==================== block 1
$ cat src/rtl/traffic_phase_sequencer_if.sv
// Signal bundle between the intersection controller and its sensors and lamps.
// ped_req is a level request; ped_ack is a one-cycle acknowledge when the request is actually served.
interface traffic_phase_sequencer_if;
    logic       x;
    logic       ped_req;
    logic       ped_ack;
    logic       walk;
    logic [1:0] hwy;
    logic [1:0] cntry;
    logic [2:0] phase;  // current FSM state, exported for observation

    modport master (
        output x,
        output ped_req,
        input  ped_ack,
        input  walk,
        input  hwy,
        input  cntry,
        input  phase
    );

    modport slave (
        input  x,
        input  ped_req,
        output ped_ack,
        output walk,
        output hwy,
        output cntry,
        output phase
    );
endinterface

$ cat src/rtl/traffic_phase_sequencer.sv
// Highway / country-road traffic light sequencer with an optional pedestrian walk phase.
// Define TRAFFIC_PED_REQ_EN to compile in the pedestrian request/acknowledge/walk logic.
module traffic_phase_sequencer #(
    parameter int unsigned HWY_MIN    = 10,
    parameter int unsigned Y_TICKS    = 3,
    parameter int unsigned RR_TICKS   = 2,
    parameter int unsigned CNTRY_MAX  = 8,
    parameter int unsigned WALK_TICKS = 4
) (
    input logic                      clock,
    input logic                      clear,
    traffic_phase_sequencer_if.slave bus
);

    typedef enum logic [2:0] {
        HG  = 3'd0,
        HY  = 3'd1,
        AR1 = 3'd2,
        CG  = 3'd3,
        CY  = 3'd4,
        AR2 = 3'd5
    } phase_t;

    localparam logic [1:0] RED    = 2'b00;
    localparam logic [1:0] YELLOW = 2'b01;
    localparam logic [1:0] GREEN  = 2'b10;

    localparam logic [7:0] HWY_LOAD   = 8'(HWY_MIN - 1);
    localparam logic [7:0] Y_LOAD     = 8'(Y_TICKS - 1);
    localparam logic [7:0] RR_LOAD    = 8'(RR_TICKS - 1);
    localparam logic [7:0] CG_LOAD    = 8'(CNTRY_MAX - 1);
    // Timer value at the end of CG cycle WALK_TICKS (timer counts CNTRY_MAX-1 down to 0).
    localparam logic [7:0] WALK_DONE  = 8'(CNTRY_MAX - WALK_TICKS);

    phase_t     state;
    phase_t     state_next;
    logic [7:0] timer;
    logic [7:0] timer_next;
    logic       ped_go;
    logic       walk_min_ok;
    logic [1:0] hwy_lamp;
    logic [1:0] cntry_lamp;

`ifdef TRAFFIC_PED_REQ_EN
    logic ped_req_q;
    logic ped_pending;
    logic ped_ack_r;
    logic walk_r;
    logic ped_rise;
    logic serve;

    assign ped_rise = bus.ped_req & ~ped_req_q;
    // Serve happens on the edge that moves AR1 into CG.
    assign serve    = (state == AR1) && (timer == 8'd0) && ped_pending;

    always_ff @(posedge clock or posedge clear) begin
        if (clear) begin
            ped_req_q   <= 1'b0;
            ped_pending <= 1'b0;
            ped_ack_r   <= 1'b0;
            walk_r      <= 1'b0;
        end else begin
            ped_req_q   <= bus.ped_req;
            // A fresh rising edge wins over the clear caused by serving.
            ped_pending <= ped_rise | (ped_pending & ~serve);
            ped_ack_r   <= serve;
            walk_r      <= (state_next == CG) && (serve || walk_r);
        end
    end

    assign ped_go      = ped_pending;
    assign walk_min_ok = ~walk_r || (timer <= WALK_DONE);
    assign bus.ped_ack = ped_ack_r;
    assign bus.walk    = walk_r;
`else
    logic unused_ped_req;

    assign unused_ped_req = bus.ped_req;
    assign ped_go         = 1'b0;
    assign walk_min_ok    = 1'b1;
    assign bus.ped_ack    = 1'b0;
    assign bus.walk       = 1'b0;
`endif

    always_ff @(posedge clock or posedge clear) begin
        if (clear) begin
            state <= HG;
            timer <= HWY_LOAD;
        end else begin
            state <= state_next;
            timer <= timer_next;
        end
    end

    always_comb begin
        state_next = state;
        timer_next = (timer == 8'd0) ? 8'd0 : timer - 8'd1;
        case (state)
            HG: begin
                if (timer == 8'd0 && (bus.x || ped_go)) begin
                    state_next = HY;
                    timer_next = Y_LOAD;
                end
            end
            HY: begin
                if (timer == 8'd0) begin
                    state_next = AR1;
                    timer_next = RR_LOAD;
                end
            end
            AR1: begin
                if (timer == 8'd0) begin
                    state_next = CG;
                    timer_next = CG_LOAD;
                end
            end
            CG: begin
                // timer==0 here means CG has run its full CNTRY_MAX cycles.
                if (timer == 8'd0 || (!bus.x && walk_min_ok)) begin
                    state_next = CY;
                    timer_next = Y_LOAD;
                end
            end
            CY: begin
                if (timer == 8'd0) begin
                    state_next = AR2;
                    timer_next = RR_LOAD;
                end
            end
            AR2: begin
                if (timer == 8'd0) begin
                    state_next = HG;
                    timer_next = HWY_LOAD;
                end
            end
            default: begin
                state_next = HG;
                timer_next = HWY_LOAD;
            end
        endcase
    end

    always_comb begin
        hwy_lamp   = RED;
        cntry_lamp = RED;
        case (state)
            HG:      hwy_lamp   = GREEN;
            HY:      hwy_lamp   = YELLOW;
            CG:      cntry_lamp = GREEN;
            CY:      cntry_lamp = YELLOW;
            default: begin
                hwy_lamp   = RED;
                cntry_lamp = RED;
            end
        endcase
    end

    assign bus.hwy   = hwy_lamp;
    assign bus.cntry = cntry_lamp;
    assign bus.phase = state;

endmodule

$ cat src/flat_wrapper.sv
// flat-port wrapper written by rule: the top's interface ports become plain ports
module traffic_phase_sequencer_flat 
#(
    parameter int unsigned HWY_MIN    = 10,
    parameter int unsigned Y_TICKS    = 3,
    parameter int unsigned RR_TICKS   = 2,
    parameter int unsigned CNTRY_MAX  = 8,
    parameter int unsigned WALK_TICKS = 4
)
  (clock, clear, bus_x, bus_ped_req, bus_ped_ack, bus_walk, bus_hwy, bus_cntry, bus_phase);
  traffic_phase_sequencer_if bus_i ();
  input logic clock;
  input logic clear;
  input wire logic [$bits(bus_i.x)-1:0] bus_x;
  input wire logic [$bits(bus_i.ped_req)-1:0] bus_ped_req;
  output wire logic [$bits(bus_i.ped_ack)-1:0] bus_ped_ack;
  output wire logic [$bits(bus_i.walk)-1:0] bus_walk;
  output wire logic [$bits(bus_i.hwy)-1:0] bus_hwy;
  output wire logic [$bits(bus_i.cntry)-1:0] bus_cntry;
  output wire logic [$bits(bus_i.phase)-1:0] bus_phase;
  assign bus_i.x = bus_x;
  assign bus_i.ped_req = bus_ped_req;
  assign bus_ped_ack = bus_i.ped_ack;
  assign bus_walk = bus_i.walk;
  assign bus_hwy = bus_i.hwy;
  assign bus_cntry = bus_i.cntry;
  assign bus_phase = bus_i.phase;
  traffic_phase_sequencer #(.HWY_MIN(HWY_MIN), .Y_TICKS(Y_TICKS), .RR_TICKS(RR_TICKS), .CNTRY_MAX(CNTRY_MAX), .WALK_TICKS(WALK_TICKS)) u_core (.clock(clock), .clear(clear), .bus(bus_i));
endmodule
$ cat config.mk
export PLATFORM = sky130hd
export DESIGN_NAME = traffic_phase_sequencer_flat
export DESIGN_NICKNAME = d
export VERILOG_FILES = /design/src/rtl/traffic_phase_sequencer_if.sv /design/src/rtl/traffic_phase_sequencer.sv /design/src/flat_wrapper.sv
export SDC_FILE = /design/constraint.sdc
export NUM_CORES = 1
export LEC_CHECK = 0
export CAP_MARGIN = 20
export CORE_MARGIN = 2
export CORE_UTILIZATION = 35
export DETAILED_ROUTE_END_ITERATION = 8
export GPL_TIMING_DRIVEN = 0
export SLEW_MARGIN = 20
export SYNTH_ARGS = -nofsm -noshare
export SYNTH_HDL_FRONTEND = slang
export SYNTH_SLANG_ARGS = --single-unit
$ cat constraint.sdc
create_clock -name clock -period 4.2 [get_ports clock]
set_clock_uncertainty 0.1 [all_clocks]
set_input_delay 0.84 -clock clock [delete_from_list [all_inputs] [get_ports clock]]
set_output_delay 0.84 -clock clock [all_outputs]
set_load 0.02 [all_outputs]
==> flow_summary.json <==
{
  "status": "finished, final reports clean",
  "top_cells_by_area": "dfrtp_1 (33%), dfstp_2 (7.7%), nor2_1 (4.4%), xnor2_1 (3.9%), ha_1 (3.7%)",
  "wire_per_inst_um": 12.5,
  "wl_um": 1410,
  "end_kind": "output pin",
  "crit_fanout": 10,
  "min_period_ns": 2.93,
  "grt_util_all_layers": 0.153,
  "diodes": 0,
  "die_h_um": 48.0,
  "ys_types": 32,
  "min_path_cells": 2,
  "ys_chip_area_sq_um": 678,
  "met1_length_um": 638,
  "cts_buffer_depth": 2,
  "vias": 587,
  "simple_gate_area_frac": 0.216,
  "hold_ws_ns": 0.463,
  "wl_met3_um": 115,
  "cts-buffers-inserted": 3,
  "dp_cells": 109,
  "num_tap_cells": 25,
  "busiest_layer": "met2",
  "cp_cell_sequence": "clkbuf_1 -> inv_1 -> nor3_1 -> clkdlybuf4s50_1",
  "yosys.area.top_type": "dfrtp_1",
  "layout.cells.most_common_list": "clkdlybuf4s50_1 (9), dfrtp_1 (9), nor2_1 (8), inv_1 (6)",
  "nNonClkBuffers": 14
}
worst max-delay path, delay by kind of cell, from the launching register on:
kind          cells  cell delay, ns
buf+inv           3            1.14
flops             1            0.37
simple gates      1            0.21
flip-flops by register name, indices dropped and copies added, names as in the netlist:
signal            cells
u_core.bus.phase      3
u_core.timer          8
where the power goes:
group | internal, mW | switching [mW]
Combinational | 0.162 | 0.187
Clock | 0.0368 | 0.0374
Sequential | 0.166 | 0.0657
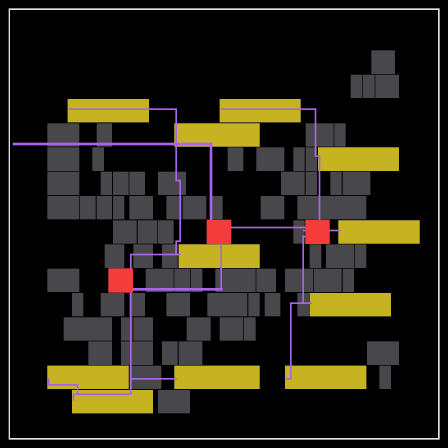
**Above:** block 1 (routed clock nets over the placement).
[clock wires] purple | length: 177 um
[cells driving clock nets] red | count: 3
[flip-flops] yellow | count: 11
routed clock nets	4

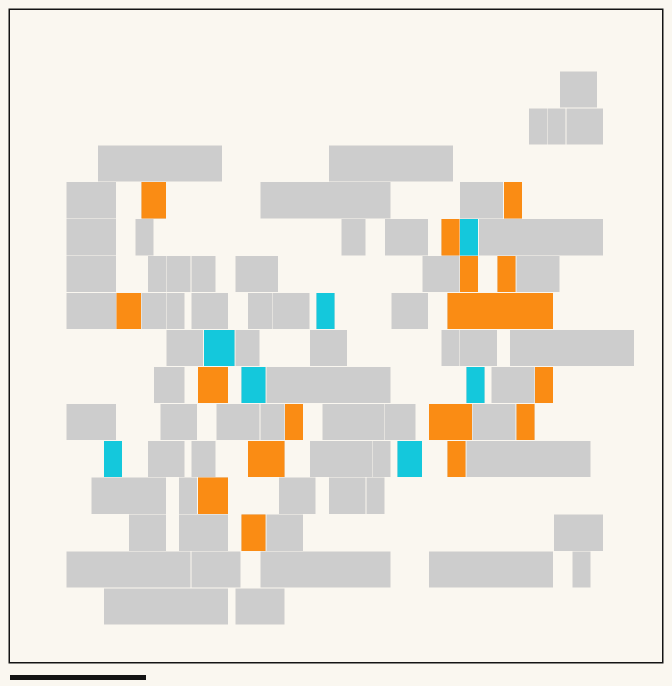
**Above:** block 1 (gate families picked out).
Scale bar: 10 um.
family	colour	cells
NOR gates	orange	16
NAND gates	cyan	7


==================== block 2
**Block 2: routed metal, one colour a layer**

Scale bar: 50 um.
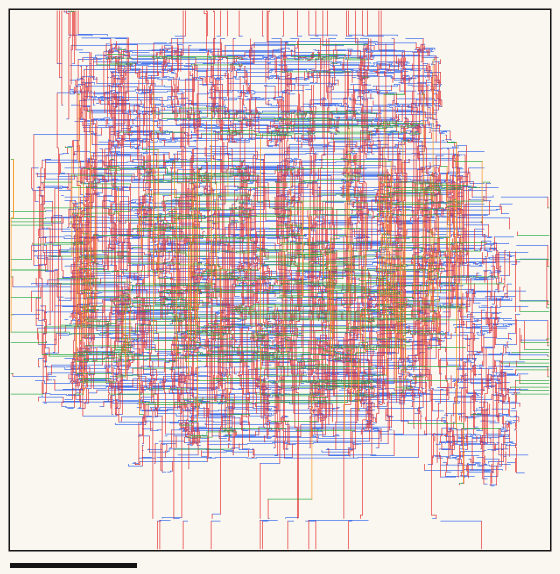
==> config.mk <==
export PLATFORM = sky130hd
export DESIGN_NAME = psum_collector
export DESIGN_NICKNAME = d
export VERILOG_FILES = /design/src/rtl/psum_collector.sv
export SDC_FILE = /design/constraint.sdc
export NUM_CORES = 1
export LEC_CHECK = 0
export ABC_AREA = 1
export CORE_MARGIN = 8
export CORE_UTILIZATION = 40
export CTS_BUF_LIST = sky130_fd_sc_hd__clkbuf_2
export DETAILED_ROUTE_END_ITERATION = 12
export GPL_TIMING_DRIVEN = 0
export HOLD_SLACK_MARGIN = 0.05
export PLACE_DENSITY = 0.62
export SYNTH_ARGS = -nofsm -noshare
export SYNTH_HDL_FRONTEND = slang
export SYNTH_SLANG_ARGS = --single-unit
==> constraint.sdc <==
create_clock -name clk -period 6.2 [get_ports clk]
set_input_delay 1.24 -clock clk [delete_from_list [all_inputs] [get_ports clk]]
set_output_delay 1.24 -clock clk [all_outputs]
set_load 0.05 [all_outputs]
==> src/rtl/psum_collector.sv <==
// ---------------------------------------------------------------------------
// psum_collector
//   Collects the partial-sum stream leaving the bottom PE of a systolic column.
//   DEPTH consecutive partial sums form one tile row; the same DEPTH addresses
//   are revisited once per input-channel tiling pass and accumulated locally.
//   When the last pass completes, the finished sums are drained in address
//   order over a valid/ready handshake. The column cannot be stalled, so any
//   sample arriving outside ACCUM is discarded and flagged in drop_err.
//
// Optional feature (macro PSUM_COLLECTOR_SAT_EN):
//   defined   -> signed saturating accumulation
//   undefined -> modulo 2^accumulationPar wrap-around addition
//
// Handshake: out_data is transferred on a rising edge where out_valid and
//   out_ready are both high. While out_valid is high and out_ready is low,
//   out_data and the read pointer hold. psum_valid has no backpressure.
//
// Ports:
//   clk, rst     clock (rising edge), async active-high reset
//   start        begin a tile (IDLE only); num_passes sampled at that edge
//   num_passes   accumulation passes, 0 behaves as 1
//   psum_in      partial sum from the last PE, qualified by psum_valid
//   out_data     finished sum at the drain pointer
//   out_valid    out_data valid (DRAIN state)
//   out_ready    downstream accepts out_data
//   busy         high in ACCUM or DRAIN
//   drop_err     sticky, a psum_valid sample was discarded
//   stateDbg     current FSM state (0 IDLE, 1 ACCUM, 2 DRAIN)
// ---------------------------------------------------------------------------
module psum_collector #(
  parameter int accumulationPar = 32,
  parameter int DEPTH           = 8,
  parameter int PASS_W          = 8
) (
  input  logic                       clk,
  input  logic                       rst,
  input  logic                       start,
  input  logic [PASS_W-1:0]          num_passes,
  input  logic [accumulationPar-1:0] psum_in,
  input  logic                       psum_valid,
  output logic [accumulationPar-1:0] out_data,
  output logic                       out_valid,
  input  logic                       out_ready,
  output logic                       busy,
  output logic                       drop_err,
  output logic [1:0]                 stateDbg
);

  localparam int AW = $clog2(DEPTH);
  localparam logic [AW-1:0] LAST_ADDR = AW'(DEPTH - 1);

  typedef enum logic [1:0] {IDLE = 2'd0, ACCUM = 2'd1, DRAIN = 2'd2} state_t;

  state_t                     state;
  logic [AW-1:0]              wrAddr;
  logic [AW-1:0]              rdAddr;
  logic [PASS_W-1:0]          passCnt;
  logic [PASS_W-1:0]          lastPass;
  logic [accumulationPar-1:0] mem [DEPTH];
  logic [accumulationPar-1:0] accNext;

  wire accept  = (state == IDLE) && start;
  wire wrEn    = (state == ACCUM) && psum_valid;
  // Any sample outside ACCUM is lost, including the cycle start is accepted.
  wire dropNow = psum_valid && (state != ACCUM);

  // Sum of the stored partial and the incoming sample.
`ifdef PSUM_COLLECTOR_SAT_EN
  logic [accumulationPar-1:0] rawSum;
  logic                       ovf;
  always_comb begin
    rawSum  = mem[wrAddr] + psum_in;
    // Overflow only when both operands share a sign the result does not.
    ovf     = (mem[wrAddr][accumulationPar-1] == psum_in[accumulationPar-1]) &&
              (rawSum[accumulationPar-1] != psum_in[accumulationPar-1]);
    accNext = rawSum;
    if (ovf) begin
      accNext = psum_in[accumulationPar-1] ?
                {1'b1, {(accumulationPar-1){1'b0}}} :
                {1'b0, {(accumulationPar-1){1'b1}}};
    end
  end
`else
  always_comb begin
    accNext = mem[wrAddr] + psum_in;
  end
`endif

  // Buffer is intentionally not reset; pass 0 overwrites every address, so a
  // fresh tile never sees stale contents.
  always_ff @(posedge clk) begin
    if (wrEn) begin
      mem[wrAddr] <= (passCnt == '0) ? psum_in : accNext;
    end
  end

  always_ff @(posedge clk or posedge rst) begin
    if (rst) begin
      state    <= IDLE;
      wrAddr   <= '0;
      rdAddr   <= '0;
      passCnt  <= '0;
      lastPass <= '0;
      drop_err <= 1'b0;
    end else begin
      // Set has priority over the clear performed by an accepted start.
      if (dropNow)     drop_err <= 1'b1;
      else if (accept) drop_err <= 1'b0;

      case (state)
        IDLE: begin
          if (start) begin
            lastPass <= (num_passes == '0) ? '0 : num_passes - PASS_W'(1);
            wrAddr   <= '0;
            rdAddr   <= '0;
            passCnt  <= '0;
            state    <= ACCUM;
          end
        end
        ACCUM: begin
          if (psum_valid) begin
            if (wrAddr == LAST_ADDR) begin
              wrAddr <= '0;
              if (passCnt == lastPass) begin
                state  <= DRAIN;
                rdAddr <= '0;
              end else begin
                passCnt <= passCnt + PASS_W'(1);
              end
            end else begin
              wrAddr <= wrAddr + AW'(1);
            end
          end
        end
        DRAIN: begin
          if (out_ready) begin
            if (rdAddr == LAST_ADDR) begin
              rdAddr <= '0;
              state  <= IDLE;
            end else begin
              rdAddr <= rdAddr + AW'(1);
            end
          end
        end
        default: state <= IDLE;
      endcase
    end
  end

  // All outputs decode directly from registers; out_data reads the array
  // combinationally so the final write is visible in the first DRAIN cycle.
  assign out_valid = (state == DRAIN);
  assign busy      = (state != IDLE);
  assign out_data  = mem[rdAddr];
  assign stateDbg  = state;

endmodule

==> flow_summary.json <==
{
  "max_stage_delay_ns": 0.94,
  "avgSynthCellArea_sq_um": 8.78,
  "relSlewSlack": 0.162,
  "top_logic_kind": "simple AND/OR/NAND/NOR gates",
  "grt-ovfl-total": 0,
  "syn_nets": 1854,
  "numSynthFlops": 281,
  "reg.largest.list": "mem: 256 flops, lastPass: 8 flops, passCnt: 8 flops",
  "status": "finished, final reports clean",
  "min_path_cells": 2,
  "layout-drive-gt1-share": 0.0839,
  "cts-buffers-inserted": 72,
  "layout.cells.most_common_list": "nand2_1 (412), edfxtp_1 (256), inv_1 (207), nor2_1 (168), o21ai_0 (163)",
  "common_cells": "nand2_1 (412), edfxtp_1 (256), inv_1 (207)",
  "cp_cell_sequence": "buf_2 -> nand3_1 -> inv_2 -> clkbuf_1 -> a221oi_1 -> nand3_1 -> ha_1 -> fa_1 -> nand3_1 -> nand3_1 -> nand2_1 -> nand2_1 -> nand2_1 -> nand2_1 -> xnor2_1 -> o21ai_0",
  "cts_hold_buf": 0,
  "top_area_frac": 0.495,
  "yosys.area.top_type": "edfxtp_1"
}
Notes on 'routed metal, one colour a layer' of block 2 above:
layer	colour	wire length
met1	blue	23.4 mm
met4	orange	3090 um
met2	red	25.6 mm
met3	green	7190 um

-- worst max path at each step --
stage / endpoint / cells after the start / slack, ns / start
after detailed placement: mem[0][14] / 16 / 0.58 / wrAddr[0]
after global routing: mem[3][14] / 16 / 0.19 / wrAddr[0]
after floorplan: out_data[30] / 8 / 2.87 / rdAddr[0]
after global placement: mem[0][4] / 4 / 0.49 / wrAddr[0]
final: mem[1][14] / 16 / 0.48 / wrAddr[0]
after CTS: mem[3][14] / 16 / 0.54 / wrAddr[0]

==================== block 3
[src/rtl/mini_riscv_pkg.sv]
// Shared MiniRiscV types: instruction layout, opcodes and the fetch-queue entry.
package mini_riscv_pkg;

    localparam int unsigned INSTR_W   = 16;
    localparam int unsigned FIELD_W   = 4;
    localparam int unsigned IMEM_WORDS = 16;
    localparam int unsigned PC_W      = $clog2(IMEM_WORDS);

    typedef logic [FIELD_W-1:0] opcode_t;

    localparam opcode_t OP_ADD   = 4'b0000;
    localparam opcode_t OP_SUB   = 4'b0001;
    localparam opcode_t OP_MUL   = 4'b0100;
    localparam opcode_t OP_LOAD  = 4'b1000;
    localparam opcode_t OP_STORE = 4'b1001;
    localparam opcode_t OP_NOP   = 4'b1111;

    typedef struct packed {
        opcode_t            opcode;
        logic [FIELD_W-1:0] rd;
        logic [FIELD_W-1:0] rs1;
        logic [FIELD_W-1:0] rs2;
    } instr_t;

    typedef struct packed {
        logic [PC_W-1:0] pc;
        instr_t          instr;
    } fetch_entry_t;

endpackage

[src/rtl/fetch_fifo.sv]
// Synchronous FIFO of fetch entries with flush; head is read straight from storage.
module fetch_fifo
    import mini_riscv_pkg::*;
#(
    parameter int unsigned DEPTH = 4,
    localparam int unsigned PTR_W = $clog2(DEPTH),
    localparam int unsigned CNT_W = $clog2(DEPTH + 1)
) (
    input  logic             clk,
    input  logic             reset,
    input  logic             flush,
    input  logic             push,
    input  fetch_entry_t     push_data,
    input  logic             pop,
    output fetch_entry_t     head,
    output logic [CNT_W-1:0] count
);

    fetch_entry_t     mem [DEPTH];
    logic [PTR_W-1:0] wr_ptr;
    logic [PTR_W-1:0] rd_ptr;
    logic             do_pop;

    function automatic logic [PTR_W-1:0] ptr_next(input logic [PTR_W-1:0] p);
        return (p == PTR_W'(DEPTH - 1)) ? '0 : p + PTR_W'(1);
    endfunction

    assign do_pop = pop & (count != '0);
    assign head   = mem[rd_ptr];

    // Storage is cleared on reset so the head reads as zero afterwards.
    always_ff @(posedge clk) begin
        if (reset) begin
            wr_ptr <= '0;
            rd_ptr <= '0;
            count  <= '0;
            for (int unsigned i = 0; i < DEPTH; i++) begin
                mem[i] <= '0;
            end
        end else if (flush) begin
            wr_ptr <= '0;
            rd_ptr <= '0;
            count  <= '0;
        end else begin
            if (push) begin
                mem[wr_ptr] <= push_data;
                wr_ptr      <= ptr_next(wr_ptr);
            end
            if (do_pop) begin
                rd_ptr <= ptr_next(rd_ptr);
            end
            if (push && !do_pop) begin
                count <= count + CNT_W'(1);
            end else if (!push && do_pop) begin
                count <= count - CNT_W'(1);
            end
        end
    end

endmodule

[src/rtl/instr_fetch_queue.sv]
// Sequential instruction fetch with credit-based request issue, redirect/flush and a decode-side queue.
module instr_fetch_queue
    import mini_riscv_pkg::*;
#(
    parameter int unsigned INSTR_WIDTH = 16,
    parameter int unsigned MEM_DEPTH   = 16,
    parameter int unsigned QUEUE_DEPTH = 4,
    localparam int unsigned PC_WIDTH   = $clog2(MEM_DEPTH),
    localparam int unsigned OCC_W      = $clog2(QUEUE_DEPTH + 1)
) (
    input  logic                   clk,
    input  logic                   reset,
    output logic                   imem_req_valid,
    output logic [PC_WIDTH-1:0]    imem_addr,
    input  logic [INSTR_WIDTH-1:0] imem_rdata,
    input  logic                   redirect_valid,
    input  logic [PC_WIDTH-1:0]    redirect_pc,
    output logic                   out_valid,
    input  logic                   out_ready,
    output logic [INSTR_WIDTH-1:0] out_instr,
    output logic [PC_WIDTH-1:0]    out_pc,
    output logic [OCC_W-1:0]       occupancy
);

    logic [PC_WIDTH-1:0] fetch_pc_q;
    logic [PC_WIDTH-1:0] resp_pc_q;
    logic                inflight_q;
    logic                pop;
    logic                push;
    logic [OCC_W:0]      pending;
    logic                credit_ok;
    fetch_entry_t        push_data;
    fetch_entry_t        head;
    logic [OCC_W-1:0]    count;

    assign out_valid = (count != '0);
    assign pop       = out_valid & out_ready;

    // A response is only valid if its request was not killed by a redirect arriving with it.
    assign push = inflight_q & ~redirect_valid;

    // Slots already claimed (queued + in flight) minus the one leaving this cycle.
    assign pending   = {1'b0, count} + (OCC_W + 1)'(inflight_q) - (OCC_W + 1)'(pop);
    assign credit_ok = (pending < (OCC_W + 1)'(QUEUE_DEPTH));

    assign imem_req_valid = ~reset & ~redirect_valid & credit_ok;
    assign imem_addr      = fetch_pc_q;

    assign push_data.pc    = resp_pc_q;
    assign push_data.instr = instr_t'(imem_rdata);

    always_ff @(posedge clk) begin
        if (reset) begin
            fetch_pc_q <= '0;
            resp_pc_q  <= '0;
            inflight_q <= 1'b0;
        end else begin
            inflight_q <= imem_req_valid;
            if (imem_req_valid) begin
                resp_pc_q <= fetch_pc_q;
            end
            if (redirect_valid) begin
                fetch_pc_q <= redirect_pc;
            end else if (imem_req_valid) begin
                fetch_pc_q <= fetch_pc_q + PC_WIDTH'(1);
            end
        end
    end

    fetch_fifo #(
        .DEPTH (QUEUE_DEPTH)
    ) u_fifo (
        .clk       (clk),
        .reset     (reset),
        .flush     (redirect_valid),
        .push      (push),
        .push_data (push_data),
        .pop       (pop),
        .head      (head),
        .count     (count)
    );

    assign out_instr = INSTR_WIDTH'(head.instr);
    assign out_pc    = head.pc;
    assign occupancy = count;

endmodule

[config.mk]
export PLATFORM = sky130hd
export DESIGN_NAME = instr_fetch_queue
export DESIGN_NICKNAME = d
export VERILOG_FILES = /design/src/rtl/mini_riscv_pkg.sv /design/src/rtl/fetch_fifo.sv /design/src/rtl/instr_fetch_queue.sv
export SDC_FILE = /design/constraint.sdc
export NUM_CORES = 1
export LEC_CHECK = 0
export CAP_MARGIN = 20
export CORE_MARGIN = 2
export CORE_UTILIZATION = 47
export CTS_CLUSTER_SIZE = 8
export DETAILED_ROUTE_END_ITERATION = 7
export GPL_ROUTABILITY_DRIVEN = 0
export PLACE_DENSITY = 0.71
export SKIP_CTS_REPAIR_TIMING = 1
export SYNTH_ARGS = -nofsm -noshare
export SYNTH_HDL_FRONTEND = slang
export SYNTH_SLANG_ARGS = --single-unit
[constraint.sdc]
create_clock -name clk -period 4.4 [get_ports clk]
set_clock_uncertainty 0.1 [all_clocks]
set_input_delay 1.32 -clock clk [delete_from_list [all_inputs] [get_ports clk]]
set_output_delay 1.32 -clock clk [all_outputs]
set_load 0.03 [all_outputs]
==> flow_summary.json <==
{
  "status": "finished with violations",
  "violations": "negative setup slack",
  "ir_worst_vdd_uv": 206,
  "switchingPower_mw": 0.455,
  "first_global_vias": 2765,
  "worstHoldStart": "u_fifo.rd_ptr[1]",
  "layout-drive-gt1-share": 0.185,
  "yosys.area_share.xor_xnor": 0.00394,
  "fin_crit_sh": 1.02,
  "cts-root-buf": "clkbuf_8",
  "powerClk_mw": 0.494,
  "setup_violations": 1,
  "ys_cells": 312,
  "coreArea_sq_um": 9200,
  "r2r-start": "u_fifo.count[2]",
  "placed_cell_area_sq_um": 5170,
  "adder_share": 0.0242,
  "finalWorstSetupSlack_ns": -0.0971,
  "lay_top_count": "edfxtp_1",
  "portBuffers": 52,
  "min_path_type": "reg2reg",
  "clkSinkCount": 98,
  "syn_nets": 344,
  "cts_buffer_depth": 2
}
-- Yosys cell counts, types with 2 or more instances --
cell / count
clkbuf_1: 15
edfxtp_1: 80
nor2b_1: 4
dfxtp_1: 18
mux2i_1: 5
o21ai_0: 2
nor3_1: 5
ha_1: 7
nand3_1: 4
mux2_4: 2
nand2_1: 9
nor2_1: 7
a21oi_1: 4
buf_2: 2
inv_1: 13
or3_1: 4
nand4_1: 3
or2_2: 3
and2_1: 60
mux4_2: 20
and3_1: 21
nor3b_1: 2
xor2_1: 2
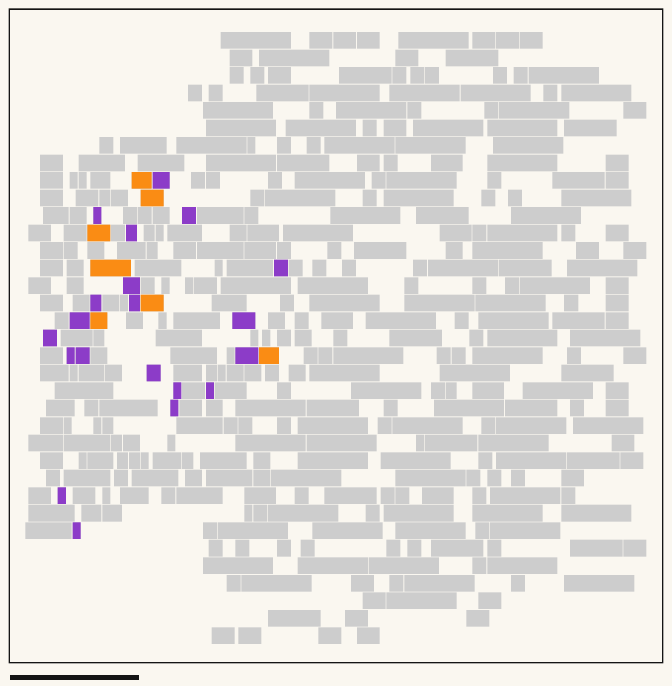
**Above:** block 3 (gate families picked out).
Scale bar: 20 um.
family	colour	cells	where
AND-OR and OR-AND gates	orange	7	west
NOR gates	purple	20	west

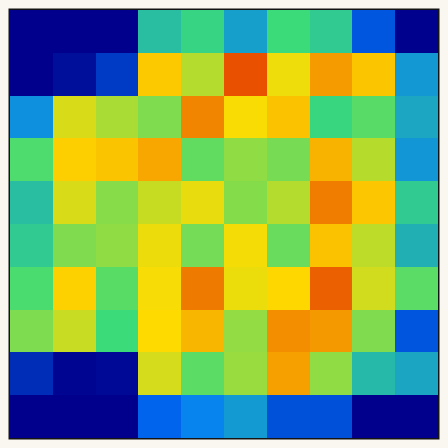
**Above:** block 3 (placement density heat map).
The die is cut into 10 by 10 equal tiles; dark blue is low, red is high, 0 to 100% covered.
mean over tiles	51%
tiles over 75% full	22%
nearly empty tiles	12%


==================== block 4
**Block 4: routed clock nets over the placement**

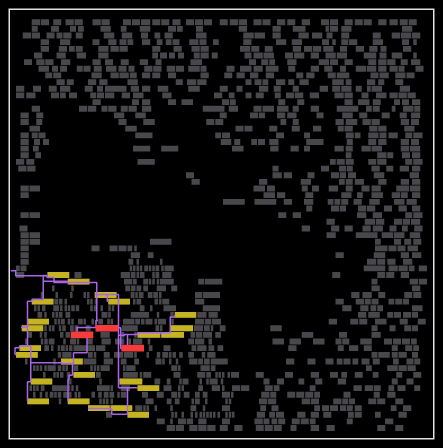
**Block 4: routed metal, one colour a layer**

Scale bar: 50 um.
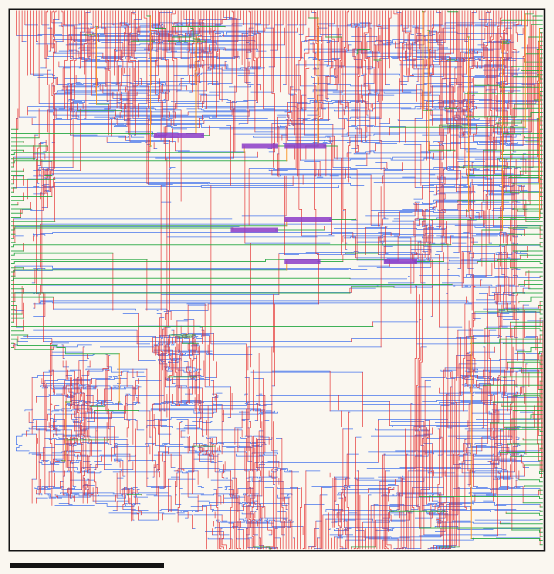
**Block 4: placement density heat map**

The die is cut into 17 by 18 equal tiles; dark blue is low, red is high, 0 to 100% covered.
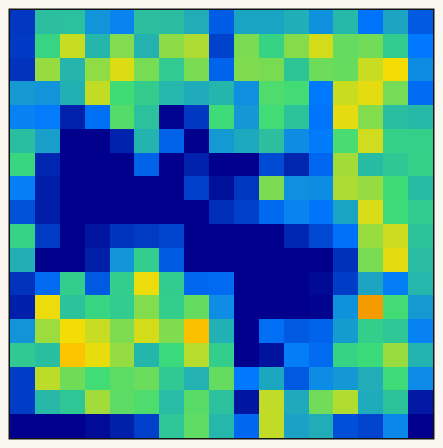
**src/rtl/lpc_stream_arbiter.sv**
```systemverilog
//------------------------------------------------------------------------------
// lpc_stream_arbiter
//
// Frame-locked round-robin arbiter. It shares the single 81-bit AXI-Stream
// sample output of the LPC encoder among N encoder channels. A channel keeps
// the grant until it sends a beat with a nonzero last code. A channel also
// loses the grant when it reaches MAX_BEATS beats in one frame; in that case
// the sticky overrun flag is raised. flush aborts the current frame at once.
//
// Ports
//   ACLK, ARESET_N   clock, asynchronous active-low reset
//   req_valid[N]     per-channel sample valid
//   req_data[81*N]   channel i sample at [81*i +: 81]
//   req_last[4*N]    channel i last code at [4*i +: 4]; nonzero = final beat
//   req_ready[N]     per-channel accept (only the granted bit can be high)
//   out_sample/out_valid/out_last/out_ready
//                    master sample port, pass-through from the granted channel
//   flush            synchronous abort; returns to IDLE and clears err_overrun
//   grant_id         granted channel in GRANT, last granted channel in IDLE
//   busy             1 while in GRANT
//   err_overrun      sticky; a frame was cut at MAX_BEATS beats
//------------------------------------------------------------------------------
module lpc_stream_arbiter #(
    parameter int N         = 4,
    parameter int MAX_BEATS = 256
) (
    input  logic             ACLK,
    input  logic             ARESET_N,
    input  logic [N-1:0]     req_valid,
    input  logic [81*N-1:0]  req_data,
    input  logic [4*N-1:0]   req_last,
    output logic [N-1:0]     req_ready,
    output logic [80:0]      out_sample,
    output logic             out_valid,
    output logic [3:0]       out_last,
    input  logic             out_ready,
    input  logic             flush,
    output logic [2:0]       grant_id,
    output logic             busy,
    output logic             err_overrun
);

    localparam int          GW       = (N > 1) ? $clog2(N) : 1;
    localparam logic [15:0] LAST_CNT = 16'(MAX_BEATS - 1);

    typedef enum logic {IDLE, GRANT} state_t;

    state_t      state;
    logic [2:0]  grant;
    logic [2:0]  last_grant;
    logic [15:0] beat_cnt;

    // Unpack the flat channel buses so the data mux can use a plain index.
    logic [80:0] ch_sample [N];
    logic [3:0]  ch_last   [N];

    for (genvar i = 0; i < N; i++) begin : g_unpack
        assign ch_sample[i] = req_data[81*i +: 81];
        assign ch_last[i]   = req_last[4*i +: 4];
    end

    logic [GW-1:0] g_idx;
    assign g_idx = grant[GW-1:0];

    // Channel index 'offset' positions after 'base', with wrap-around at N.
    function automatic logic [GW-1:0] rr_index(input logic [2:0] base, input int offset);
        return GW'((int'(base) + offset) % N);
    endfunction

    // Round-robin pick: the first requester after last_grant, with wrap-around.
    logic [GW-1:0] pick;
    logic          pick_found;

    // NOTE: every signal written in always_comb gets a default first, so
    // no path leaves it unassigned and no latch is inferred.
    always_comb begin
        pick       = '0;
        pick_found = 1'b0;
        for (int i = 1; i <= N; i++) begin
            if (!pick_found && req_valid[rr_index(last_grant, i)]) begin
                pick       = rr_index(last_grant, i);
                pick_found = 1'b1;
            end
        end
    end

    // Zero-latency pass-through from the granted channel. flush blocks the
    // handshake so that no beat is accepted in the abort cycle.
    always_comb begin
        out_sample = '0;
        out_last   = '0;
        out_valid  = 1'b0;
        req_ready  = '0;
        if (state == GRANT) begin
            out_sample = ch_sample[g_idx];
            out_last   = ch_last[g_idx];
            if (!flush) begin
                out_valid        = req_valid[g_idx];
                req_ready[g_idx] = out_ready;
            end
        end
    end

    logic accept, frame_end, overrun;
    assign accept    = out_valid && out_ready;
    assign frame_end = accept && (out_last != 4'd0);
    // A real frame end on the limit beat has priority, so overrun is not raised then.
    assign overrun   = accept && (out_last == 4'd0) && (beat_cnt == LAST_CNT);

    // NOTE: state registers are updated with non-blocking assignments only.
    // Every register reads its pre-edge value, whatever the statement order.
    always_ff @(posedge ACLK or negedge ARESET_N) begin
        if (!ARESET_N) begin
            state       <= IDLE;
            grant       <= '0;
            last_grant  <= 3'(N - 1);   // channel 0 wins the first arbitration
            beat_cnt    <= '0;
            err_overrun <= 1'b0;
        end else if (flush) begin
            if (state == GRANT)
                last_grant <= grant;
            state       <= IDLE;
            beat_cnt    <= '0;
            err_overrun <= 1'b0;
        end else begin
            case (state)
                IDLE: begin
                    if (pick_found) begin
                        grant    <= 3'(pick);
                        beat_cnt <= '0;
                        state    <= GRANT;
                    end
                end
                GRANT: begin
                    if (accept) begin
                        if (frame_end || overrun) begin
                            state      <= IDLE;
                            last_grant <= grant;
                            beat_cnt   <= '0;
                        end else begin
                            beat_cnt <= beat_cnt + 16'd1;
                        end
                        if (overrun)
                            err_overrun <= 1'b1;
                    end
                end
                default: state <= IDLE;
            endcase
        end
    end

    assign busy     = (state == GRANT);
    assign grant_id = (state == GRANT) ? grant : last_grant;

endmodule

```
**config.mk**
```make
export PLATFORM = sky130hd
export DESIGN_NAME = lpc_stream_arbiter
export DESIGN_NICKNAME = d
export VERILOG_FILES = /design/src/rtl/lpc_stream_arbiter.sv
export SDC_FILE = /design/constraint.sdc
export NUM_CORES = 1
export LEC_CHECK = 0
export ABC_AREA = 1
export CORE_AREA = 2 2 171 173
export DETAILED_ROUTE_END_ITERATION = 8
export DIE_AREA = 0 0 173 175
export GPL_TIMING_DRIVEN = 0
export PLACE_DENSITY = 0.49
export SLEW_MARGIN = 10
export SYNTH_ARGS = -nofsm -noshare
export SYNTH_HDL_FRONTEND = slang
export SYNTH_SLANG_ARGS = --single-unit
```
**constraint.sdc**
```tcl
create_clock -name ACLK -period 1.7 [get_ports ACLK]
set_input_delay 0.17 -clock ACLK [delete_from_list [all_inputs] [get_ports ACLK]]
set_output_delay 0.17 -clock ACLK [all_outputs]
set_load 0.02 [all_outputs]
```
==> flow_summary.json <==
{
  "met3_usage": 0.0812,
  "syn_nets": 937,
  "wl_met2_um": 15700,
  "grt_first_pass_wirelength_um": 46000,
  "power.share.clock": 0.035,
  "pwr-share-comb": 0.917,
  "r2r_end": "beat_cnt[11]",
  "finalWorstSetupSlack_ns": -0.303,
  "violations": "negative setup slack",
  "busiest_layer": "met2",
  "powerClk_mw": 0.514,
  "yosys.area.top_type": "a22oi_1",
  "firstDrtPassIters": 4,
  "rsz0062_at_grt": "true",
  "synthArstFlopShare": 1.00,
  "slew_viol_final": 0,
  "fp_util": 0.128,
  "dp_cells": 1414,
  "cts-root-buf": "clkbuf_16",
  "critical_path_class": "reg2out",
  "avgSynthCellArea_sq_um": 6.20,
  "status": "finished with violations",
  "cts-buffers-inserted": 3,
  "ys_cells": 588,
  "crit_required_ns": 1.53,
  "fp-row-count": 62,
  "top_cells_by_area": "a22oi_1 (33%), dfrtp_1 (14%), nand2_1 (12%), a21oi_1 (11%), clkbuf_1 (4.3%)",
  "grt_use_met2": 0.331,
  "fin_crit_sh": 1.18,
  "fin_area_sq_um": 10600,
  "synth.most_common_cell": "a22oi_1",
  "setup_violations": 104,
  "fmax_mhz": 499,
  "layout-drive-gt1-share": 0.385,
  "grt_max_degree": 24,
  "use_met1": 0.258,
  "cts_tree": "done",
  "clkSinkCount": 23,
  "vias": 6712,
  "hold_ws_ns": 0.434,
  "grt-ovfl-total": 0,
  "switchingPower_mw": 7.31
}
About 'routed clock nets over the placement' of block 4:
[flip-flops] yellow | count: 23
[clock wires] purple | length: 357 um
[cells driving clock nets] red | count: 3
routed clock nets	4

About 'routed metal, one colour a layer' of block 4:
layer	colour	wire length
met2	red	15700 um
met3	green	3030 um
met5	purple	83.7 um
met1	blue	14400 um
met4	orange	541 um

About 'placement density heat map' of block 4:
densest ninth of the die	north-east
tiles over 75% full	1.0%
nearly empty tiles	15%

-- cell type report --
cell class	instances	area (sq um)
sequential	23	581
tap	384	480
fill	2988	17800
clock buffer	4	78.8
buffer	49	726
timing repair inverter	2	15.0
inverter	40	178
timing repair buffer	494	4940
multi-input combinational	475	3560
antenna	10	25.0
-- sequential cells by signal, indices dropped and copies added, names as in the netlist --
name and count:
beat_cnt 16, last_grant 3, grant 2, busy 1, err_overrun 1

==================== block 5
**Block 5: routed clock nets over the placement**

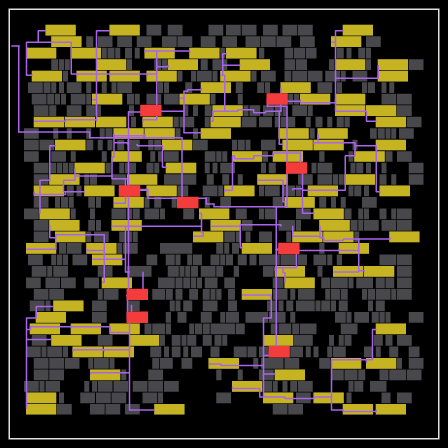
**Block 5: placement density heat map**

The die is cut into 10 by 10 equal tiles; dark blue is low, red is high, 0 to 100% covered.
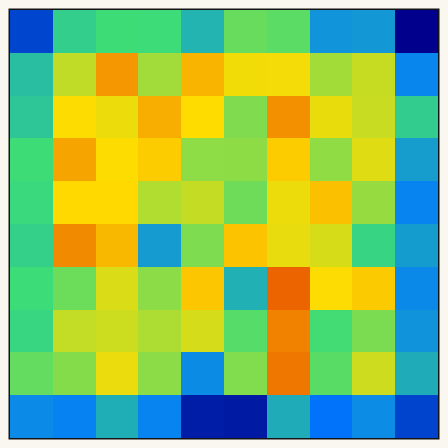
**src/rtl/fc_spi_pkg.sv**
```systemverilog
// Shared opcodes, idle TX byte, frame sizes and FSM encoding for the FC SPI command decoder.
package fc_spi_pkg;

  localparam logic [7:0] FC_CMD_WRITE = 8'h01;
  localparam logic [7:0] FC_CMD_READ  = 8'h02;
  localparam logic [7:0] FC_TX_IDLE   = 8'h00;

  localparam int unsigned FC_HDR_BYTES      = 3;
  localparam int unsigned FC_WR_FRAME_BYTES = 5;
  localparam int unsigned FC_RD_FRAME_BYTES = 5;

  typedef enum logic [3:0] {
    ST_IDLE,
    ST_ADDR_HI,
    ST_ADDR_LO,
    ST_DATA_HI,
    ST_DATA_LO,
    ST_RD_REQ,
    ST_RD_CAP,
    ST_RD_TX_LO,
    ST_RD_TX_END,
    ST_DISCARD
  } fc_state_t;

endpackage

```
**src/rtl/fc_spi_cmd_decoder.sv**
```systemverilog
// Decodes FC SPI frames (cmd, addr16, data16) into register write/read strobes and returns
// read data on the SPI TX path; counts aborted or invalid frames with a saturating counter.
module fc_spi_cmd_decoder
  import fc_spi_pkg::*;
#(
  parameter logic [7:0] CMD_WRITE_c = FC_CMD_WRITE,
  parameter logic [7:0] CMD_READ_c  = FC_CMD_READ,
  parameter logic [7:0] TX_IDLE_c   = FC_TX_IDLE
) (
  input  logic        clk210_p,
  input  logic        reset_p,
  input  logic [7:0]  spi_rx_byte_p,
  input  logic        spi_rx_valid_p,
  input  logic        spi_cs_active_p,
  output logic [7:0]  spi_tx_byte_p,
  output logic        spi_tx_load_p,
  output logic [15:0] memory_map_spi_wr_addr_p,
  output logic [15:0] memory_map_spi_wr_data_p,
  output logic        memory_map_spi_wr_en_p,
  output logic [15:0] memory_map_spi_rd_addr_p,
  output logic        memory_map_spi_rd_en_p,
  input  logic [15:0] memory_map_spi_rd_data_p,
  output logic [15:0] frame_error_count_p
);

  fc_state_t   r_state;
  fc_state_t   w_next_state;

  logic        r_is_wr;
  logic [7:0]  r_addr_hi;
  logic [7:0]  r_addr_lo;
  logic [7:0]  r_data_hi;
  logic [7:0]  r_rd_lo;
  logic [15:0] r_wr_addr;
  logic [15:0] r_wr_data;
  logic        r_wr_en;
  logic [15:0] r_rd_addr;
  logic [7:0]  r_tx_byte;
  logic        r_tx_load;
  logic [15:0] r_err_cnt;

  logic        w_rx;
  logic        w_err_inc;
  logic        w_wr_commit;
  logic        w_tx_hi;
  logic        w_tx_lo;
  logic        w_tx_end;

  assign w_rx = spi_rx_valid_p & spi_cs_active_p;

  always_ff @(posedge clk210_p) begin
    if (reset_p) r_state <= ST_IDLE;
    else         r_state <= w_next_state;
  end

  // CS loss outranks byte decoding; DISCARD already counted its error on entry.
  always_comb begin
    w_next_state = r_state;
    w_err_inc    = 1'b0;
    w_wr_commit  = 1'b0;
    w_tx_hi      = 1'b0;
    w_tx_lo      = 1'b0;
    w_tx_end     = 1'b0;
    if (!spi_cs_active_p) begin
      if (r_state != ST_IDLE) begin
        w_next_state = ST_IDLE;
        w_err_inc    = (r_state != ST_DISCARD);
      end
    end else begin
      case (r_state)
        ST_IDLE: begin
          if (w_rx) begin
            if ((spi_rx_byte_p == CMD_WRITE_c) || (spi_rx_byte_p == CMD_READ_c)) begin
              w_next_state = ST_ADDR_HI;
            end else begin
              w_next_state = ST_DISCARD;
              w_err_inc    = 1'b1;
            end
          end
        end
        ST_ADDR_HI: if (w_rx) w_next_state = ST_ADDR_LO;
        ST_ADDR_LO: if (w_rx) w_next_state = r_is_wr ? ST_DATA_HI : ST_RD_REQ;
        ST_DATA_HI: if (w_rx) w_next_state = ST_DATA_LO;
        ST_DATA_LO: begin
          if (w_rx) begin
            w_next_state = ST_IDLE;
            w_wr_commit  = 1'b1;
          end
        end
        ST_RD_REQ: begin
          if (w_rx) begin
            w_next_state = ST_DISCARD;
            w_err_inc    = 1'b1;
          end else begin
            w_next_state = ST_RD_CAP;
          end
        end
        ST_RD_CAP: begin
          if (w_rx) begin
            w_next_state = ST_DISCARD;
            w_err_inc    = 1'b1;
          end else begin
            w_next_state = ST_RD_TX_LO;
            w_tx_hi      = 1'b1;
          end
        end
        ST_RD_TX_LO: begin
          if (w_rx) begin
            w_next_state = ST_RD_TX_END;
            w_tx_lo      = 1'b1;
          end
        end
        ST_RD_TX_END: begin
          if (w_rx) begin
            w_next_state = ST_IDLE;
            w_tx_end     = 1'b1;
          end
        end
        ST_DISCARD: w_next_state = ST_DISCARD;
        default:    w_next_state = ST_IDLE;
      endcase
    end
  end

  always_ff @(posedge clk210_p) begin
    if (reset_p) begin
      r_is_wr   <= 1'b0;
      r_addr_hi <= '0;
      r_addr_lo <= '0;
      r_data_hi <= '0;
      r_rd_lo   <= '0;
      r_wr_addr <= '0;
      r_wr_data <= '0;
      r_wr_en   <= 1'b0;
      r_rd_addr <= '0;
      r_tx_byte <= TX_IDLE_c;
      r_tx_load <= 1'b0;
    end else begin
      r_wr_en   <= w_wr_commit;
      r_tx_load <= w_tx_hi | w_tx_lo | w_tx_end;
      if (w_rx) begin
        case (r_state)
          ST_IDLE:    r_is_wr   <= (spi_rx_byte_p == CMD_WRITE_c);
          ST_ADDR_HI: r_addr_hi <= spi_rx_byte_p;
          ST_ADDR_LO: begin
            r_addr_lo <= spi_rx_byte_p;
            if (!r_is_wr) r_rd_addr <= {r_addr_hi, spi_rx_byte_p};
          end
          ST_DATA_HI: r_data_hi <= spi_rx_byte_p;
          default: ;
        endcase
      end
      // Write outputs only move on commit so they stay stable across the strobe.
      if (w_wr_commit) begin
        r_wr_addr <= {r_addr_hi, r_addr_lo};
        r_wr_data <= {r_data_hi, spi_rx_byte_p};
      end
      if (w_tx_hi) begin
        r_tx_byte <= memory_map_spi_rd_data_p[15:8];
        r_rd_lo   <= memory_map_spi_rd_data_p[7:0];
      end else if (w_tx_lo) begin
        r_tx_byte <= r_rd_lo;
      end else if (w_tx_end) begin
        r_tx_byte <= TX_IDLE_c;
      end
    end
  end

  always_ff @(posedge clk210_p) begin
    if (reset_p) begin
      r_err_cnt <= '0;
    end else if (w_err_inc && (r_err_cnt != '1)) begin
      r_err_cnt <= r_err_cnt + 16'd1;
    end
  end

  assign spi_tx_byte_p            = r_tx_byte;
  assign spi_tx_load_p            = r_tx_load;
  assign memory_map_spi_wr_addr_p = r_wr_addr;
  assign memory_map_spi_wr_data_p = r_wr_data;
  assign memory_map_spi_wr_en_p   = r_wr_en;
  assign memory_map_spi_rd_addr_p = r_rd_addr;
  assign memory_map_spi_rd_en_p   = (r_state == ST_RD_REQ) || (r_state == ST_RD_CAP);
  assign frame_error_count_p      = r_err_cnt;

endmodule

```
**config.mk**
```make
export PLATFORM = sky130hd
export DESIGN_NAME = fc_spi_cmd_decoder
export DESIGN_NICKNAME = d
export VERILOG_FILES = /design/src/rtl/fc_spi_pkg.sv /design/src/rtl/fc_spi_cmd_decoder.sv
export SDC_FILE = /design/constraint.sdc
export NUM_CORES = 1
export LEC_CHECK = 0
export CAP_MARGIN = 20
export CORE_MARGIN = 3
export CORE_UTILIZATION = 50
export DETAILED_ROUTE_END_ITERATION = 16
export HOLD_SLACK_MARGIN = 0.12
export MAX_ROUTING_LAYER = met4
export PLACE_DENSITY_LB_ADDON = 0.05
export SYNTH_ARGS = -nofsm -noshare
export SYNTH_HDL_FRONTEND = slang
export SYNTH_SLANG_ARGS = --single-unit
```
**constraint.sdc**
```tcl
create_clock -name clk210_p -period 2.8 [get_ports clk210_p]
set_input_delay 0.28 -clock clk210_p [delete_from_list [all_inputs] [get_ports clk210_p]]
set_output_delay 0.28 -clock clk210_p [all_outputs]
set_load 0.005 [all_outputs]
```
==> flow_summary.json <==
{
  "yosysWarnings": 0,
  "comb_power_mw": 0.179,
  "critPathLaunchType": "flop",
  "maxUsedRoutingLayer": "met4",
  "powerClk_mw": 0.936,
  "skew_ns": 0.0135,
  "ys_sh_aoi": 0.121,
  "crit_fanout": 15,
  "cts-root-buf": "clkbuf_8",
  "status": "finished, final reports clean",
  "avgSynthCellArea_sq_um": 8.52,
  "synth.cell_area_sq_um": 4540,
  "coreArea_sq_um": 8760,
  "ctsResizeCount": 0,
  "biggestCellCategory": "sequential cells",
  "path_depth": 7,
  "edf_count": 0
}
## Picture notes: 'routed clock nets over the placement' of block 5
[cells driving clock nets] red | count: 9
[clock wires] purple | length: 1170 um
[flip-flops] yellow | count: 111
flops lie	spread over the die

## Picture notes: 'placement density heat map' of block 5
nearly empty tiles	1.0%
fullest tile	89%
mean over tiles	56%
tiles over 75% full	18%

layer usage:
| metal | GRT usage | up-vias |
|---|---|---|
| met2 | 0.349 | 116 |
| met3 | 0.0489 | 6 |
| met1 | 0.292 | 1864 |
| li1 | - | 1997 |
| met5 | - | - |
| met4 | 0.0654 | 0 |
per-stage QoR:
stage                      util  cell area [sq um]  hold WS [ns]  power, mW
after floorplan               -               4540         0.416       1.73
after detailed placement  0.651               5700         0.445       1.82
final                     0.673               5900         0.442       2.72
after global placement    0.651               5700         0.441       1.82
after CTS                 0.673               5900         0.428       2.75
after global routing      0.673               5900         0.474       2.83

==================== block 6
File: src/rtl/serial_tx_sequencer_pkg.sv
// Shared serial-IO definitions: sequencer state encoding and word-size floor.
package serial_tx_sequencer_pkg;

    // Smallest word the sequencer can frame.
    localparam int MIN_WIDTH = 2;

    // Sequencer states.
    typedef enum logic {
        ST_IDLE  = 1'b0,
        ST_SHIFT = 1'b1
    } state_t;

endpackage

File: src/rtl/serial_tx_sequencer_p2s.sv
// ParallelToSerial: loadable left-shift register presenting its MSB serially.
module ParallelToSerial #(
    parameter int               WIDTH         = 8,
    parameter logic [WIDTH-1:0] INITIAL_VALUE = '0
) (
    input  logic             CLK,
    input  logic             RSTN,
    input  logic             LOAD,
    input  logic             CE,
    input  logic [WIDTH-1:0] DIN,
    output logic             SOUT
);

    logic [WIDTH-1:0] sreg;

    // Load a fresh word or shift left by one (zero fill) when enabled.
    always_ff @(posedge CLK or negedge RSTN) begin
        if (!RSTN) begin
            sreg <= INITIAL_VALUE;
        end else if (CE) begin
            if (LOAD) sreg <= DIN;
            else      sreg <= {sreg[WIDTH-2:0], 1'b0};
        end
    end

    assign SOUT = sreg[WIDTH-1];

endmodule

File: src/rtl/serial_tx_sequencer.sv
// Serial transmit sequencer: frames a parallel word MSB first, each bit held
// DIV+1 clocks, with abort, completion pulse and back-to-back acceptance.
module serial_tx_sequencer
    import serial_tx_sequencer_pkg::*;
#(
    parameter int WIDTH     = 8,
    parameter int DIV_WIDTH = 16
) (
    input  logic                 CLK,
    input  logic                 RSTN,
    input  logic [WIDTH-1:0]     DIN,
    input  logic                 DIN_VALID,
    output logic                 DIN_READY,
    input  logic [DIV_WIDTH-1:0] DIV,
    input  logic                 ABORT,
    output logic                 SOUT,
    output logic                 FRAME,
    output logic                 BIT_STB,
    output logic                 DONE
);

    localparam int CW = (WIDTH > 2) ? $clog2(WIDTH) : 1;

    generate
        if (WIDTH < MIN_WIDTH) begin : g_width_chk
            $error("serial_tx_sequencer: WIDTH below minimum");
        end
    endgenerate

    state_t               state, state_nxt;
    logic [DIV_WIDTH-1:0] div_lat;
    logic [DIV_WIDTH-1:0] div_cnt;
    logic [CW-1:0]        bit_cnt;
    logic                 done_r;
    logic                 accept;
    logic                 last_bit;
    logic                 sh_load;
    logic                 sh_ce;
    logic                 sh_msb;

    assign last_bit = (bit_cnt == CW'(WIDTH - 1));

    // State register.
    always_ff @(posedge CLK or negedge RSTN) begin
        if (!RSTN) state <= ST_IDLE;
        else       state <= state_nxt;
    end

    // Next state: accept starts a frame; abort or the final strobe ends it.
    always_comb begin
        state_nxt = state;
        case (state)
            ST_IDLE:  if (DIN_VALID && !ABORT)    state_nxt = ST_SHIFT;
            ST_SHIFT: if (ABORT)                  state_nxt = ST_IDLE;
                      else if (BIT_STB && last_bit) state_nxt = ST_IDLE;
            default:                              state_nxt = ST_IDLE;
        endcase
    end

    // Outputs and shifter controls decoded from state; abort masks the strobe.
    always_comb begin
        DIN_READY = 1'b0;
        FRAME     = 1'b0;
        BIT_STB   = 1'b0;
        accept    = 1'b0;
        sh_load   = 1'b0;
        sh_ce     = 1'b0;
        case (state)
            ST_IDLE: begin
                DIN_READY = !ABORT;
                accept    = DIN_VALID && !ABORT;
                sh_load   = accept;
                sh_ce     = accept;
            end
            ST_SHIFT: begin
                FRAME   = 1'b1;
                BIT_STB = !ABORT && (div_cnt == div_lat);
                sh_ce   = BIT_STB && !last_bit;
            end
            default: ;
        endcase
    end

    // Divider, bit counter, latched period and the delayed completion pulse.
    always_ff @(posedge CLK or negedge RSTN) begin
        if (!RSTN) begin
            div_lat <= '0;
            div_cnt <= '0;
            bit_cnt <= '0;
            done_r  <= 1'b0;
        end else begin
            done_r <= BIT_STB && last_bit;
            if (accept) begin
                div_lat <= DIV;
                div_cnt <= '0;
                bit_cnt <= '0;
            end else if (state == ST_SHIFT) begin
                if (BIT_STB) begin
                    div_cnt <= '0;
                    bit_cnt <= bit_cnt + CW'(1);
                end else begin
                    div_cnt <= div_cnt + DIV_WIDTH'(1);
                end
            end
        end
    end

    assign DONE = done_r;
    assign SOUT = FRAME && sh_msb;

    ParallelToSerial #(
        .WIDTH         (WIDTH),
        .INITIAL_VALUE ('0)
    ) u_p2s (
        .CLK  (CLK),
        .RSTN (RSTN),
        .LOAD (sh_load),
        .CE   (sh_ce),
        .DIN  (DIN),
        .SOUT (sh_msb)
    );

endmodule

File: config.mk
export PLATFORM = sky130hd
export DESIGN_NAME = serial_tx_sequencer
export DESIGN_NICKNAME = d
export VERILOG_FILES = /design/src/rtl/serial_tx_sequencer_pkg.sv /design/src/rtl/serial_tx_sequencer_p2s.sv /design/src/rtl/serial_tx_sequencer.sv
export SDC_FILE = /design/constraint.sdc
export NUM_CORES = 1
export LEC_CHECK = 0
export CAP_MARGIN = 30
export CELL_PAD_IN_SITES_DETAIL_PLACEMENT = 1
export CELL_PAD_IN_SITES_GLOBAL_PLACEMENT = 1
export CORE_UTILIZATION = 44
export CTS_CLUSTER_SIZE = 25
export DETAILED_ROUTE_END_ITERATION = 6
export PLACE_DENSITY_LB_ADDON = 0.08
export SLEW_MARGIN = 20
export SYNTH_ARGS = -nofsm -noshare
export SYNTH_HDL_FRONTEND = slang
export SYNTH_SLANG_ARGS = --single-unit
export TNS_END_PERCENT = 20
File: constraint.sdc
create_clock -name CLK -period 3.5 [get_ports CLK]
set_input_delay 0.525 -clock CLK [delete_from_list [all_inputs] [get_ports CLK]]
set_output_delay 0.525 -clock CLK [all_outputs]
set_load 0.02 [all_outputs]
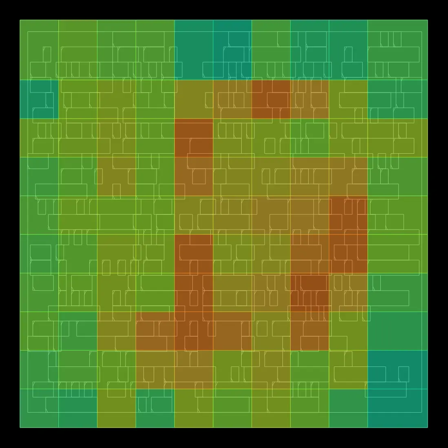
**Above:** block 6 (congestion heat map).
gr busiest metal: met2
gr usage total: 0.217
M2 GR Usage: 0.361
met1 Usage GRT: 0.285
fin util: 0.558

==> flow_summary.json <==
{
  "status": "finished, final reports clean",
  "syn_nets": 270,
  "switchingPower_mw": 0.338,
  "relSlewSlack": 0.418,
  "seq_area_frac": 0.422,
  "antenna_found_initial": 0,
  "ys_chip_area_sq_um": 2210,
  "cts_hold_buf": 0,
  "sh_comb_area": 0.381,
  "comb_power_mw": 0.196,
  "fp-row-count": 25,
  "yosysWarnings": 0,
  "setup_tns_ns": 0,
  "ir_worst_vdd_uv": 247,
  "wl_met2_um": 2460,
  "fin_crit_sh": 0.861,
  "critical-path-top-delay-family": "simple AND/OR/NAND/NOR gates",
  "fp.dieW_um": 72.8
}
[through the flow]
step | cell area [sq um] | util | instances | hold WS (ns)
floorplan | 2210 | - | 239 | 0.229
global placement | 2560 | 0.535 | 330 | 0.482
detailed placement | 2580 | 0.540 | 331 | 0.486
CTS | 2670 | 0.558 | 339 | 0.169
global route | 2670 | 0.558 | 339 | 0.186
finish | 2670 | 0.558 | 339 | 0.166
[registers in the layout, summed over array words and instances (netlist names)]
register and flops:
bit_cnt 3, DONE 1, u_p2s.sreg 8, div_cnt 16
state 1, div_lat 16

==================== block 7
**Block 7: gate families picked out**

Scale bar: 50 um.
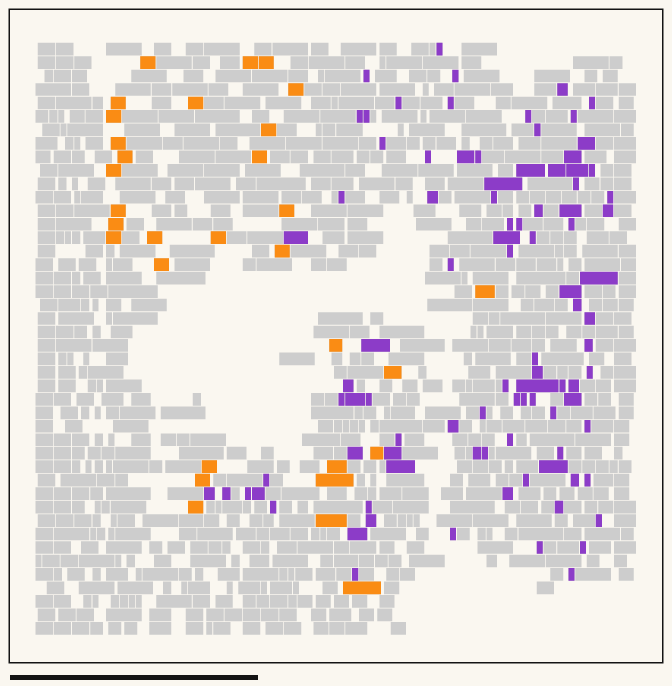
`src/rtl/except_arb_pkg.sv`:
```
// Shared definitions for the exception arbiter: ExcCodes, exc_src bit map,
// FSM state encoding and the captured-exception record.
package except_arb_pkg;

  localparam int unsigned XLEN  = 32;
  localparam int unsigned EXC_W = 5;
  localparam int unsigned SRC_W = 8;
  localparam int unsigned CNT_W = 4;

  localparam logic [EXC_W-1:0] EXCC_INT  = 5'd0;
  localparam logic [EXC_W-1:0] EXCC_ADEL = 5'd4;
  localparam logic [EXC_W-1:0] EXCC_ADES = 5'd5;
  localparam logic [EXC_W-1:0] EXCC_SYS  = 5'd8;
  localparam logic [EXC_W-1:0] EXCC_BP   = 5'd9;
  localparam logic [EXC_W-1:0] EXCC_RI   = 5'd10;
  localparam logic [EXC_W-1:0] EXCC_OV   = 5'd12;

  // Bit positions inside exc_src; bit 0 is reserved.
  localparam int unsigned SRC_ADES_D = 7;
  localparam int unsigned SRC_ADEL_D = 6;
  localparam int unsigned SRC_SY     = 5;
  localparam int unsigned SRC_BP     = 4;
  localparam int unsigned SRC_OV     = 3;
  localparam int unsigned SRC_RI     = 2;
  localparam int unsigned SRC_ADEL_I = 1;

  typedef enum logic [1:0] {
    ST_IDLE  = 2'd0,
    ST_DRAIN = 2'd1,
    ST_FLUSH = 2'd2
  } arb_state_e;

  typedef struct packed {
    logic [XLEN-1:0]  target;
    logic [XLEN-1:0]  epc;
    logic [XLEN-1:0]  bva;
    logic [EXC_W-1:0] code;
    logic             bd;
    logic             is_eret;
  } exc_rec_t;

endpackage

```
`src/rtl/except_arb_prio.sv`:
```
// Combinational priority encoder: picks the single event taken this cycle.
module except_prio
  import except_arb_pkg::*;
(
  input  logic             en_i,
  input  logic             int_pend_i,
  input  logic             valid_i,
  input  logic [SRC_W-1:0] exc_src_i,
  input  logic             er_i,
  output logic             take_o,
  output logic [EXC_W-1:0] code_o,
  output logic             is_eret_o
);

  logic unused_ok;
  assign unused_ok = exc_src_i[0];

  // Interrupts ignore valid; synchronous sources and ERET need a real instruction.
  always_comb begin
    take_o    = 1'b0;
    code_o    = EXCC_INT;
    is_eret_o = 1'b0;
    if (en_i) begin
      if (int_pend_i) begin
        take_o = 1'b1;
        code_o = EXCC_INT;
      end else if (valid_i) begin
        if (exc_src_i[SRC_ADEL_I]) begin
          take_o = 1'b1;
          code_o = EXCC_ADEL;
        end else if (exc_src_i[SRC_RI]) begin
          take_o = 1'b1;
          code_o = EXCC_RI;
        end else if (exc_src_i[SRC_OV]) begin
          take_o = 1'b1;
          code_o = EXCC_OV;
        end else if (exc_src_i[SRC_BP]) begin
          take_o = 1'b1;
          code_o = EXCC_BP;
        end else if (exc_src_i[SRC_SY]) begin
          take_o = 1'b1;
          code_o = EXCC_SYS;
        end else if (exc_src_i[SRC_ADEL_D]) begin
          take_o = 1'b1;
          code_o = EXCC_ADEL;
        end else if (exc_src_i[SRC_ADES_D]) begin
          take_o = 1'b1;
          code_o = EXCC_ADES;
        end else if (er_i) begin
          take_o    = 1'b1;
          is_eret_o = 1'b1;
        end
      end
    end
  end

endmodule

```
`src/rtl/except_arb.sv`:
```
// MM-stage exception/interrupt/ERET arbiter: picks one event, waits for the
// data bus to drain, then squashes the pipeline and redirects fetch.
module except_arb
  import except_arb_pkg::*;
#(
  parameter int unsigned     N_INT        = 8,
  parameter logic [XLEN-1:0] EXC_VECTOR   = 32'hbfc00380,
  parameter int unsigned     FLUSH_CYCLES = 2
) (
  input  logic             clk,
  input  logic             rst,
  input  logic             valid,
  input  logic             slot,
  input  logic [XLEN-1:0]  pc,
  input  logic [N_INT-1:0] intr_vect,
  input  logic [N_INT-1:0] intr_mask,
  input  logic             ie,
  input  logic             exl,
  input  logic [SRC_W-1:0] exc_src,
  input  logic [XLEN-1:0]  bad_addr_i,
  input  logic [XLEN-1:0]  bad_addr_d,
  input  logic             er,
  input  logic [XLEN-1:0]  er_epc,
  input  logic             mem_busy,
  output logic             stall,
  output logic             flush,
  output logic             redirect,
  output logic [XLEN-1:0]  redirect_addr,
  output logic             cp0_we,
  output logic             cp0_bd,
  output logic [EXC_W-1:0] cp0_exc,
  output logic [XLEN-1:0]  cp0_epc,
  output logic [XLEN-1:0]  cp0_bva
);

  localparam logic [CNT_W-1:0] FLUSH_LAST = CNT_W'(FLUSH_CYCLES - 1);

  arb_state_e       state_q, state_d;
  logic [CNT_W-1:0] cnt_q, cnt_d;
  exc_rec_t         rec_q, rec_d;

  logic             int_pend;
  logic             take;
  logic [EXC_W-1:0] take_code;
  logic             take_eret;
  logic             first_flush;
  exc_rec_t         rec_new;

  assign int_pend = (|(intr_vect & intr_mask)) & ie & ~exl;

  except_prio u_prio (
    .en_i       (state_q == ST_IDLE && !rst),
    .int_pend_i (int_pend),
    .valid_i    (valid),
    .exc_src_i  (exc_src),
    .er_i       (er),
    .take_o     (take),
    .code_o     (take_code),
    .is_eret_o  (take_eret)
  );

  // Record captured at the take; an ADEL with adel_i set can only be the fetch fault.
  always_comb begin
    rec_new         = '0;
    rec_new.code    = take_code;
    rec_new.is_eret = take_eret;
    rec_new.bd      = slot;
    rec_new.epc     = slot ? (pc - 32'd4) : pc;
    rec_new.target  = take_eret ? er_epc : EXC_VECTOR;
    if (take_code == EXCC_ADEL && exc_src[SRC_ADEL_I]) begin
      rec_new.bva = bad_addr_i;
    end else if (take_code == EXCC_ADEL || take_code == EXCC_ADES) begin
      rec_new.bva = bad_addr_d;
    end
  end

  always_comb begin
    state_d = state_q;
    cnt_d   = cnt_q;
    rec_d   = rec_q;
    unique case (state_q)
      ST_IDLE: begin
        if (take) begin
          rec_d   = rec_new;
          cnt_d   = '0;
          state_d = mem_busy ? ST_DRAIN : ST_FLUSH;
        end
      end
      ST_DRAIN: begin
        if (!mem_busy) begin
          cnt_d   = '0;
          state_d = ST_FLUSH;
        end
      end
      ST_FLUSH: begin
        if (cnt_q == FLUSH_LAST) begin
          cnt_d   = '0;
          state_d = ST_IDLE;
        end else begin
          cnt_d = cnt_q + CNT_W'(1);
        end
      end
      default: begin
        cnt_d   = '0;
        state_d = ST_IDLE;
      end
    endcase
  end

  always_ff @(posedge clk) begin
    if (rst) begin
      state_q <= ST_IDLE;
      cnt_q   <= '0;
      rec_q   <= '0;
    end else begin
      state_q <= state_d;
      cnt_q   <= cnt_d;
      rec_q   <= rec_d;
    end
  end

  assign first_flush = (state_q == ST_FLUSH) && (cnt_q == '0);

  always_comb begin
    stall         = take || (state_q != ST_IDLE);
    flush         = (state_q == ST_FLUSH);
    redirect      = first_flush;
    redirect_addr = first_flush ? rec_q.target : '0;
    cp0_we        = first_flush && !rec_q.is_eret;
    cp0_bd        = rec_q.bd;
    cp0_exc       = rec_q.code;
    cp0_epc       = rec_q.epc;
    cp0_bva       = rec_q.bva;
  end

endmodule
```
`config.mk`:
```
export PLATFORM = sky130hd
export DESIGN_NAME = except_arb
export DESIGN_NICKNAME = d
export VERILOG_FILES = /design/src/rtl/except_arb_pkg.sv /design/src/rtl/except_arb_prio.sv /design/src/rtl/except_arb.sv
export SDC_FILE = /design/constraint.sdc
export NUM_CORES = 1
export LEC_CHECK = 0
export CORE_MARGIN = 5
export CORE_UTILIZATION = 38
export DETAILED_ROUTE_END_ITERATION = 8
export HOLD_SLACK_MARGIN = 0.08
export PLACE_DENSITY = 0.89
export SLEW_MARGIN = 20
export SYNTH_ARGS = -nofsm -noshare
export SYNTH_HDL_FRONTEND = slang
export SYNTH_SLANG_ARGS = --single-unit
```
`constraint.sdc`:
```
create_clock -name clk -period 1.9 [get_ports clk]
set_input_delay 0.38 -clock clk [delete_from_list [all_inputs] [get_ports clk]]
set_output_delay 0.38 -clock clk [all_outputs]
set_load 0.05 [all_outputs]
```
==> flow_summary.json <==
{
  "max_stage_delay_ns": 0.55,
  "critical_path_class": "in2reg",
  "min_path_type": "in2reg",
  "hold_ws_ns": 0.348,
  "busiest_layer": "met2",
  "logic_area_sq_um": 3130,
  "flop-count": 108,
  "diodes": 0,
  "met3_usage": 0.0635,
  "cp_slowest_cell": "or4_4",
  "fp.dieW_um": 132,
  "violations": "negative setup slack",
  "crit_required_ns": 2.15,
  "status": "finished with violations",
  "finalWorstSetupSlack_ns": -0.160,
  "ys_chip_area_sq_um": 5620,
  "rsz0062_at_grt": "true",
  "top_area_frac": 0.384,
  "setup_violations": 98,
  "critPathLaunchType": "input pin",
  "synthArstFlopShare": 0,
  "p_seq_frac": 0.377,
  "min_to": "state_q[1]",
  "yosysWarnings": 0
}
Notes on 'gate families picked out' of block 7 above:
family	colour	cells
AND-OR and OR-AND gates	orange	31
NOR gates	purple	93

what timing repair did:
action	CTS	global route
pin swaps	37	66
endpoints found under the setup margin	156	155
gates resized	131	111
buffers inserted	17	17
cloned	7	15
flip-flops by register name, indices dropped and copies added (netlist names):
name	cells
cnt_q	4
rec_q	33
cp0_exc	4
cp0_epc	32
cp0_bva	32
cp0_bd	1
state_q	2
Yosys cell counts (19+ instances only):
cell	count
inv_1	19
nand2_1	49
and3_1	33
o21ai_1	30
clkbuf_1	23
xnor2_1	22
a211oi_2	26
a22o_1	23
mux2i_1	32
dfxtp_1	108
buf_4	75
nor2_1	62

==================== block 8
**Block 8: congestion heat map**

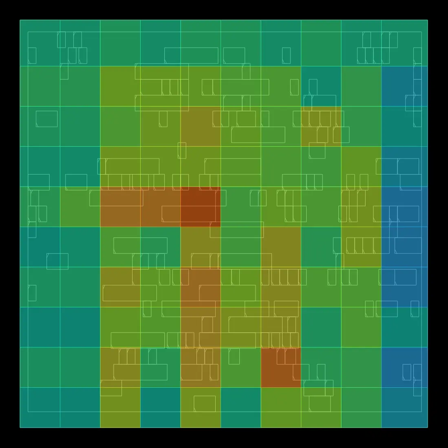
**Block 8: routed metal, one colour a layer**

Scale bar: 20 um.
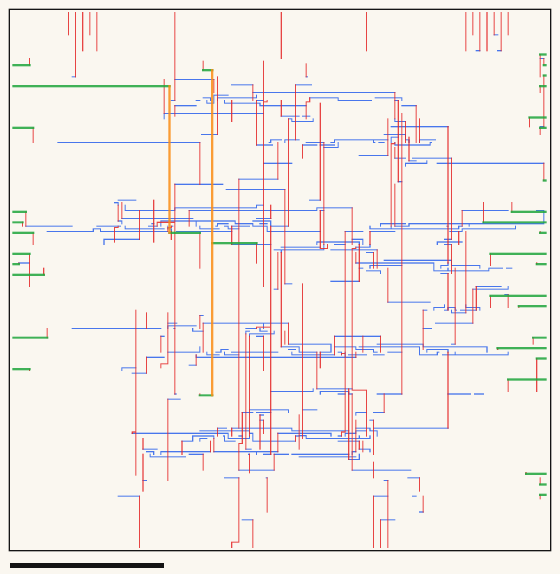
--- config.mk ---
export PLATFORM = sky130hd
export DESIGN_NAME = pr_irq_ctrl
export DESIGN_NICKNAME = d
export VERILOG_FILES = /design/src/rtl/pr_irq_pkg.sv /design/src/rtl/irq_edge_det.sv /design/src/rtl/pr_irq_ctrl.sv
export SDC_FILE = /design/constraint.sdc
export NUM_CORES = 1
export LEC_CHECK = 0
export ABC_AREA = 1
export CAP_MARGIN = 20
export CELL_PAD_IN_SITES_DETAIL_PLACEMENT = 0
export CELL_PAD_IN_SITES_GLOBAL_PLACEMENT = 1
export CORE_UTILIZATION = 23
export CTS_BUF_LIST = sky130_fd_sc_hd__clkbuf_16
export DETAILED_ROUTE_END_ITERATION = 6
export PLACE_DENSITY_LB_ADDON = 0.1
export REMOVE_ABC_BUFFERS = 1
export SLEW_MARGIN = 20
export SYNTH_ARGS = -nofsm -noshare
export SYNTH_HDL_FRONTEND = slang
export SYNTH_HIERARCHICAL = 1
export SYNTH_SLANG_ARGS = --single-unit
--- constraint.sdc ---
create_clock -name clk -period 1.8 [get_ports clk]
set_input_delay 0.18 -clock clk [delete_from_list [all_inputs] [get_ports clk]]
set_output_delay 0.18 -clock clk [all_outputs]
set_load 0.03 [all_outputs]
--- src/rtl/pr_irq_pkg.sv ---
// Shared definitions for the peripheral interrupt controller.
package pr_irq_pkg;

  typedef enum logic [1:0] {
    OFF_PEND = 2'd0,
    OFF_MASK = 2'd1,
    OFF_MODE = 2'd2,
    OFF_ENC  = 2'd3
  } reg_off_e;

  localparam int unsigned SRC_TIMER  = 0;
  localparam int unsigned SRC_UART   = 1;
  localparam int unsigned SRC_SWITCH = 2;
  localparam int unsigned SRC_KEY    = 3;

  // Bit of the CPU's Pr_IP field that source 0 drives.
  localparam int unsigned PR_IP_BASE = 10;

endpackage

--- src/rtl/irq_edge_det.sv ---
// Per-source pending bit: rising-edge latch with W1C, or level follower.
module irq_edge_det (
  input  logic clk,
  input  logic reset,
  input  logic mode,
  input  logic w1c,
  input  logic irq,
  output logic pend
);

  logic prev;

  // prev always tracks the input so a mode switch never fakes an edge; a new edge beats a same-cycle clear.
  always_ff @(posedge clk or posedge reset) begin
    if (reset) begin
      prev <= 1'b0;
      pend <= 1'b0;
    end else begin
      prev <= irq;
      if (mode) pend <= (irq & ~prev) | (pend & ~w1c);
      else      pend <= irq;
    end
  end

endmodule

--- src/rtl/pr_irq_ctrl.sv ---
// Peripheral interrupt controller: pending/mask/mode registers on the Bridge bus, drives Pr_IP[15:10].
module pr_irq_ctrl
  import pr_irq_pkg::*;
#(
  parameter int unsigned       N_SRC    = 4,
  parameter logic [N_SRC-1:0]  MASK_RST = '0,
  parameter logic [N_SRC-1:0]  MODE_RST = '1
) (
  input  logic             clk,
  input  logic             reset,
  input  logic             sel,
  input  logic             We,
  input  logic [1:0]       ADDR,
  input  logic [31:0]      WD,
  output logic [31:0]      RD,
  input  logic [N_SRC-1:0] irq_in,
  output logic [5:0]       Pr_IP,
  output logic             irq_any
);

  logic [N_SRC-1:0] mask_q;
  logic [N_SRC-1:0] mode_q;
  logic [N_SRC-1:0] pend;
  logic [N_SRC-1:0] w1c;
  logic [N_SRC-1:0] masked_pend;
  logic             wr;
  logic             enc_any;
  logic [2:0]       enc_idx;
  logic             unused_wd;

  assign wr        = sel & We;
  assign unused_wd = &{1'b0, WD[31:N_SRC]};

  // W1C strobes for the pending bits, only on a selected write to PEND.
  always_comb begin
    w1c = '0;
    if (wr && (ADDR == OFF_PEND)) w1c = WD[N_SRC-1:0];
  end

  // MASK and MODE software registers.
  always_ff @(posedge clk or posedge reset) begin
    if (reset) begin
      mask_q <= MASK_RST;
      mode_q <= MODE_RST;
    end else if (wr) begin
      if (ADDR == OFF_MASK) mask_q <= WD[N_SRC-1:0];
      if (ADDR == OFF_MODE) mode_q <= WD[N_SRC-1:0];
    end
  end

  for (genvar g = 0; g < N_SRC; g++) begin : g_src
    irq_edge_det u_det (
      .clk   (clk),
      .reset (reset),
      .mode  (mode_q[g]),
      .w1c   (w1c[g]),
      .irq   (irq_in[g]),
      .pend  (pend[g])
    );
  end

  assign masked_pend = pend & mask_q;

  // Priority encoder: scanning from the top down leaves the lowest-numbered source.
  always_comb begin
    enc_any = |masked_pend;
    enc_idx = '0;
    for (int unsigned i = N_SRC; i > 0; i--) begin
      if (masked_pend[i-1]) enc_idx = 3'(i - 1);
    end
  end

  // Zero-wait-state read mux.
  always_comb begin
    RD = '0;
    case (reg_off_e'(ADDR))
      OFF_PEND: RD[N_SRC-1:0] = pend;
      OFF_MASK: RD[N_SRC-1:0] = mask_q;
      OFF_MODE: RD[N_SRC-1:0] = mode_q;
      OFF_ENC: begin
        RD[31]  = enc_any;
        RD[2:0] = enc_idx;
      end
      default:  RD = '0;
    endcase
  end

  // CPU interrupt lines; bits above N_SRC stay low.
  always_comb begin
    Pr_IP              = '0;
    Pr_IP[N_SRC-1:0]   = masked_pend;
    irq_any            = |Pr_IP;
  end

endmodule

==> flow_summary.json <==
{
  "status": "finished, final reports clean",
  "flop_cell": "dfrtp_1",
  "io_pins": 81,
  "clkSinkCount": 16,
  "dp_cells": 220,
  "fp_util": 0.241,
  "p_int_mw": 0.857,
  "synth.cell_area_sq_um": 1060,
  "end_kind": "output pin",
  "fmax_mhz": 606,
  "dieArea_sq_um": 4910,
  "p_seq_frac": 0.360,
  "mux_share": 0,
  "nNetsFinal": 215,
  "ir_worst_vdd_uv": 260,
  "power_mw": 1.31,
  "crit_fanout": 3,
  "synth.most_common_cell": "nand2_1",
  "startpoint": "g_src[0].u_det/pend",
  "setup_violations": 0,
  "fp-row-count": 24,
  "cp_cell_sequence": "nand2_1 -> inv_1 -> clkdlybuf4s50_1",
  "crit_required_ns": 1.62,
  "r2r_cells": 3,
  "layout.cells.most_common_list": "nand2_1 (44), conb_1 (29), inv_1 (23), clkdlybuf4s50_1 (17), dfrtp_1 (12)",
  "firstDrtPassIters": 4,
  "cp_slowest_cell": "clkdlybuf4s50_1",
  "fin_crit_sh": 0.917
}
Notes on 'congestion heat map' of block 8 above:
post-DR wirelength/cell: 8.86 um
fin util: 0.299
gr usage total: 0.0896
M2 GR Usage: 0.145

Notes on 'routed metal, one colour a layer' of block 8 above:
layer	colour	wire length
met1	blue	909 um
met4	orange	61.2 um
met2	red	897 um
met3	green	110 um

area by class of cell:
type,instances,area (sq um),area share
well taps,52,65.1,0.0493
flip-flops and latches,16,405,0.307
clock buffers,3,75.1,0.0569
inverters,24,90.1,0.0682
repair buffers,24,228,0.173
multi-input cells,104,457,0.346
flip-flops by register name, summed over array words and instances, names as in the netlist:
name and cells:
g_src.u_det/pend 4, g_src.u_det/prev 4, mask_q 4, mode_q 4
per-layer routing:
metal	global-route usage	wire length, um	vias to the layer above
met4	0.0667	61	0
met5	0	0	-
met1	0.103	908	344
met3	0.0188	110	5
met2	0.145	896	35
li1	-	-	428

==================== block 9
## config.mk

```make
export PLATFORM = sky130hd
export DESIGN_NAME = conv_layer_ctrl_flat
export DESIGN_NICKNAME = d
export VERILOG_FILES = /design/src/rtl/conv_layer_ctrl_if.sv /design/src/rtl/conv_layer_ctrl.sv /design/src/flat_wrapper.sv
export SDC_FILE = /design/constraint.sdc
export NUM_CORES = 1
export LEC_CHECK = 0
export CORE_UTILIZATION = 38
export DETAILED_ROUTE_END_ITERATION = 10
export MAX_ROUTING_LAYER = met4
export PLACE_DENSITY = 0.77
export SETUP_SLACK_MARGIN = 0.15
export SLEW_MARGIN = 20
export SYNTH_ARGS = -nofsm -noshare
export SYNTH_HDL_FRONTEND = slang
export SYNTH_SLANG_ARGS = --single-unit
```

## constraint.sdc

```tcl
create_clock -name i_clk -period 2.8 [get_ports i_clk]
set_input_delay 0.56 -clock i_clk [delete_from_list [all_inputs] [get_ports i_clk]]
set_output_delay 0.56 -clock i_clk [all_outputs]
set_load 0.02 [all_outputs]
```

## src/rtl/conv_layer_ctrl_if.sv

```systemverilog
// Signal bundle linking conv_layer_ctrl to the layer top, conv_blk and its
// weight / feature-map / result BRAMs.
interface conv_layer_ctrl_if #(
  parameter int KERNEL_SIZE = 3,
  parameter int FM_SIZE     = 28,
  parameter int PADDING     = 0,
  parameter int STRIDE      = 1,
  parameter int MAXPOOL     = 0,
  parameter int OUT_FM_CH   = 4,
  parameter int NUM_PE      = 1,
  parameter int B_W         = 18,
  parameter int DW          = 48
);
  localparam int KW        = KERNEL_SIZE * KERNEL_SIZE;
  localparam int OUT_SIZE  = ((FM_SIZE - KERNEL_SIZE + 2 * PADDING) / STRIDE) + 1;
  localparam int OUT_WORDS = (MAXPOOL != 0) ? (OUT_SIZE / 2) * (OUT_SIZE / 2) : OUT_SIZE * OUT_SIZE;
  localparam int FM_WORDS  = FM_SIZE * FM_SIZE;
  localparam int PW        = (OUT_FM_CH > 1) ? $clog2(OUT_FM_CH) : 1;
  localparam int WAW       = (OUT_FM_CH * KW > 1) ? $clog2(OUT_FM_CH * KW) : 1;
  localparam int FAW       = (FM_WORDS > 1) ? $clog2(FM_WORDS) : 1;
  localparam int RAW       = (OUT_FM_CH * OUT_WORDS > 1) ? $clog2(OUT_FM_CH * OUT_WORDS) : 1;

  logic                 start;
  logic                 busy;
  logic                 done;
  logic                 err;
  logic [PW-1:0]        pass;
  logic                 w_rd;
  logic [WAW-1:0]       w_addr;
  logic [B_W-1:0]       w_data;
  logic                 blk_rst;
  logic                 weight_en;
  logic [B_W-1:0]       weight_data;
  logic                 fm_rd;
  logic [FAW-1:0]       fm_addr;
  logic                 go;
  logic                 blk_en;
  logic [DW*NUM_PE-1:0] blk_result;
  logic                 res_we;
  logic [RAW-1:0]       res_addr;
  logic [DW*NUM_PE-1:0] res_data;

  modport master (
    input  start, w_data, blk_en, blk_result,
    output busy, done, err, pass, w_rd, w_addr, blk_rst, weight_en, weight_data,
           fm_rd, fm_addr, go, res_we, res_addr, res_data
  );

  modport slave (
    output start, w_data, blk_en, blk_result,
    input  busy, done, err, pass, w_rd, w_addr, blk_rst, weight_en, weight_data,
           fm_rd, fm_addr, go, res_we, res_addr, res_data
  );
endinterface

```

## src/rtl/conv_layer_ctrl.sv

```systemverilog
// Layer sequencer: per output channel clears conv_blk, loads its weights,
// streams the feature map and collects results into the output BRAM.
module conv_layer_ctrl #(
  parameter int KERNEL_SIZE = 3,
  parameter int FM_SIZE     = 28,
  parameter int PADDING     = 0,
  parameter int STRIDE      = 1,
  parameter int MAXPOOL     = 0,
  parameter int OUT_FM_CH   = 4,
  parameter int NUM_PE      = 1,
  parameter int B_W         = 18,
  parameter int DW          = 48,
  parameter int DRAIN_TMO   = 4096
) (
  input  logic           i_clk,
  input  logic           i_rst_n,
  conv_layer_ctrl_if.master bus
);
  localparam int KW         = KERNEL_SIZE * KERNEL_SIZE;
  localparam int OUT_SIZE   = ((FM_SIZE - KERNEL_SIZE + 2 * PADDING) / STRIDE) + 1;
  localparam int OUT_WORDS  = (MAXPOOL != 0) ? (OUT_SIZE / 2) * (OUT_SIZE / 2) : OUT_SIZE * OUT_SIZE;
  localparam int FM_WORDS   = FM_SIZE * FM_SIZE;
  localparam int STREAM_LEN = (FM_SIZE + 2 * PADDING) * (FM_SIZE + 2 * PADDING);
  localparam int PW         = (OUT_FM_CH > 1) ? $clog2(OUT_FM_CH) : 1;
  localparam int WAW        = (OUT_FM_CH * KW > 1) ? $clog2(OUT_FM_CH * KW) : 1;
  localparam int FAW        = (FM_WORDS > 1) ? $clog2(FM_WORDS) : 1;
  localparam int RAW        = (OUT_FM_CH * OUT_WORDS > 1) ? $clog2(OUT_FM_CH * OUT_WORDS) : 1;
  localparam int CNT_MAX    = (STREAM_LEN > KW)
                              ? ((STREAM_LEN > DRAIN_TMO) ? STREAM_LEN : DRAIN_TMO)
                              : ((KW > DRAIN_TMO) ? KW : DRAIN_TMO);
  localparam int CW         = $clog2(CNT_MAX + 1);
  localparam int OCW        = $clog2(OUT_WORDS + 1);

  typedef enum logic [2:0] {IDLE, CLR, LOAD_W, STREAM, DRAIN, NEXT} state_t;

  state_t         state;
  logic           busy;
  logic           done;
  logic           err;
  logic           blk_rst;
  logic           w_rd;
  logic           weight_en;
  logic           fm_rd;
  logic           strobe;
  logic           go;
  logic [PW-1:0]  pass;
  logic [WAW-1:0] w_addr;
  logic [FAW-1:0] fm_addr;
  logic [CW-1:0]  cnt;
  logic [OCW-1:0] rcnt;
  logic           capture;

  // Results pass straight through to the output BRAM while a slot is still free.
  always_comb begin
    capture = ((state == STREAM) || (state == DRAIN)) && bus.blk_en && (rcnt != OCW'(OUT_WORDS));
  end

  // Layer sequencing FSM; o_go and o_weight_en trail their read strobes by one cycle.
  always_ff @(posedge i_clk or negedge i_rst_n) begin
    if (!i_rst_n) begin
      state     <= IDLE;
      busy      <= 1'b0;
      done      <= 1'b0;
      err       <= 1'b0;
      blk_rst   <= 1'b1;
      w_rd      <= 1'b0;
      weight_en <= 1'b0;
      fm_rd     <= 1'b0;
      strobe    <= 1'b0;
      go        <= 1'b0;
      pass      <= {PW{1'b0}};
      w_addr    <= {WAW{1'b0}};
      fm_addr   <= {FAW{1'b0}};
      cnt       <= {CW{1'b0}};
      rcnt      <= {OCW{1'b0}};
    end else begin
      weight_en <= w_rd;
      go        <= strobe;
      if (capture) begin
        rcnt <= rcnt + OCW'(1);
      end
      case (state)
        IDLE: begin
          done    <= 1'b0;
          blk_rst <= 1'b1;
          if (bus.start && !done) begin
            state <= CLR;
            busy  <= 1'b1;
            err   <= 1'b0;
            pass  <= {PW{1'b0}};
            cnt   <= {CW{1'b0}};
          end
        end
        CLR: begin
          if (cnt == CW'(1)) begin
            state   <= LOAD_W;
            blk_rst <= 1'b0;
            w_rd    <= 1'b1;
            w_addr  <= WAW'(pass) * WAW'(KW);
            cnt     <= {CW{1'b0}};
          end else begin
            cnt <= cnt + CW'(1);
          end
        end
        LOAD_W: begin
          if (w_rd) begin
            if (cnt == CW'(KW - 1)) begin
              w_rd <= 1'b0;
            end else begin
              w_addr <= w_addr + WAW'(1);
              cnt    <= cnt + CW'(1);
            end
          end else begin
            // Last weight enable is on the bus now; go starts only after it.
            state   <= STREAM;
            strobe  <= 1'b1;
            fm_rd   <= 1'b1;
            fm_addr <= {FAW{1'b0}};
            cnt     <= {CW{1'b0}};
          end
        end
        STREAM: begin
          if (strobe) begin
            if (cnt == CW'(STREAM_LEN - 1)) begin
              strobe <= 1'b0;
              fm_rd  <= 1'b0;
            end else begin
              cnt <= cnt + CW'(1);
              if (cnt < CW'(FM_WORDS - 1)) begin
                fm_rd   <= 1'b1;
                fm_addr <= FAW'(cnt + CW'(1));
              end else begin
                fm_rd <= 1'b0;
              end
            end
          end else begin
            state <= DRAIN;
            cnt   <= {CW{1'b0}};
          end
        end
        DRAIN: begin
          if (rcnt == OCW'(OUT_WORDS)) begin
            state <= NEXT;
          end else if (cnt == CW'(DRAIN_TMO - 1)) begin
            state <= NEXT;
            err   <= 1'b1;
          end else begin
            cnt <= cnt + CW'(1);
          end
        end
        NEXT: begin
          rcnt    <= {OCW{1'b0}};
          cnt     <= {CW{1'b0}};
          blk_rst <= 1'b1;
          if (pass < PW'(OUT_FM_CH - 1)) begin
            pass  <= pass + PW'(1);
            state <= CLR;
          end else begin
            done  <= 1'b1;
            busy  <= 1'b0;
            state <= IDLE;
          end
        end
        default: begin
          state <= IDLE;
        end
      endcase
    end
  end

  assign bus.busy        = busy;
  assign bus.done        = done;
  assign bus.err         = err;
  assign bus.pass        = pass;
  assign bus.w_rd        = w_rd;
  assign bus.w_addr      = w_addr;
  assign bus.blk_rst     = blk_rst;
  assign bus.weight_en   = weight_en;
  assign bus.weight_data = weight_en ? bus.w_data : {B_W{1'b0}};
  assign bus.fm_rd       = fm_rd;
  assign bus.fm_addr     = fm_addr;
  assign bus.go          = go;
  assign bus.res_we      = capture;
  assign bus.res_addr    = capture ? (RAW'(pass) * RAW'(OUT_WORDS) + RAW'(rcnt)) : {RAW{1'b0}};
  assign bus.res_data    = capture ? bus.blk_result : {(DW*NUM_PE){1'b0}};
endmodule

```

## src/flat_wrapper.sv

```systemverilog
// flat-port wrapper written by rule: the top's interface ports become plain ports
module conv_layer_ctrl_flat 
#(
  parameter int KERNEL_SIZE = 3,
  parameter int FM_SIZE     = 28,
  parameter int PADDING     = 0,
  parameter int STRIDE      = 1,
  parameter int MAXPOOL     = 0,
  parameter int OUT_FM_CH   = 4,
  parameter int NUM_PE      = 1,
  parameter int B_W         = 18,
  parameter int DW          = 48,
  parameter int DRAIN_TMO   = 4096
)
  (i_clk, i_rst_n, bus_start, bus_w_data, bus_blk_en, bus_blk_result, bus_busy, bus_done, bus_err, bus_pass, bus_w_rd, bus_w_addr, bus_blk_rst, bus_weight_en, bus_weight_data, bus_fm_rd, bus_fm_addr, bus_go, bus_res_we, bus_res_addr, bus_res_data);
  conv_layer_ctrl_if #(.KERNEL_SIZE(KERNEL_SIZE), .FM_SIZE(FM_SIZE), .PADDING(PADDING), .STRIDE(STRIDE), .MAXPOOL(MAXPOOL), .OUT_FM_CH(OUT_FM_CH), .NUM_PE(NUM_PE), .B_W(B_W), .DW(DW)) bus_i ();
  input  logic i_clk;
  input  logic i_rst_n;
  input wire logic [$bits(bus_i.start)-1:0] bus_start;
  input wire logic [$bits(bus_i.w_data)-1:0] bus_w_data;
  input wire logic [$bits(bus_i.blk_en)-1:0] bus_blk_en;
  input wire logic [$bits(bus_i.blk_result)-1:0] bus_blk_result;
  output wire logic [$bits(bus_i.busy)-1:0] bus_busy;
  output wire logic [$bits(bus_i.done)-1:0] bus_done;
  output wire logic [$bits(bus_i.err)-1:0] bus_err;
  output wire logic [$bits(bus_i.pass)-1:0] bus_pass;
  output wire logic [$bits(bus_i.w_rd)-1:0] bus_w_rd;
  output wire logic [$bits(bus_i.w_addr)-1:0] bus_w_addr;
  output wire logic [$bits(bus_i.blk_rst)-1:0] bus_blk_rst;
  output wire logic [$bits(bus_i.weight_en)-1:0] bus_weight_en;
  output wire logic [$bits(bus_i.weight_data)-1:0] bus_weight_data;
  output wire logic [$bits(bus_i.fm_rd)-1:0] bus_fm_rd;
  output wire logic [$bits(bus_i.fm_addr)-1:0] bus_fm_addr;
  output wire logic [$bits(bus_i.go)-1:0] bus_go;
  output wire logic [$bits(bus_i.res_we)-1:0] bus_res_we;
  output wire logic [$bits(bus_i.res_addr)-1:0] bus_res_addr;
  output wire logic [$bits(bus_i.res_data)-1:0] bus_res_data;
  assign bus_i.start = bus_start;
  assign bus_i.w_data = bus_w_data;
  assign bus_i.blk_en = bus_blk_en;
  assign bus_i.blk_result = bus_blk_result;
  assign bus_busy = bus_i.busy;
  assign bus_done = bus_i.done;
  assign bus_err = bus_i.err;
  assign bus_pass = bus_i.pass;
  assign bus_w_rd = bus_i.w_rd;
  assign bus_w_addr = bus_i.w_addr;
  assign bus_blk_rst = bus_i.blk_rst;
  assign bus_weight_en = bus_i.weight_en;
  assign bus_weight_data = bus_i.weight_data;
  assign bus_fm_rd = bus_i.fm_rd;
  assign bus_fm_addr = bus_i.fm_addr;
  assign bus_go = bus_i.go;
  assign bus_res_we = bus_i.res_we;
  assign bus_res_addr = bus_i.res_addr;
  assign bus_res_data = bus_i.res_data;
  conv_layer_ctrl #(.KERNEL_SIZE(KERNEL_SIZE), .FM_SIZE(FM_SIZE), .PADDING(PADDING), .STRIDE(STRIDE), .MAXPOOL(MAXPOOL), .OUT_FM_CH(OUT_FM_CH), .NUM_PE(NUM_PE), .B_W(B_W), .DW(DW), .DRAIN_TMO(DRAIN_TMO)) u_core (.i_clk(i_clk), .i_rst_n(i_rst_n), .bus(bus_i));
endmodule
```

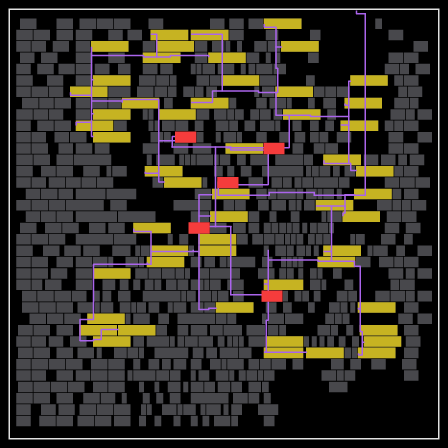
**Above:** block 9 (routed clock nets over the placement).
[cells driving clock nets] red | count: 5
[clock wires] purple | length: 677 um
[flip-flops] yellow | count: 53
flops lie	spread over the die
routed clock nets	6

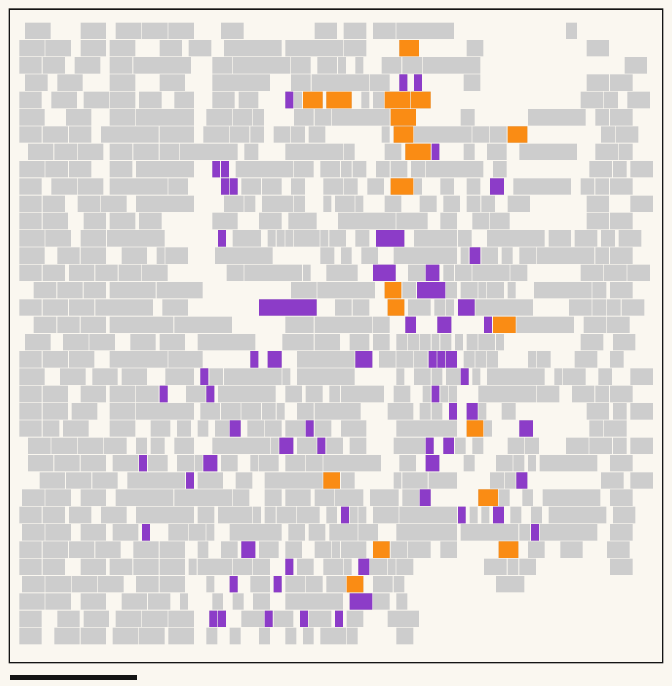
**Above:** block 9 (gate families picked out).
Scale bar: 20 um.
family	colour	cells
AND-OR and OR-AND gates	orange	19
NOR gates	purple	62

==> flow_summary.json <==
{
  "fp-row-count": 36,
  "r2r-start": "u_core.cnt[5]",
  "critical_path_class": "reg2out",
  "p_sw_frac": 0.213,
  "ir_worst_vdd_uv": 179,
  "flop_cell": "dfrtp_1",
  "max_stage_delay_ns": 0.43,
  "p_int_mw": 1.03,
  "hpwl_um": 10100,
  "status": "finished, final reports clean",
  "syn_nets": 535,
  "logic_area_sq_um": 2720,
  "cts_buffer_depth": 2,
  "die_h_um": 103,
  "buf_share": 0.361,
  "top_cells_by_area": "dfrtp_1 (34%), and3_1 (8.5%), ha_1 (4.6%), nor2_1 (3.5%), and2_1 (3.3%)",
  "p_per_area_nw_per_um2": 192,
  "largest_register": "u_core.cnt"
}
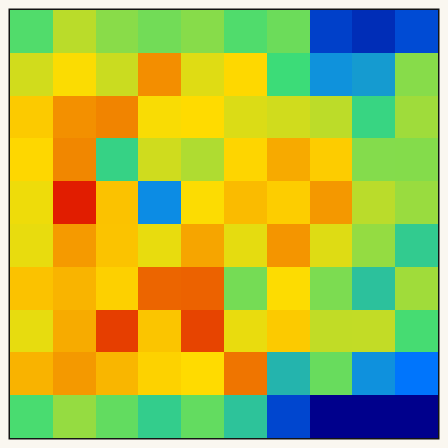
**Above:** block 9 (placement density heat map).
The die is cut into 10 by 10 equal tiles; dark blue is low, red is high, 0 to 100% covered.
nearly empty tiles	3.0%
mean over tiles	63%
tiles over 75% full	36%
emptiest ninth of the die	south-east

==> cells in the final DEF (no fill, tap or decap), drive strengths merged, types with 5 or more instances in the layout <==
master,instances
and2,21
xor2,12
mux2i,8
o2bb2ai,7
nand3,13
clkbuf,16
o41ai,6
nor4,9
ha,14
a22o,5
o21ai,20
mux2,7
or3,9
or4,6
nand4,8
nand2,33
xnor2,10
a21oi,16
nor3,12
buf,127
clkdlybuf4s50,112
nor2,36
and3,52
dfrtp,52
inv,14
==> routing by layer <==
layer	wire length, um	track usage
met1	5460	0.298
met2	7780	0.485
met3	962	0.0380
met4	331	0.0593
met5	0	-

==================== block 10
**Block 10: congestion heat map**

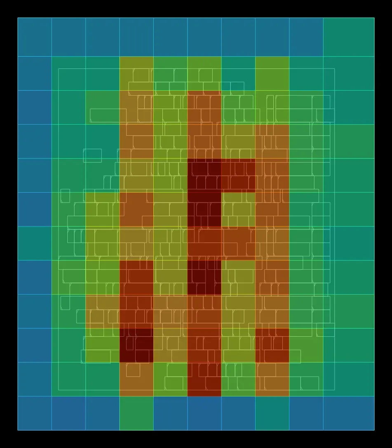
**Block 10: placement density heat map**

The die is cut into 7 by 8 equal tiles; dark blue is low, red is high, 0 to 100% covered.
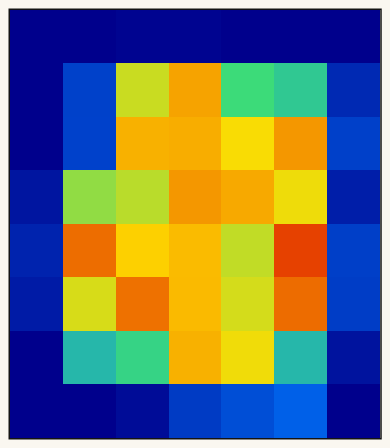
===== src/rtl/news_dispense_arbiter.sv =====
// Two-kiosk newspaper vending controller sharing one dispenser.
// Kiosks accumulate credit; a round-robin FSM grants the dispenser and returns change or refunds.
module news_dispense_arbiter #(
  parameter int unsigned PRICE   = 15,
  parameter int unsigned TIMEOUT = 8
) (
  input  logic       clk,
  input  logic       reset,
  input  logic [1:0] coin0,
  input  logic [1:0] coin1,
  input  logic       disp_ack,
  output logic       disp_req,
  output logic       disp_id,
  output logic       news0,
  output logic       news1,
  output logic       chg_valid,
  output logic [4:0] chg_amt,
  output logic       refund_valid,
  output logic [4:0] refund_amt,
  output logic       coin_rej0,
  output logic       coin_rej1
);

  localparam logic [1:0] IDLE  = 2'd0;
  localparam logic [1:0] REQ   = 2'd1;
  localparam logic [1:0] DONE  = 2'd2;
  localparam logic [1:0] FAULT = 2'd3;

  localparam int unsigned CW = (TIMEOUT > 1) ? $clog2(TIMEOUT) : 1;
  localparam logic [4:0] PriceC = 5'(PRICE);
  localparam logic [5:0] MaxC   = 6'(PRICE + 5);
  localparam logic [CW-1:0] CntLast = CW'(TIMEOUT - 1);

  logic [1:0]    state_q, state_d;
  logic [4:0]    credit0_q, credit0_d, credit1_q, credit1_d;
  logic          rr_q, rr_d;
  logic [CW-1:0] cnt_q, cnt_d;
  logic          id_d;
  logic          pend0, pend1;
  logic [4:0]    served_credit;
  logic [5:0]    sum0, sum1;

  function automatic logic [5:0] coin_value(input logic [1:0] coin);
    unique case (coin)
      2'b01:   coin_value = 6'd5;
      2'b10:   coin_value = 6'd10;
      default: coin_value = 6'd0;
    endcase
  endfunction

  always_comb begin
    pend0         = credit0_q >= PriceC;
    pend1         = credit1_q >= PriceC;
    served_credit = disp_id ? credit1_q : credit0_q;
    sum0          = {1'b0, credit0_q} + coin_value(coin0);
    sum1          = {1'b0, credit1_q} + coin_value(coin1);

    credit0_d = credit0_q;
    credit1_d = credit1_q;
    // Saturating add only when the kiosk is not already holding a sale
    if (!pend0) credit0_d = (sum0 > MaxC) ? MaxC[4:0] : sum0[4:0];
    if (!pend1) credit1_d = (sum1 > MaxC) ? MaxC[4:0] : sum1[4:0];

    state_d = state_q;
    rr_d    = rr_q;
    cnt_d   = cnt_q;
    id_d    = disp_id;
    unique case (state_q)
      IDLE: begin
        if (pend0 || pend1) begin
          id_d    = (pend0 && pend1) ? rr_q : pend1;
          state_d = REQ;
          cnt_d   = '0;
        end
      end
      REQ: begin
        if (disp_ack)               state_d = DONE;
        else if (cnt_q == CntLast)  state_d = FAULT;
        else                        cnt_d = cnt_q + 1'b1;
      end
      default: begin
        if (disp_id) credit1_d = '0;
        else         credit0_d = '0;
        rr_d    = ~disp_id;
        state_d = IDLE;
      end
    endcase
  end

  always_ff @(posedge clk) begin
    if (reset) begin
      state_q      <= IDLE;
      credit0_q    <= '0;
      credit1_q    <= '0;
      rr_q         <= 1'b0;
      cnt_q        <= '0;
      disp_req     <= 1'b0;
      disp_id      <= 1'b0;
      news0        <= 1'b0;
      news1        <= 1'b0;
      chg_valid    <= 1'b0;
      chg_amt      <= '0;
      refund_valid <= 1'b0;
      refund_amt   <= '0;
      coin_rej0    <= 1'b0;
      coin_rej1    <= 1'b0;
    end else begin
      state_q      <= state_d;
      credit0_q    <= credit0_d;
      credit1_q    <= credit1_d;
      rr_q         <= rr_d;
      cnt_q        <= cnt_d;
      disp_req     <= (state_d == REQ);
      disp_id      <= id_d;
      news0        <= (state_d == DONE) && !id_d;
      news1        <= (state_d == DONE) && id_d;
      chg_valid    <= (state_d == DONE);
      chg_amt      <= (state_d == DONE) ? served_credit - PriceC : 5'd0;
      refund_valid <= (state_d == FAULT);
      refund_amt   <= (state_d == FAULT) ? served_credit : 5'd0;
      coin_rej0    <= (coin_value(coin0) != 6'd0) && pend0;
      coin_rej1    <= (coin_value(coin1) != 6'd0) && pend1;
    end
  end

endmodule


===== config.mk =====
export PLATFORM = sky130hd
export DESIGN_NAME = news_dispense_arbiter
export DESIGN_NICKNAME = d
export VERILOG_FILES = /design/src/rtl/news_dispense_arbiter.sv
export SDC_FILE = /design/constraint.sdc
export NUM_CORES = 1
export LEC_CHECK = 0
export CAP_MARGIN = 20
export CORE_ASPECT_RATIO = 1.2
export CORE_MARGIN = 8
export CORE_UTILIZATION = 49
export DETAILED_ROUTE_END_ITERATION = 8
export PLACE_DENSITY = 0.8
export SYNTH_ARGS = -nofsm -noshare
export SYNTH_HDL_FRONTEND = slang
export SYNTH_SLANG_ARGS = --single-unit

===== constraint.sdc =====
create_clock -name clk -period 2.1 [get_ports clk]
set_input_delay 0.42 -clock clk [delete_from_list [all_inputs] [get_ports clk]]
set_output_delay 0.42 -clock clk [all_outputs]
set_load 0.05 [all_outputs]

==> flow_summary.json <==
{
  "status": "finished, final reports clean",
  "cts-root-buf": "clkbuf_8",
  "flop-count": 34,
  "grt_util_all_layers": 0.140,
  "firstDrtPassIters": 4,
  "maxCapViolations": 0,
  "ctsResizeCount": 9,
  "fp.dieW_um": 72.5,
  "comb_power_mw": 0.835,
  "place.gp.congestion": 0.878,
  "postRouteAntennaNets": 0,
  "biggestCellCategory": "combinational gates",
  "ir_worst_vdd_uv": 424,
  "yosys.area.top_type": "dfxtp_1",
  "htreeDepth": 2,
  "synth.most_common_cell": "dfxtp_1",
  "slew_viol_final": 0,
  "fin_crit_sh": 0.952,
  "met3_usage": 0.0361,
  "cts-buffers-inserted": 5,
  "power_mw": 2.18,
  "p_per_area_nw_per_um2": 907,
  "dieArea_sq_um": 6070,
  "ys_seq_frac": 0.363,
  "r2r-start": "credit0_q[1]"
}
## Picture notes: 'congestion heat map' of block 10
gr busiest metal: met2
met1 Usage GRT: 0.140
fin util: 0.656
M2 GR Usage: 0.255
post-DR wirelength/cell: 13.6 um

## Picture notes: 'placement density heat map' of block 10
emptiest ninth of the die	north-west
mean over tiles	39%
tiles over 75% full	25%
densest ninth of the die	centre
fullest tile	93%

## sequential cells by signal (all words and copies together), names as in the netlist, 2 cells and up
signal      count
credit0_q       5
refund_amt      5
state_q         2
credit1_q       5
cnt_q           3
chg_amt         5
## cell families (layout without fill, tap and decap cells)
group,after synthesis,after routing,synth area share
XOR/XNOR,12,12,0.0640
flip-flops,34,34,0.363
multiplexers,5,5,0.0267
adder cells (fa/ha/maj),15,15,0.100
buffers and inverters,25,69,0.0634
AND-OR/OR-AND,44,44,0.173
AND/OR/NAND/NOR,74,74,0.209

==================== block 11
--- config.mk ---
export PLATFORM = sky130hd
export DESIGN_NAME = seq_divider
export DESIGN_NICKNAME = d
export VERILOG_FILES = /design/src/rtl/div_pkg.sv /design/src/rtl/div_step.sv /design/src/rtl/seq_divider.sv
export SDC_FILE = /design/constraint.sdc
export NUM_CORES = 1
export LEC_CHECK = 0
export ABC_AREA = 0
export CAP_MARGIN = 20
export CORE_ASPECT_RATIO = 0.9
export CORE_MARGIN = 4
export CORE_UTILIZATION = 55
export DETAILED_ROUTE_END_ITERATION = 8
export PLACE_DENSITY_LB_ADDON = 0.15
export REMOVE_ABC_BUFFERS = 1
export SLEW_MARGIN = 20
export SYNTH_ARGS = -nofsm -noshare
export SYNTH_HDL_FRONTEND = slang
export SYNTH_SLANG_ARGS = --single-unit
--- constraint.sdc ---
create_clock -name clk -period 4 [get_ports clk]
set_input_delay 0.4 -clock clk [delete_from_list [all_inputs] [get_ports clk]]
set_output_delay 0.4 -clock clk [all_outputs]
set_load 0.05 [all_outputs]
--- src/rtl/div_pkg.sv ---
// Shared definitions for the sequential restoring divider: default width,
// FSM state encoding and iteration-counter sizing.
package div_pkg;

  localparam int DIV_WIDTH = 16;

  typedef enum logic [1:0] {
    IDLE = 2'd0,
    CALC = 2'd1,
    DONE = 2'd2
  } div_state_t;

  // Counter must hold the value WIDTH itself, hence the +1.
  function automatic int cnt_width(input int w);
    return $clog2(w + 1);
  endfunction

  localparam int DIV_CNT_W = cnt_width(DIV_WIDTH);

endpackage

--- src/rtl/div_step.sv ---
// One combinational restoring-division step: shift in the next dividend bit,
// trial-subtract the divisor, and keep the difference only if it did not underflow.
module div_step #(
  parameter int WIDTH = 16
) (
  input  logic [WIDTH-2:0] rem_in,
  input  logic             dividend_msb,
  input  logic [WIDTH-1:0] divisor,
  output logic [WIDTH-1:0] rem_out,
  output logic             q_bit
);

  logic [WIDTH-1:0] partial;

  always_comb begin
    partial = {rem_in, dividend_msb};
    q_bit   = (partial >= divisor);
    rem_out = q_bit ? (partial - divisor) : partial;
  end

endmodule

--- src/rtl/seq_divider.sv ---
// Multi-cycle unsigned restoring divider, one quotient bit per clock.
// Optional DIV_ZERO_FLAG_EN adds a div_zero output flagging a zero divisor.
module seq_divider
  import div_pkg::*;
#(
  parameter int WIDTH = DIV_WIDTH
) (
  input  logic               clk,
  input  logic               reset,
  input  logic               init,
  input  logic [WIDTH-1:0]   op_A,
  input  logic [WIDTH-1:0]   op_B,
  output logic [2*WIDTH-1:0] result,
  output logic               done
`ifdef DIV_ZERO_FLAG_EN
  ,
  output logic               div_zero
`endif
);

  localparam int CNT_W = cnt_width(WIDTH);

  div_state_t       state;
  logic             init_q;
  logic [CNT_W-1:0] counter;
  logic [WIDTH-1:0] divisor;
  // Dividend bits shift out the top while quotient bits shift in at the bottom;
  // after WIDTH steps this register holds the full quotient.
  logic [WIDTH-1:0] dq;
  // Before step k the remainder is below 2^(k-1), so its MSB is always zero
  // while iterating; only the final step's rem_out needs the full width.
  logic [WIDTH-2:0] rem;

  logic             start;
  logic [WIDTH-1:0] rem_out;
  logic             q_bit;

  assign start = init & ~init_q;

  div_step #(.WIDTH(WIDTH)) u_step (
    .rem_in       (rem),
    .dividend_msb (dq[WIDTH-1]),
    .divisor      (divisor),
    .rem_out      (rem_out),
    .q_bit        (q_bit)
  );

  always_ff @(posedge clk) begin
    if (reset) begin
      state    <= IDLE;
      init_q   <= 1'b0;
      counter  <= '0;
      divisor  <= '0;
      dq       <= '0;
      rem      <= '0;
      result   <= '0;
      done     <= 1'b0;
`ifdef DIV_ZERO_FLAG_EN
      div_zero <= 1'b0;
`endif
    end else begin
      init_q <= init;
      case (state)
        IDLE, DONE: begin
          if (start) begin
            dq       <= op_A;
            divisor  <= op_B;
            rem      <= '0;
            counter  <= CNT_W'(WIDTH);
            done     <= 1'b0;
`ifdef DIV_ZERO_FLAG_EN
            div_zero <= 1'b0;
`endif
            state    <= CALC;
          end
        end
        CALC: begin
          rem     <= rem_out[WIDTH-2:0];
          dq      <= {dq[WIDTH-2:0], q_bit};
          counter <= counter - CNT_W'(1);
          if (counter == CNT_W'(1)) begin
            result   <= {rem_out, dq[WIDTH-2:0], q_bit};
            done     <= 1'b1;
`ifdef DIV_ZERO_FLAG_EN
            div_zero <= (divisor == '0);
`endif
            state    <= DONE;
          end
        end
        default: state <= IDLE;
      endcase
    end
  end

endmodule

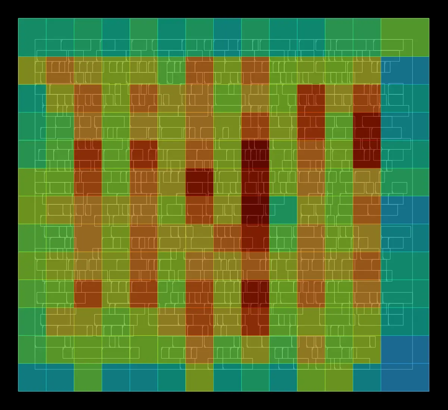
**Above:** block 11 (congestion heat map).
gr usage total: 0.234
M2 GR Usage: 0.405
met1 Usage GRT: 0.284
met3 usage: 0.0601

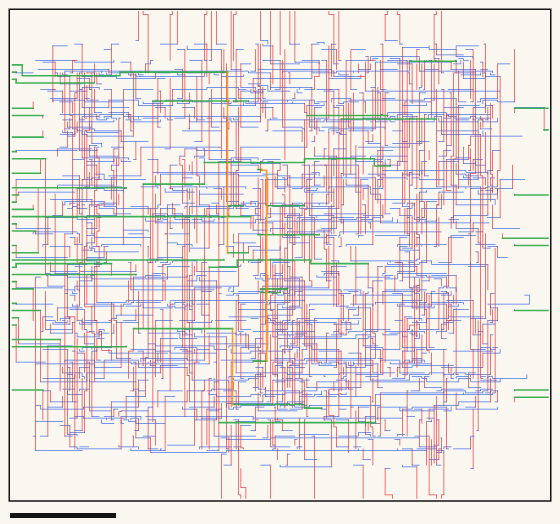
**Above:** block 11 (routed metal, one colour a layer).
Scale bar: 20 um.
layer	colour	wire length
met1	blue	4660 um
met4	orange	85.2 um
met3	green	590 um
met2	red	5200 um

-- kinds of logic (layout without fill, tap and decap cells) --
group / after synthesis / count (layout)
AND-OR/OR-AND: 162 / 162
XOR/XNOR: 8 / 8
adder cells (fa/ha/maj): 19 / 19
buffers and inverters: 56 / 114
flip-flops: 88 / 88
multiplexers: 16 / 16
AND/OR/NAND/NOR: 184 / 184
-- per-layer routing --
metal	vias up	wire, um	GRT usage
met5	-	0	0
met4	0	85	0.0664
met3	7	589	0.0601
met2	75	5200	0.405
met1	1824	4660	0.284
li1	1952	-	-
==> flow_summary.json <==
{
  "status": "finished, final reports clean",
  "fp.dieW_um": 102,
  "largest_reg_flops": 32,
  "clkSinkCount": 88,
  "ys_chip_area_sq_um": 4340,
  "inv_count": 25,
  "fin_area_sq_um": 5250,
  "cts_setup_buffers": 0,
  "crit_fanout": 13,
  "cts-buffers-inserted": 9,
  "hold_violations": 0,
  "switchingPower_mw": 1.02,
  "dieArea_sq_um": 9380,
  "fp_util": 0.569,
  "cp.arrival_ns": 3.56,
  "setup_tns_ns": 0,
  "viasPerCell": 5.62,
  "top_power_group": "combinational logic",
  "cts_tree": "done",
  "path_depth": 11,
  "hpwl_um": 7400,
  "slew_viol_final": 0,
  "p_sw_frac": 0.359,
  "synthArstFlopShare": 0,
  "grt_max_degree": 50
}

==================== block 12
**Block 12: routed metal, one colour a layer**

Scale bar: 50 um.
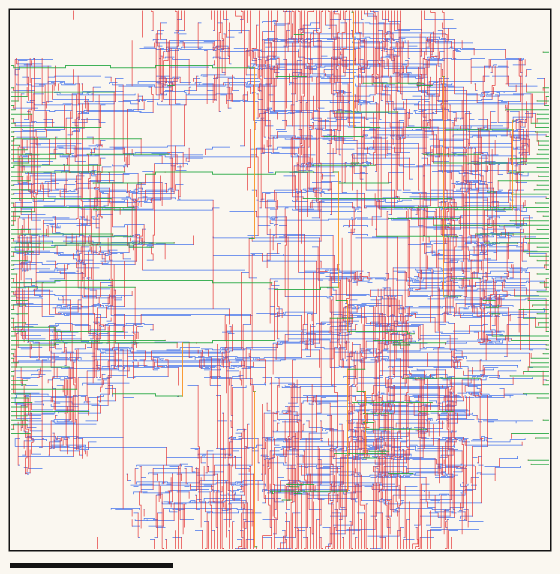
File: config.mk
export PLATFORM = sky130hd
export DESIGN_NAME = mem_stage
export DESIGN_NICKNAME = d
export VERILOG_FILES = /design/src/rtl/riscv_cpu_pkg.sv /design/src/rtl/lsu_align.sv /design/src/rtl/mem_stage.sv
export SDC_FILE = /design/constraint.sdc
export NUM_CORES = 1
export LEC_CHECK = 0
export CELL_PAD_IN_SITES_DETAIL_PLACEMENT = 0
export CELL_PAD_IN_SITES_GLOBAL_PLACEMENT = 1
export CORE_MARGIN = 1.5
export CORE_UTILIZATION = 34
export CTS_CLUSTER_DIAMETER = 150
export DETAILED_ROUTE_END_ITERATION = 7
export MAX_ROUTING_LAYER = met4
export PLACE_DENSITY = 0.89
export SETUP_SLACK_MARGIN = 0.15
export SYNTH_ARGS = -nofsm -noshare
export SYNTH_HDL_FRONTEND = slang
export SYNTH_SLANG_ARGS = --single-unit
export TNS_END_PERCENT = 10
File: constraint.sdc
create_clock -name clk_i -period 4.1 [get_ports clk_i]
set_clock_uncertainty 0.15 [all_clocks]
set_input_delay 0.41 -clock clk_i [delete_from_list [all_inputs] [get_ports clk_i]]
set_output_delay 0.41 -clock clk_i [all_outputs]
set_load 0.02 [all_outputs]
File: src/rtl/riscv_cpu_pkg.sv
// Shared types for the memory stage: access sizes, the EX->MEM and MEM->WB
// pipeline records, and the memory-stage FSM states.
package riscv_cpu_pkg;

  localparam int DATA_WIDTH = 32;
  localparam int ADDR_WIDTH = 32;

  typedef enum logic [1:0] {
    MEM_BYTE = 2'b00,
    MEM_HALF = 2'b01,
    MEM_WORD = 2'b10
  } mem_size_e;

  typedef struct packed {
    logic       reg_we;
    logic [1:0] wdata_mux;
    logic [4:0] dest_reg;
    logic       mem_re;
    logic       mem_we;
    mem_size_e  mem_size;
    logic       mem_unsigned;
  } id_stage_t;

  typedef struct packed {
    id_stage_t             id_stage;
    logic [DATA_WIDTH-1:0] alu_result;
    logic [DATA_WIDTH-1:0] store_data;
  } ex2mem_t;

  typedef struct packed {
    ex2mem_t               ex_stage;
    logic [DATA_WIDTH-1:0] mem_data;
  } mem2wb_t;

  typedef enum logic [1:0] {
    IDLE        = 2'b00,
    WAIT_GNT    = 2'b01,
    WAIT_RVALID = 2'b10
  } mem_state_e;

  // Force address low bits to the natural alignment of the access size.
  function automatic logic [ADDR_WIDTH-1:0] align_addr(input logic [ADDR_WIDTH-1:0] addr,
                                                      input mem_size_e size);
    logic [ADDR_WIDTH-1:0] a;
    a = addr;
    case (size)
      MEM_HALF: a[0]   = 1'b0;
      MEM_WORD: a[1:0] = 2'b00;
      default:  a      = addr;
    endcase
    return a;
  endfunction

endpackage

File: src/rtl/lsu_align.sv
// Combinational lane steering: store byte enables / replicated write data,
// and load byte/half extraction with sign or zero extension.
module lsu_align
  import riscv_cpu_pkg::*;
(
  input  mem_size_e              size,
  input  logic                   is_unsigned,
  input  logic [1:0]             off,
  input  logic [DATA_WIDTH-1:0]  store_data,
  input  logic [DATA_WIDTH-1:0]  rdata,
  output logic [3:0]             be,
  output logic [DATA_WIDTH-1:0]  wdata,
  output logic [DATA_WIDTH-1:0]  load_data
);

  logic [DATA_WIDTH-1:0] shifted;

  // Byte enables, store replication and load extension keyed on access size.
  always_comb begin
    shifted   = rdata >> {off, 3'b000};
    be        = 4'b1111;
    wdata     = store_data;
    load_data = shifted;
    case (size)
      MEM_BYTE: begin
        be        = 4'b0001 << off;
        wdata     = {4{store_data[7:0]}};
        load_data = {{24{~is_unsigned & shifted[7]}}, shifted[7:0]};
      end
      MEM_HALF: begin
        be        = 4'b0011 << off;
        wdata     = {2{store_data[15:0]}};
        load_data = {{16{~is_unsigned & shifted[15]}}, shifted[15:0]};
      end
      default: begin
        be        = 4'b1111;
        wdata     = store_data;
        load_data = rdata;
      end
    endcase
  end

endmodule

File: src/rtl/mem_stage.sv
// Memory-access pipeline stage between EX and WB. Issues loads/stores over a
// req/gnt/rvalid port, stalls EX while a transaction is outstanding and hands
// a registered result to WB.
// Optional: MEM_MISALIGN_TRAP_EN turns misaligned HALF/WORD accesses into a
// no-request trap (misalign_o pulse, reg_we suppressed); otherwise addresses
// are forced to size alignment.
module mem_stage
  import riscv_cpu_pkg::*;
(
  input  logic                  clk_i,
  input  logic                  rst_i,
  input  ex2mem_t               mem_pipeline_i,
  input  logic                  valid_i,
  output logic                  ready_o,
  output mem2wb_t               wb_pipeline_o,
  output logic                  wb_valid_o,
  output logic                  data_req_o,
  input  logic                  data_gnt_i,
  output logic [ADDR_WIDTH-1:0] data_addr_o,
  output logic                  data_we_o,
  output logic [3:0]            data_be_o,
  output logic [DATA_WIDTH-1:0] data_wdata_o,
  input  logic                  data_rvalid_i,
  input  logic [DATA_WIDTH-1:0] data_rdata_i,
  output logic                  misalign_o
);

  mem_state_e state, state_n;
  ex2mem_t    cap, cur;
  mem2wb_t    wb_q;
  logic       wb_valid_q, misalign_q;

  logic                  is_mem, is_store, mis;
  logic [ADDR_WIDTH-1:0] addr;
  logic [DATA_WIDTH-1:0] load_data;
  logic                  capture, done, load_done, trap;

  // Outside IDLE the captured copy drives the port so req stays stable.
  assign cur      = (state == IDLE) ? mem_pipeline_i : cap;
  assign is_mem   = cur.id_stage.mem_re | cur.id_stage.mem_we;
  assign is_store = cur.id_stage.mem_we;

`ifdef MEM_MISALIGN_TRAP_EN
  assign addr = cur.alu_result[ADDR_WIDTH-1:0];
  assign mis  = ((cur.id_stage.mem_size == MEM_HALF) && addr[0]) ||
                ((cur.id_stage.mem_size == MEM_WORD) && (addr[1:0] != 2'b00));
`else
  assign addr = align_addr(cur.alu_result[ADDR_WIDTH-1:0], cur.id_stage.mem_size);
  assign mis  = 1'b0;
`endif

  lsu_align u_align (
    .size        (cur.id_stage.mem_size),
    .is_unsigned (cur.id_stage.mem_unsigned),
    .off         (addr[1:0]),
    .store_data  (cur.store_data),
    .rdata       (data_rdata_i),
    .be          (data_be_o),
    .wdata       (data_wdata_o),
    .load_data   (load_data)
  );

  assign data_addr_o = {addr[ADDR_WIDTH-1:2], 2'b00};
  assign data_we_o   = is_store;

  // Next-state and handshake decode.
  always_comb begin
    state_n    = state;
    data_req_o = 1'b0;
    ready_o    = 1'b0;
    capture    = 1'b0;
    done       = 1'b0;
    load_done  = 1'b0;
    trap       = 1'b0;
    case (state)
      IDLE: begin
        ready_o = 1'b1;
        if (valid_i) begin
          if (!is_mem) begin
            done = 1'b1;
          end else if (mis) begin
            done = 1'b1;
            trap = 1'b1;
          end else begin
            data_req_o = 1'b1;
            if (data_gnt_i) begin
              if (is_store) begin
                done = 1'b1;
              end else begin
                capture = 1'b1;
                state_n = WAIT_RVALID;
              end
            end else begin
              ready_o = 1'b0;
              capture = 1'b1;
              state_n = WAIT_GNT;
            end
          end
        end
      end
      WAIT_GNT: begin
        data_req_o = 1'b1;
        if (data_gnt_i) begin
          if (is_store) begin
            done    = 1'b1;
            state_n = IDLE;
          end else begin
            state_n = WAIT_RVALID;
          end
        end
      end
      WAIT_RVALID: begin
        if (data_rvalid_i) begin
          done      = 1'b1;
          load_done = 1'b1;
          state_n   = IDLE;
        end
      end
      default: state_n = IDLE;
    endcase
  end

  // State, captured instruction and registered WB result.
  always_ff @(posedge clk_i) begin
    if (rst_i) begin
      state      <= IDLE;
      cap        <= '0;
      wb_q       <= '0;
      wb_valid_q <= 1'b0;
      misalign_q <= 1'b0;
    end else begin
      state      <= state_n;
      wb_valid_q <= done;
      misalign_q <= trap;
      if (capture) cap <= mem_pipeline_i;
      if (done) begin
        wb_q.ex_stage <= cur;
        wb_q.mem_data <= load_done ? load_data : '0;
        if (trap) wb_q.ex_stage.id_stage.reg_we <= 1'b0;
      end
    end
  end

  assign wb_pipeline_o = wb_q;
  assign wb_valid_o    = wb_valid_q;
  assign misalign_o    = misalign_q;

endmodule

==> flow_summary.json <==
{
  "grt_first_pass_wirelength_um": 45100,
  "buf_share": 0.254,
  "grt_util_all_layers": 0.211,
  "p_seq_frac": 0.404,
  "cts_setup_buffers": 0,
  "cp.arrival_ns": 3.27,
  "layout.cells.most_common_list": "clkdlybuf4s50_1 (291), nand2_1 (191), dfxtp_1 (189), a21oi_1 (95), nor2_1 (82)",
  "ir_worst_vdd_uv": 283,
  "fp-row-count": 59,
  "p_int_mw": 3.36,
  "simple_gate_area_frac": 0.158,
  "wire_per_inst_um": 17.9,
  "wl_um": 29100,
  "critPathBufInv": 2,
  "critical-path-top-delay-family": "buffers and inverters",
  "post-place-ws_ns": 0.381,
  "status": "finished, final reports clean",
  "coreArea_sq_um": 26000,
  "power.share.clock": 0.320,
  "sh_comb_area": 0.358,
  "top_power_group": "registers",
  "firstDrtPassIters": 5,
  "comb_power_mw": 1.37,
  "rsz0062_at_grt": "true",
  "yosys.area.top_type": "dfxtp_1",
  "top_cells_by_area": "dfxtp_1 (42%), nand2_1 (8.0%), mux2i_1 (7.2%), a21oi_1 (5.3%), buf_4 (4.1%)",
  "worstMarginPinSlew_ns": 0.891,
  "min_path_cells": 2,
  "lay_top_count": "clkdlybuf4s50_1",
  "r2r_cells": 10,
  "maxCapViolations": 0,
  "cp_cell_sequence": "nor2_4 -> mux2i_4 -> buf_4 -> ha_1 -> nand2_1 -> o22ai_1 -> clkdlybuf4s50_1",
  "final-clk-cell-share": 0.0448,
  "worstHoldStart": "rst_i",
  "antenna_found_initial": 0,
  "avgSynthCellArea_sq_um": 8.39,
  "critPathLaunchType": "flop",
  "fp.dieW_um": 166
}
## Picture notes: 'routed metal, one colour a layer' of block 12
layer	colour	wire length
met1	blue	12700 um
met2	red	13800 um
met3	green	2180 um
met4	orange	348 um

## per-stage QoR
stage          total power [mW]  cells   util
2_1_floorplan              2.86   1073      -
3_3_place_gp               3.41   1597  0.458
3_5_place_dp               3.43   1597  0.458
4_1_cts                    5.03   1629  0.480
5_1_grt                    5.21   1629  0.480
6_report                   4.97   1629  0.480
## state kept, by name (all words and copies together), names as in the netlist
name and flops:
wb_valid_o 1, wb_pipeline_o 109, cap 77, state 2
## per-layer routing
metal,up-vias,share of wire,global-route usage
li1,4130,-,-
met1,3930,0.44,0.266
met2,284,0.48,0.340
met3,21,0.075,0.0569
met4,0,0.012,0.0415
met5,-,0,-


## Gallery

Gate families picked out.
(a)
Scale bar: 50 um.
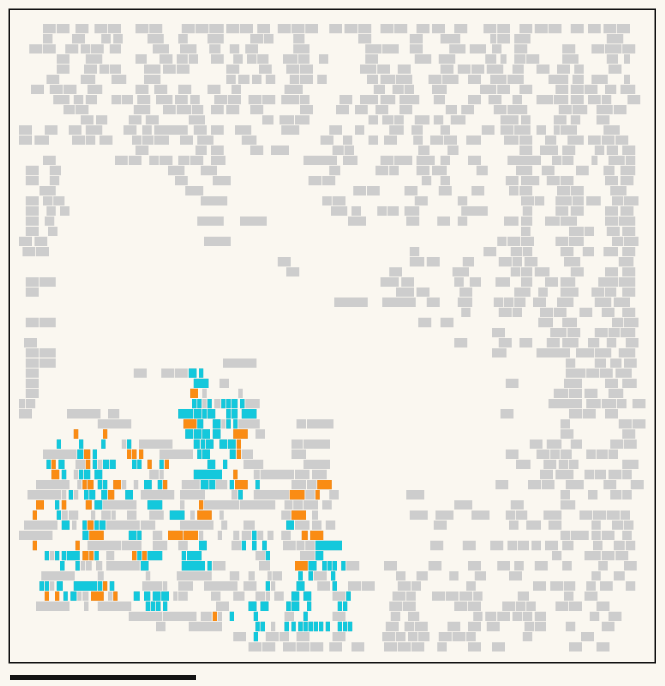
(b)
Scale bar: 50 um.
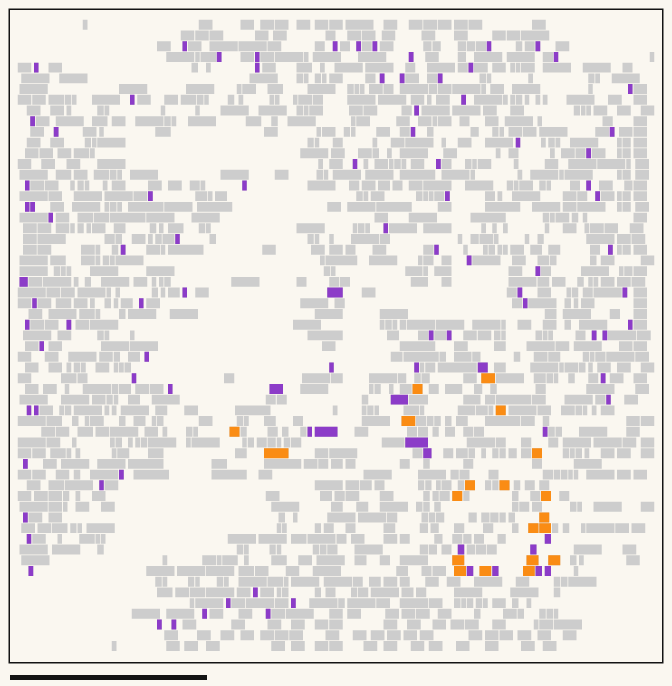
(c)
Scale bar: 20 um.
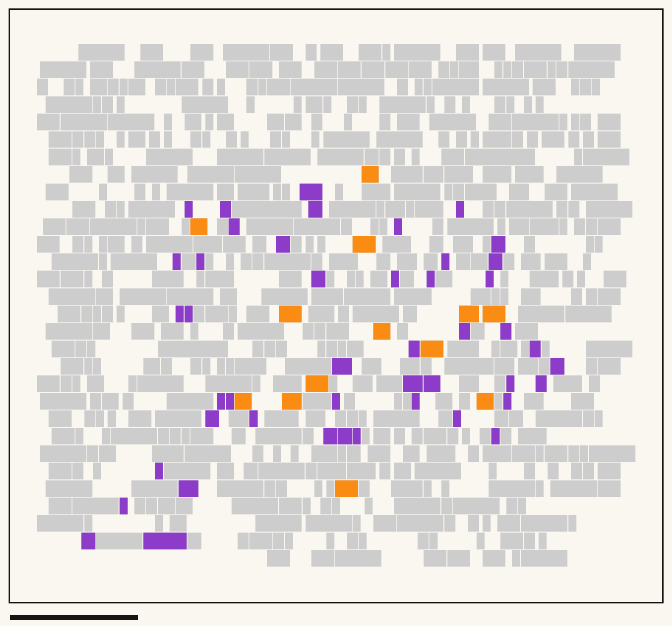
(d)
Scale bar: 20 um.
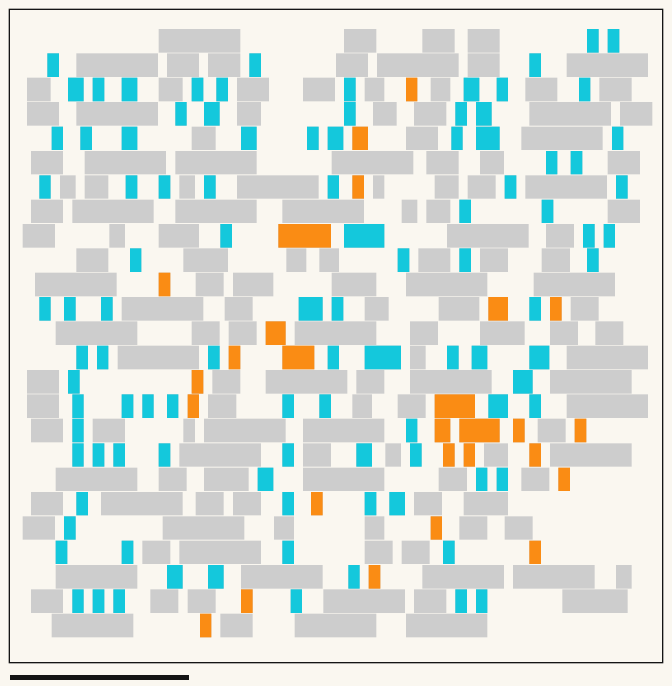
(e)
Scale bar: 20 um.
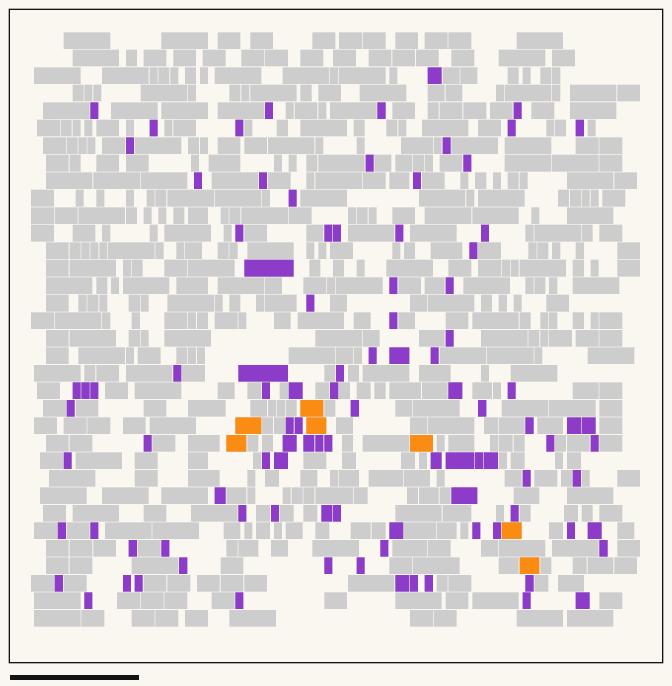
(f)
Scale bar: 50 um.
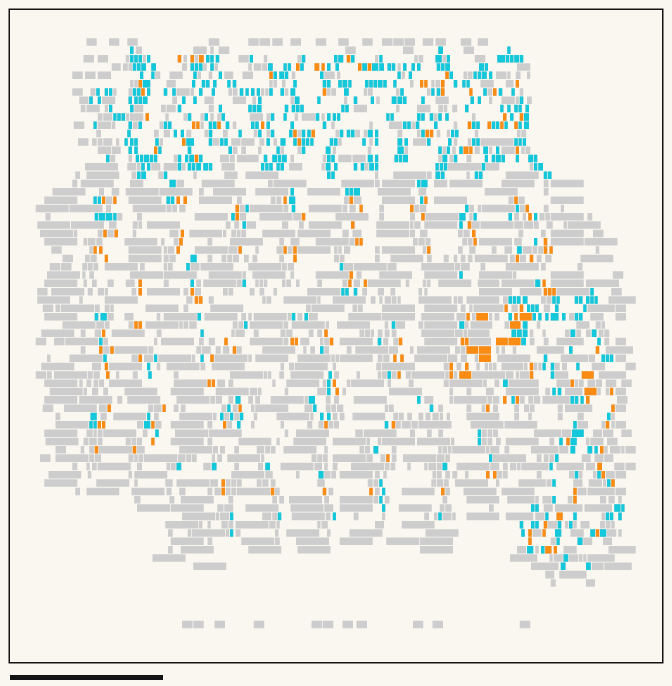
For block 11, see (c).
For block 12, see (b).
For block 6, see (d).
For block 5, see (e).
For block 4, see (a).
For block 2, see (f).
- smallest die: (d)
- fewest cells: (d)


==> layout pictures side by side <==
Congestion heat map.
Plate I
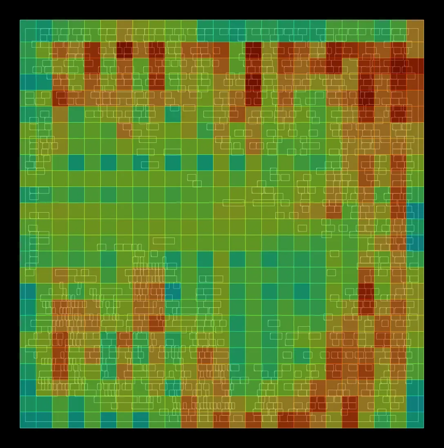
Plate II
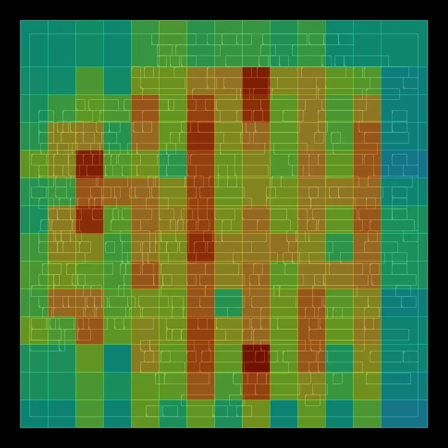
Plate III
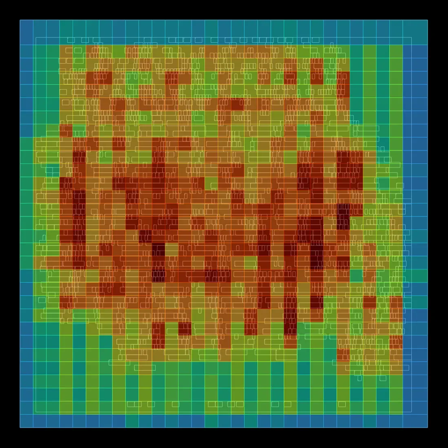
Plate IV
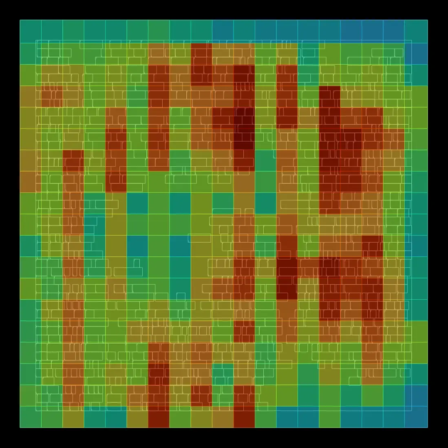
Plate V
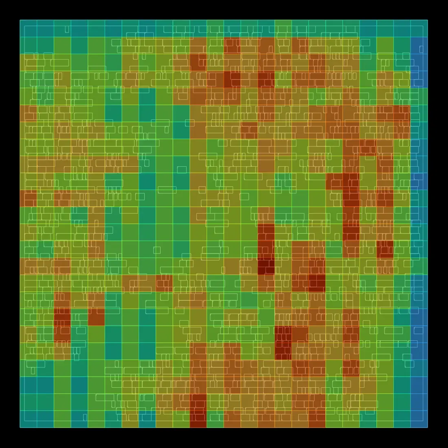
Plate VI
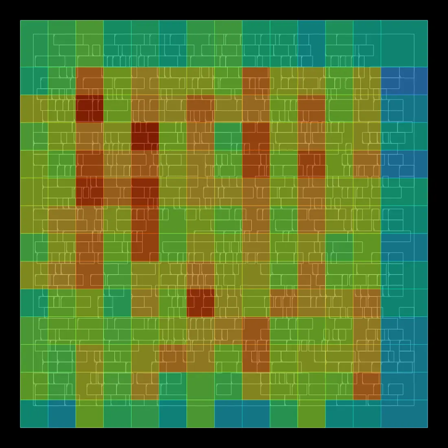
Of these, least wire per cell: Plate VI
Of these, lowest utilization: Plate I
Plate IV comes from block 7.
Plate III comes from block 2.
Plate V comes from block 12.
Plate I comes from block 4.
Plate VI comes from block 5.
Plate II comes from block 3.

Power is estimated from default activity; no workload was simulated.
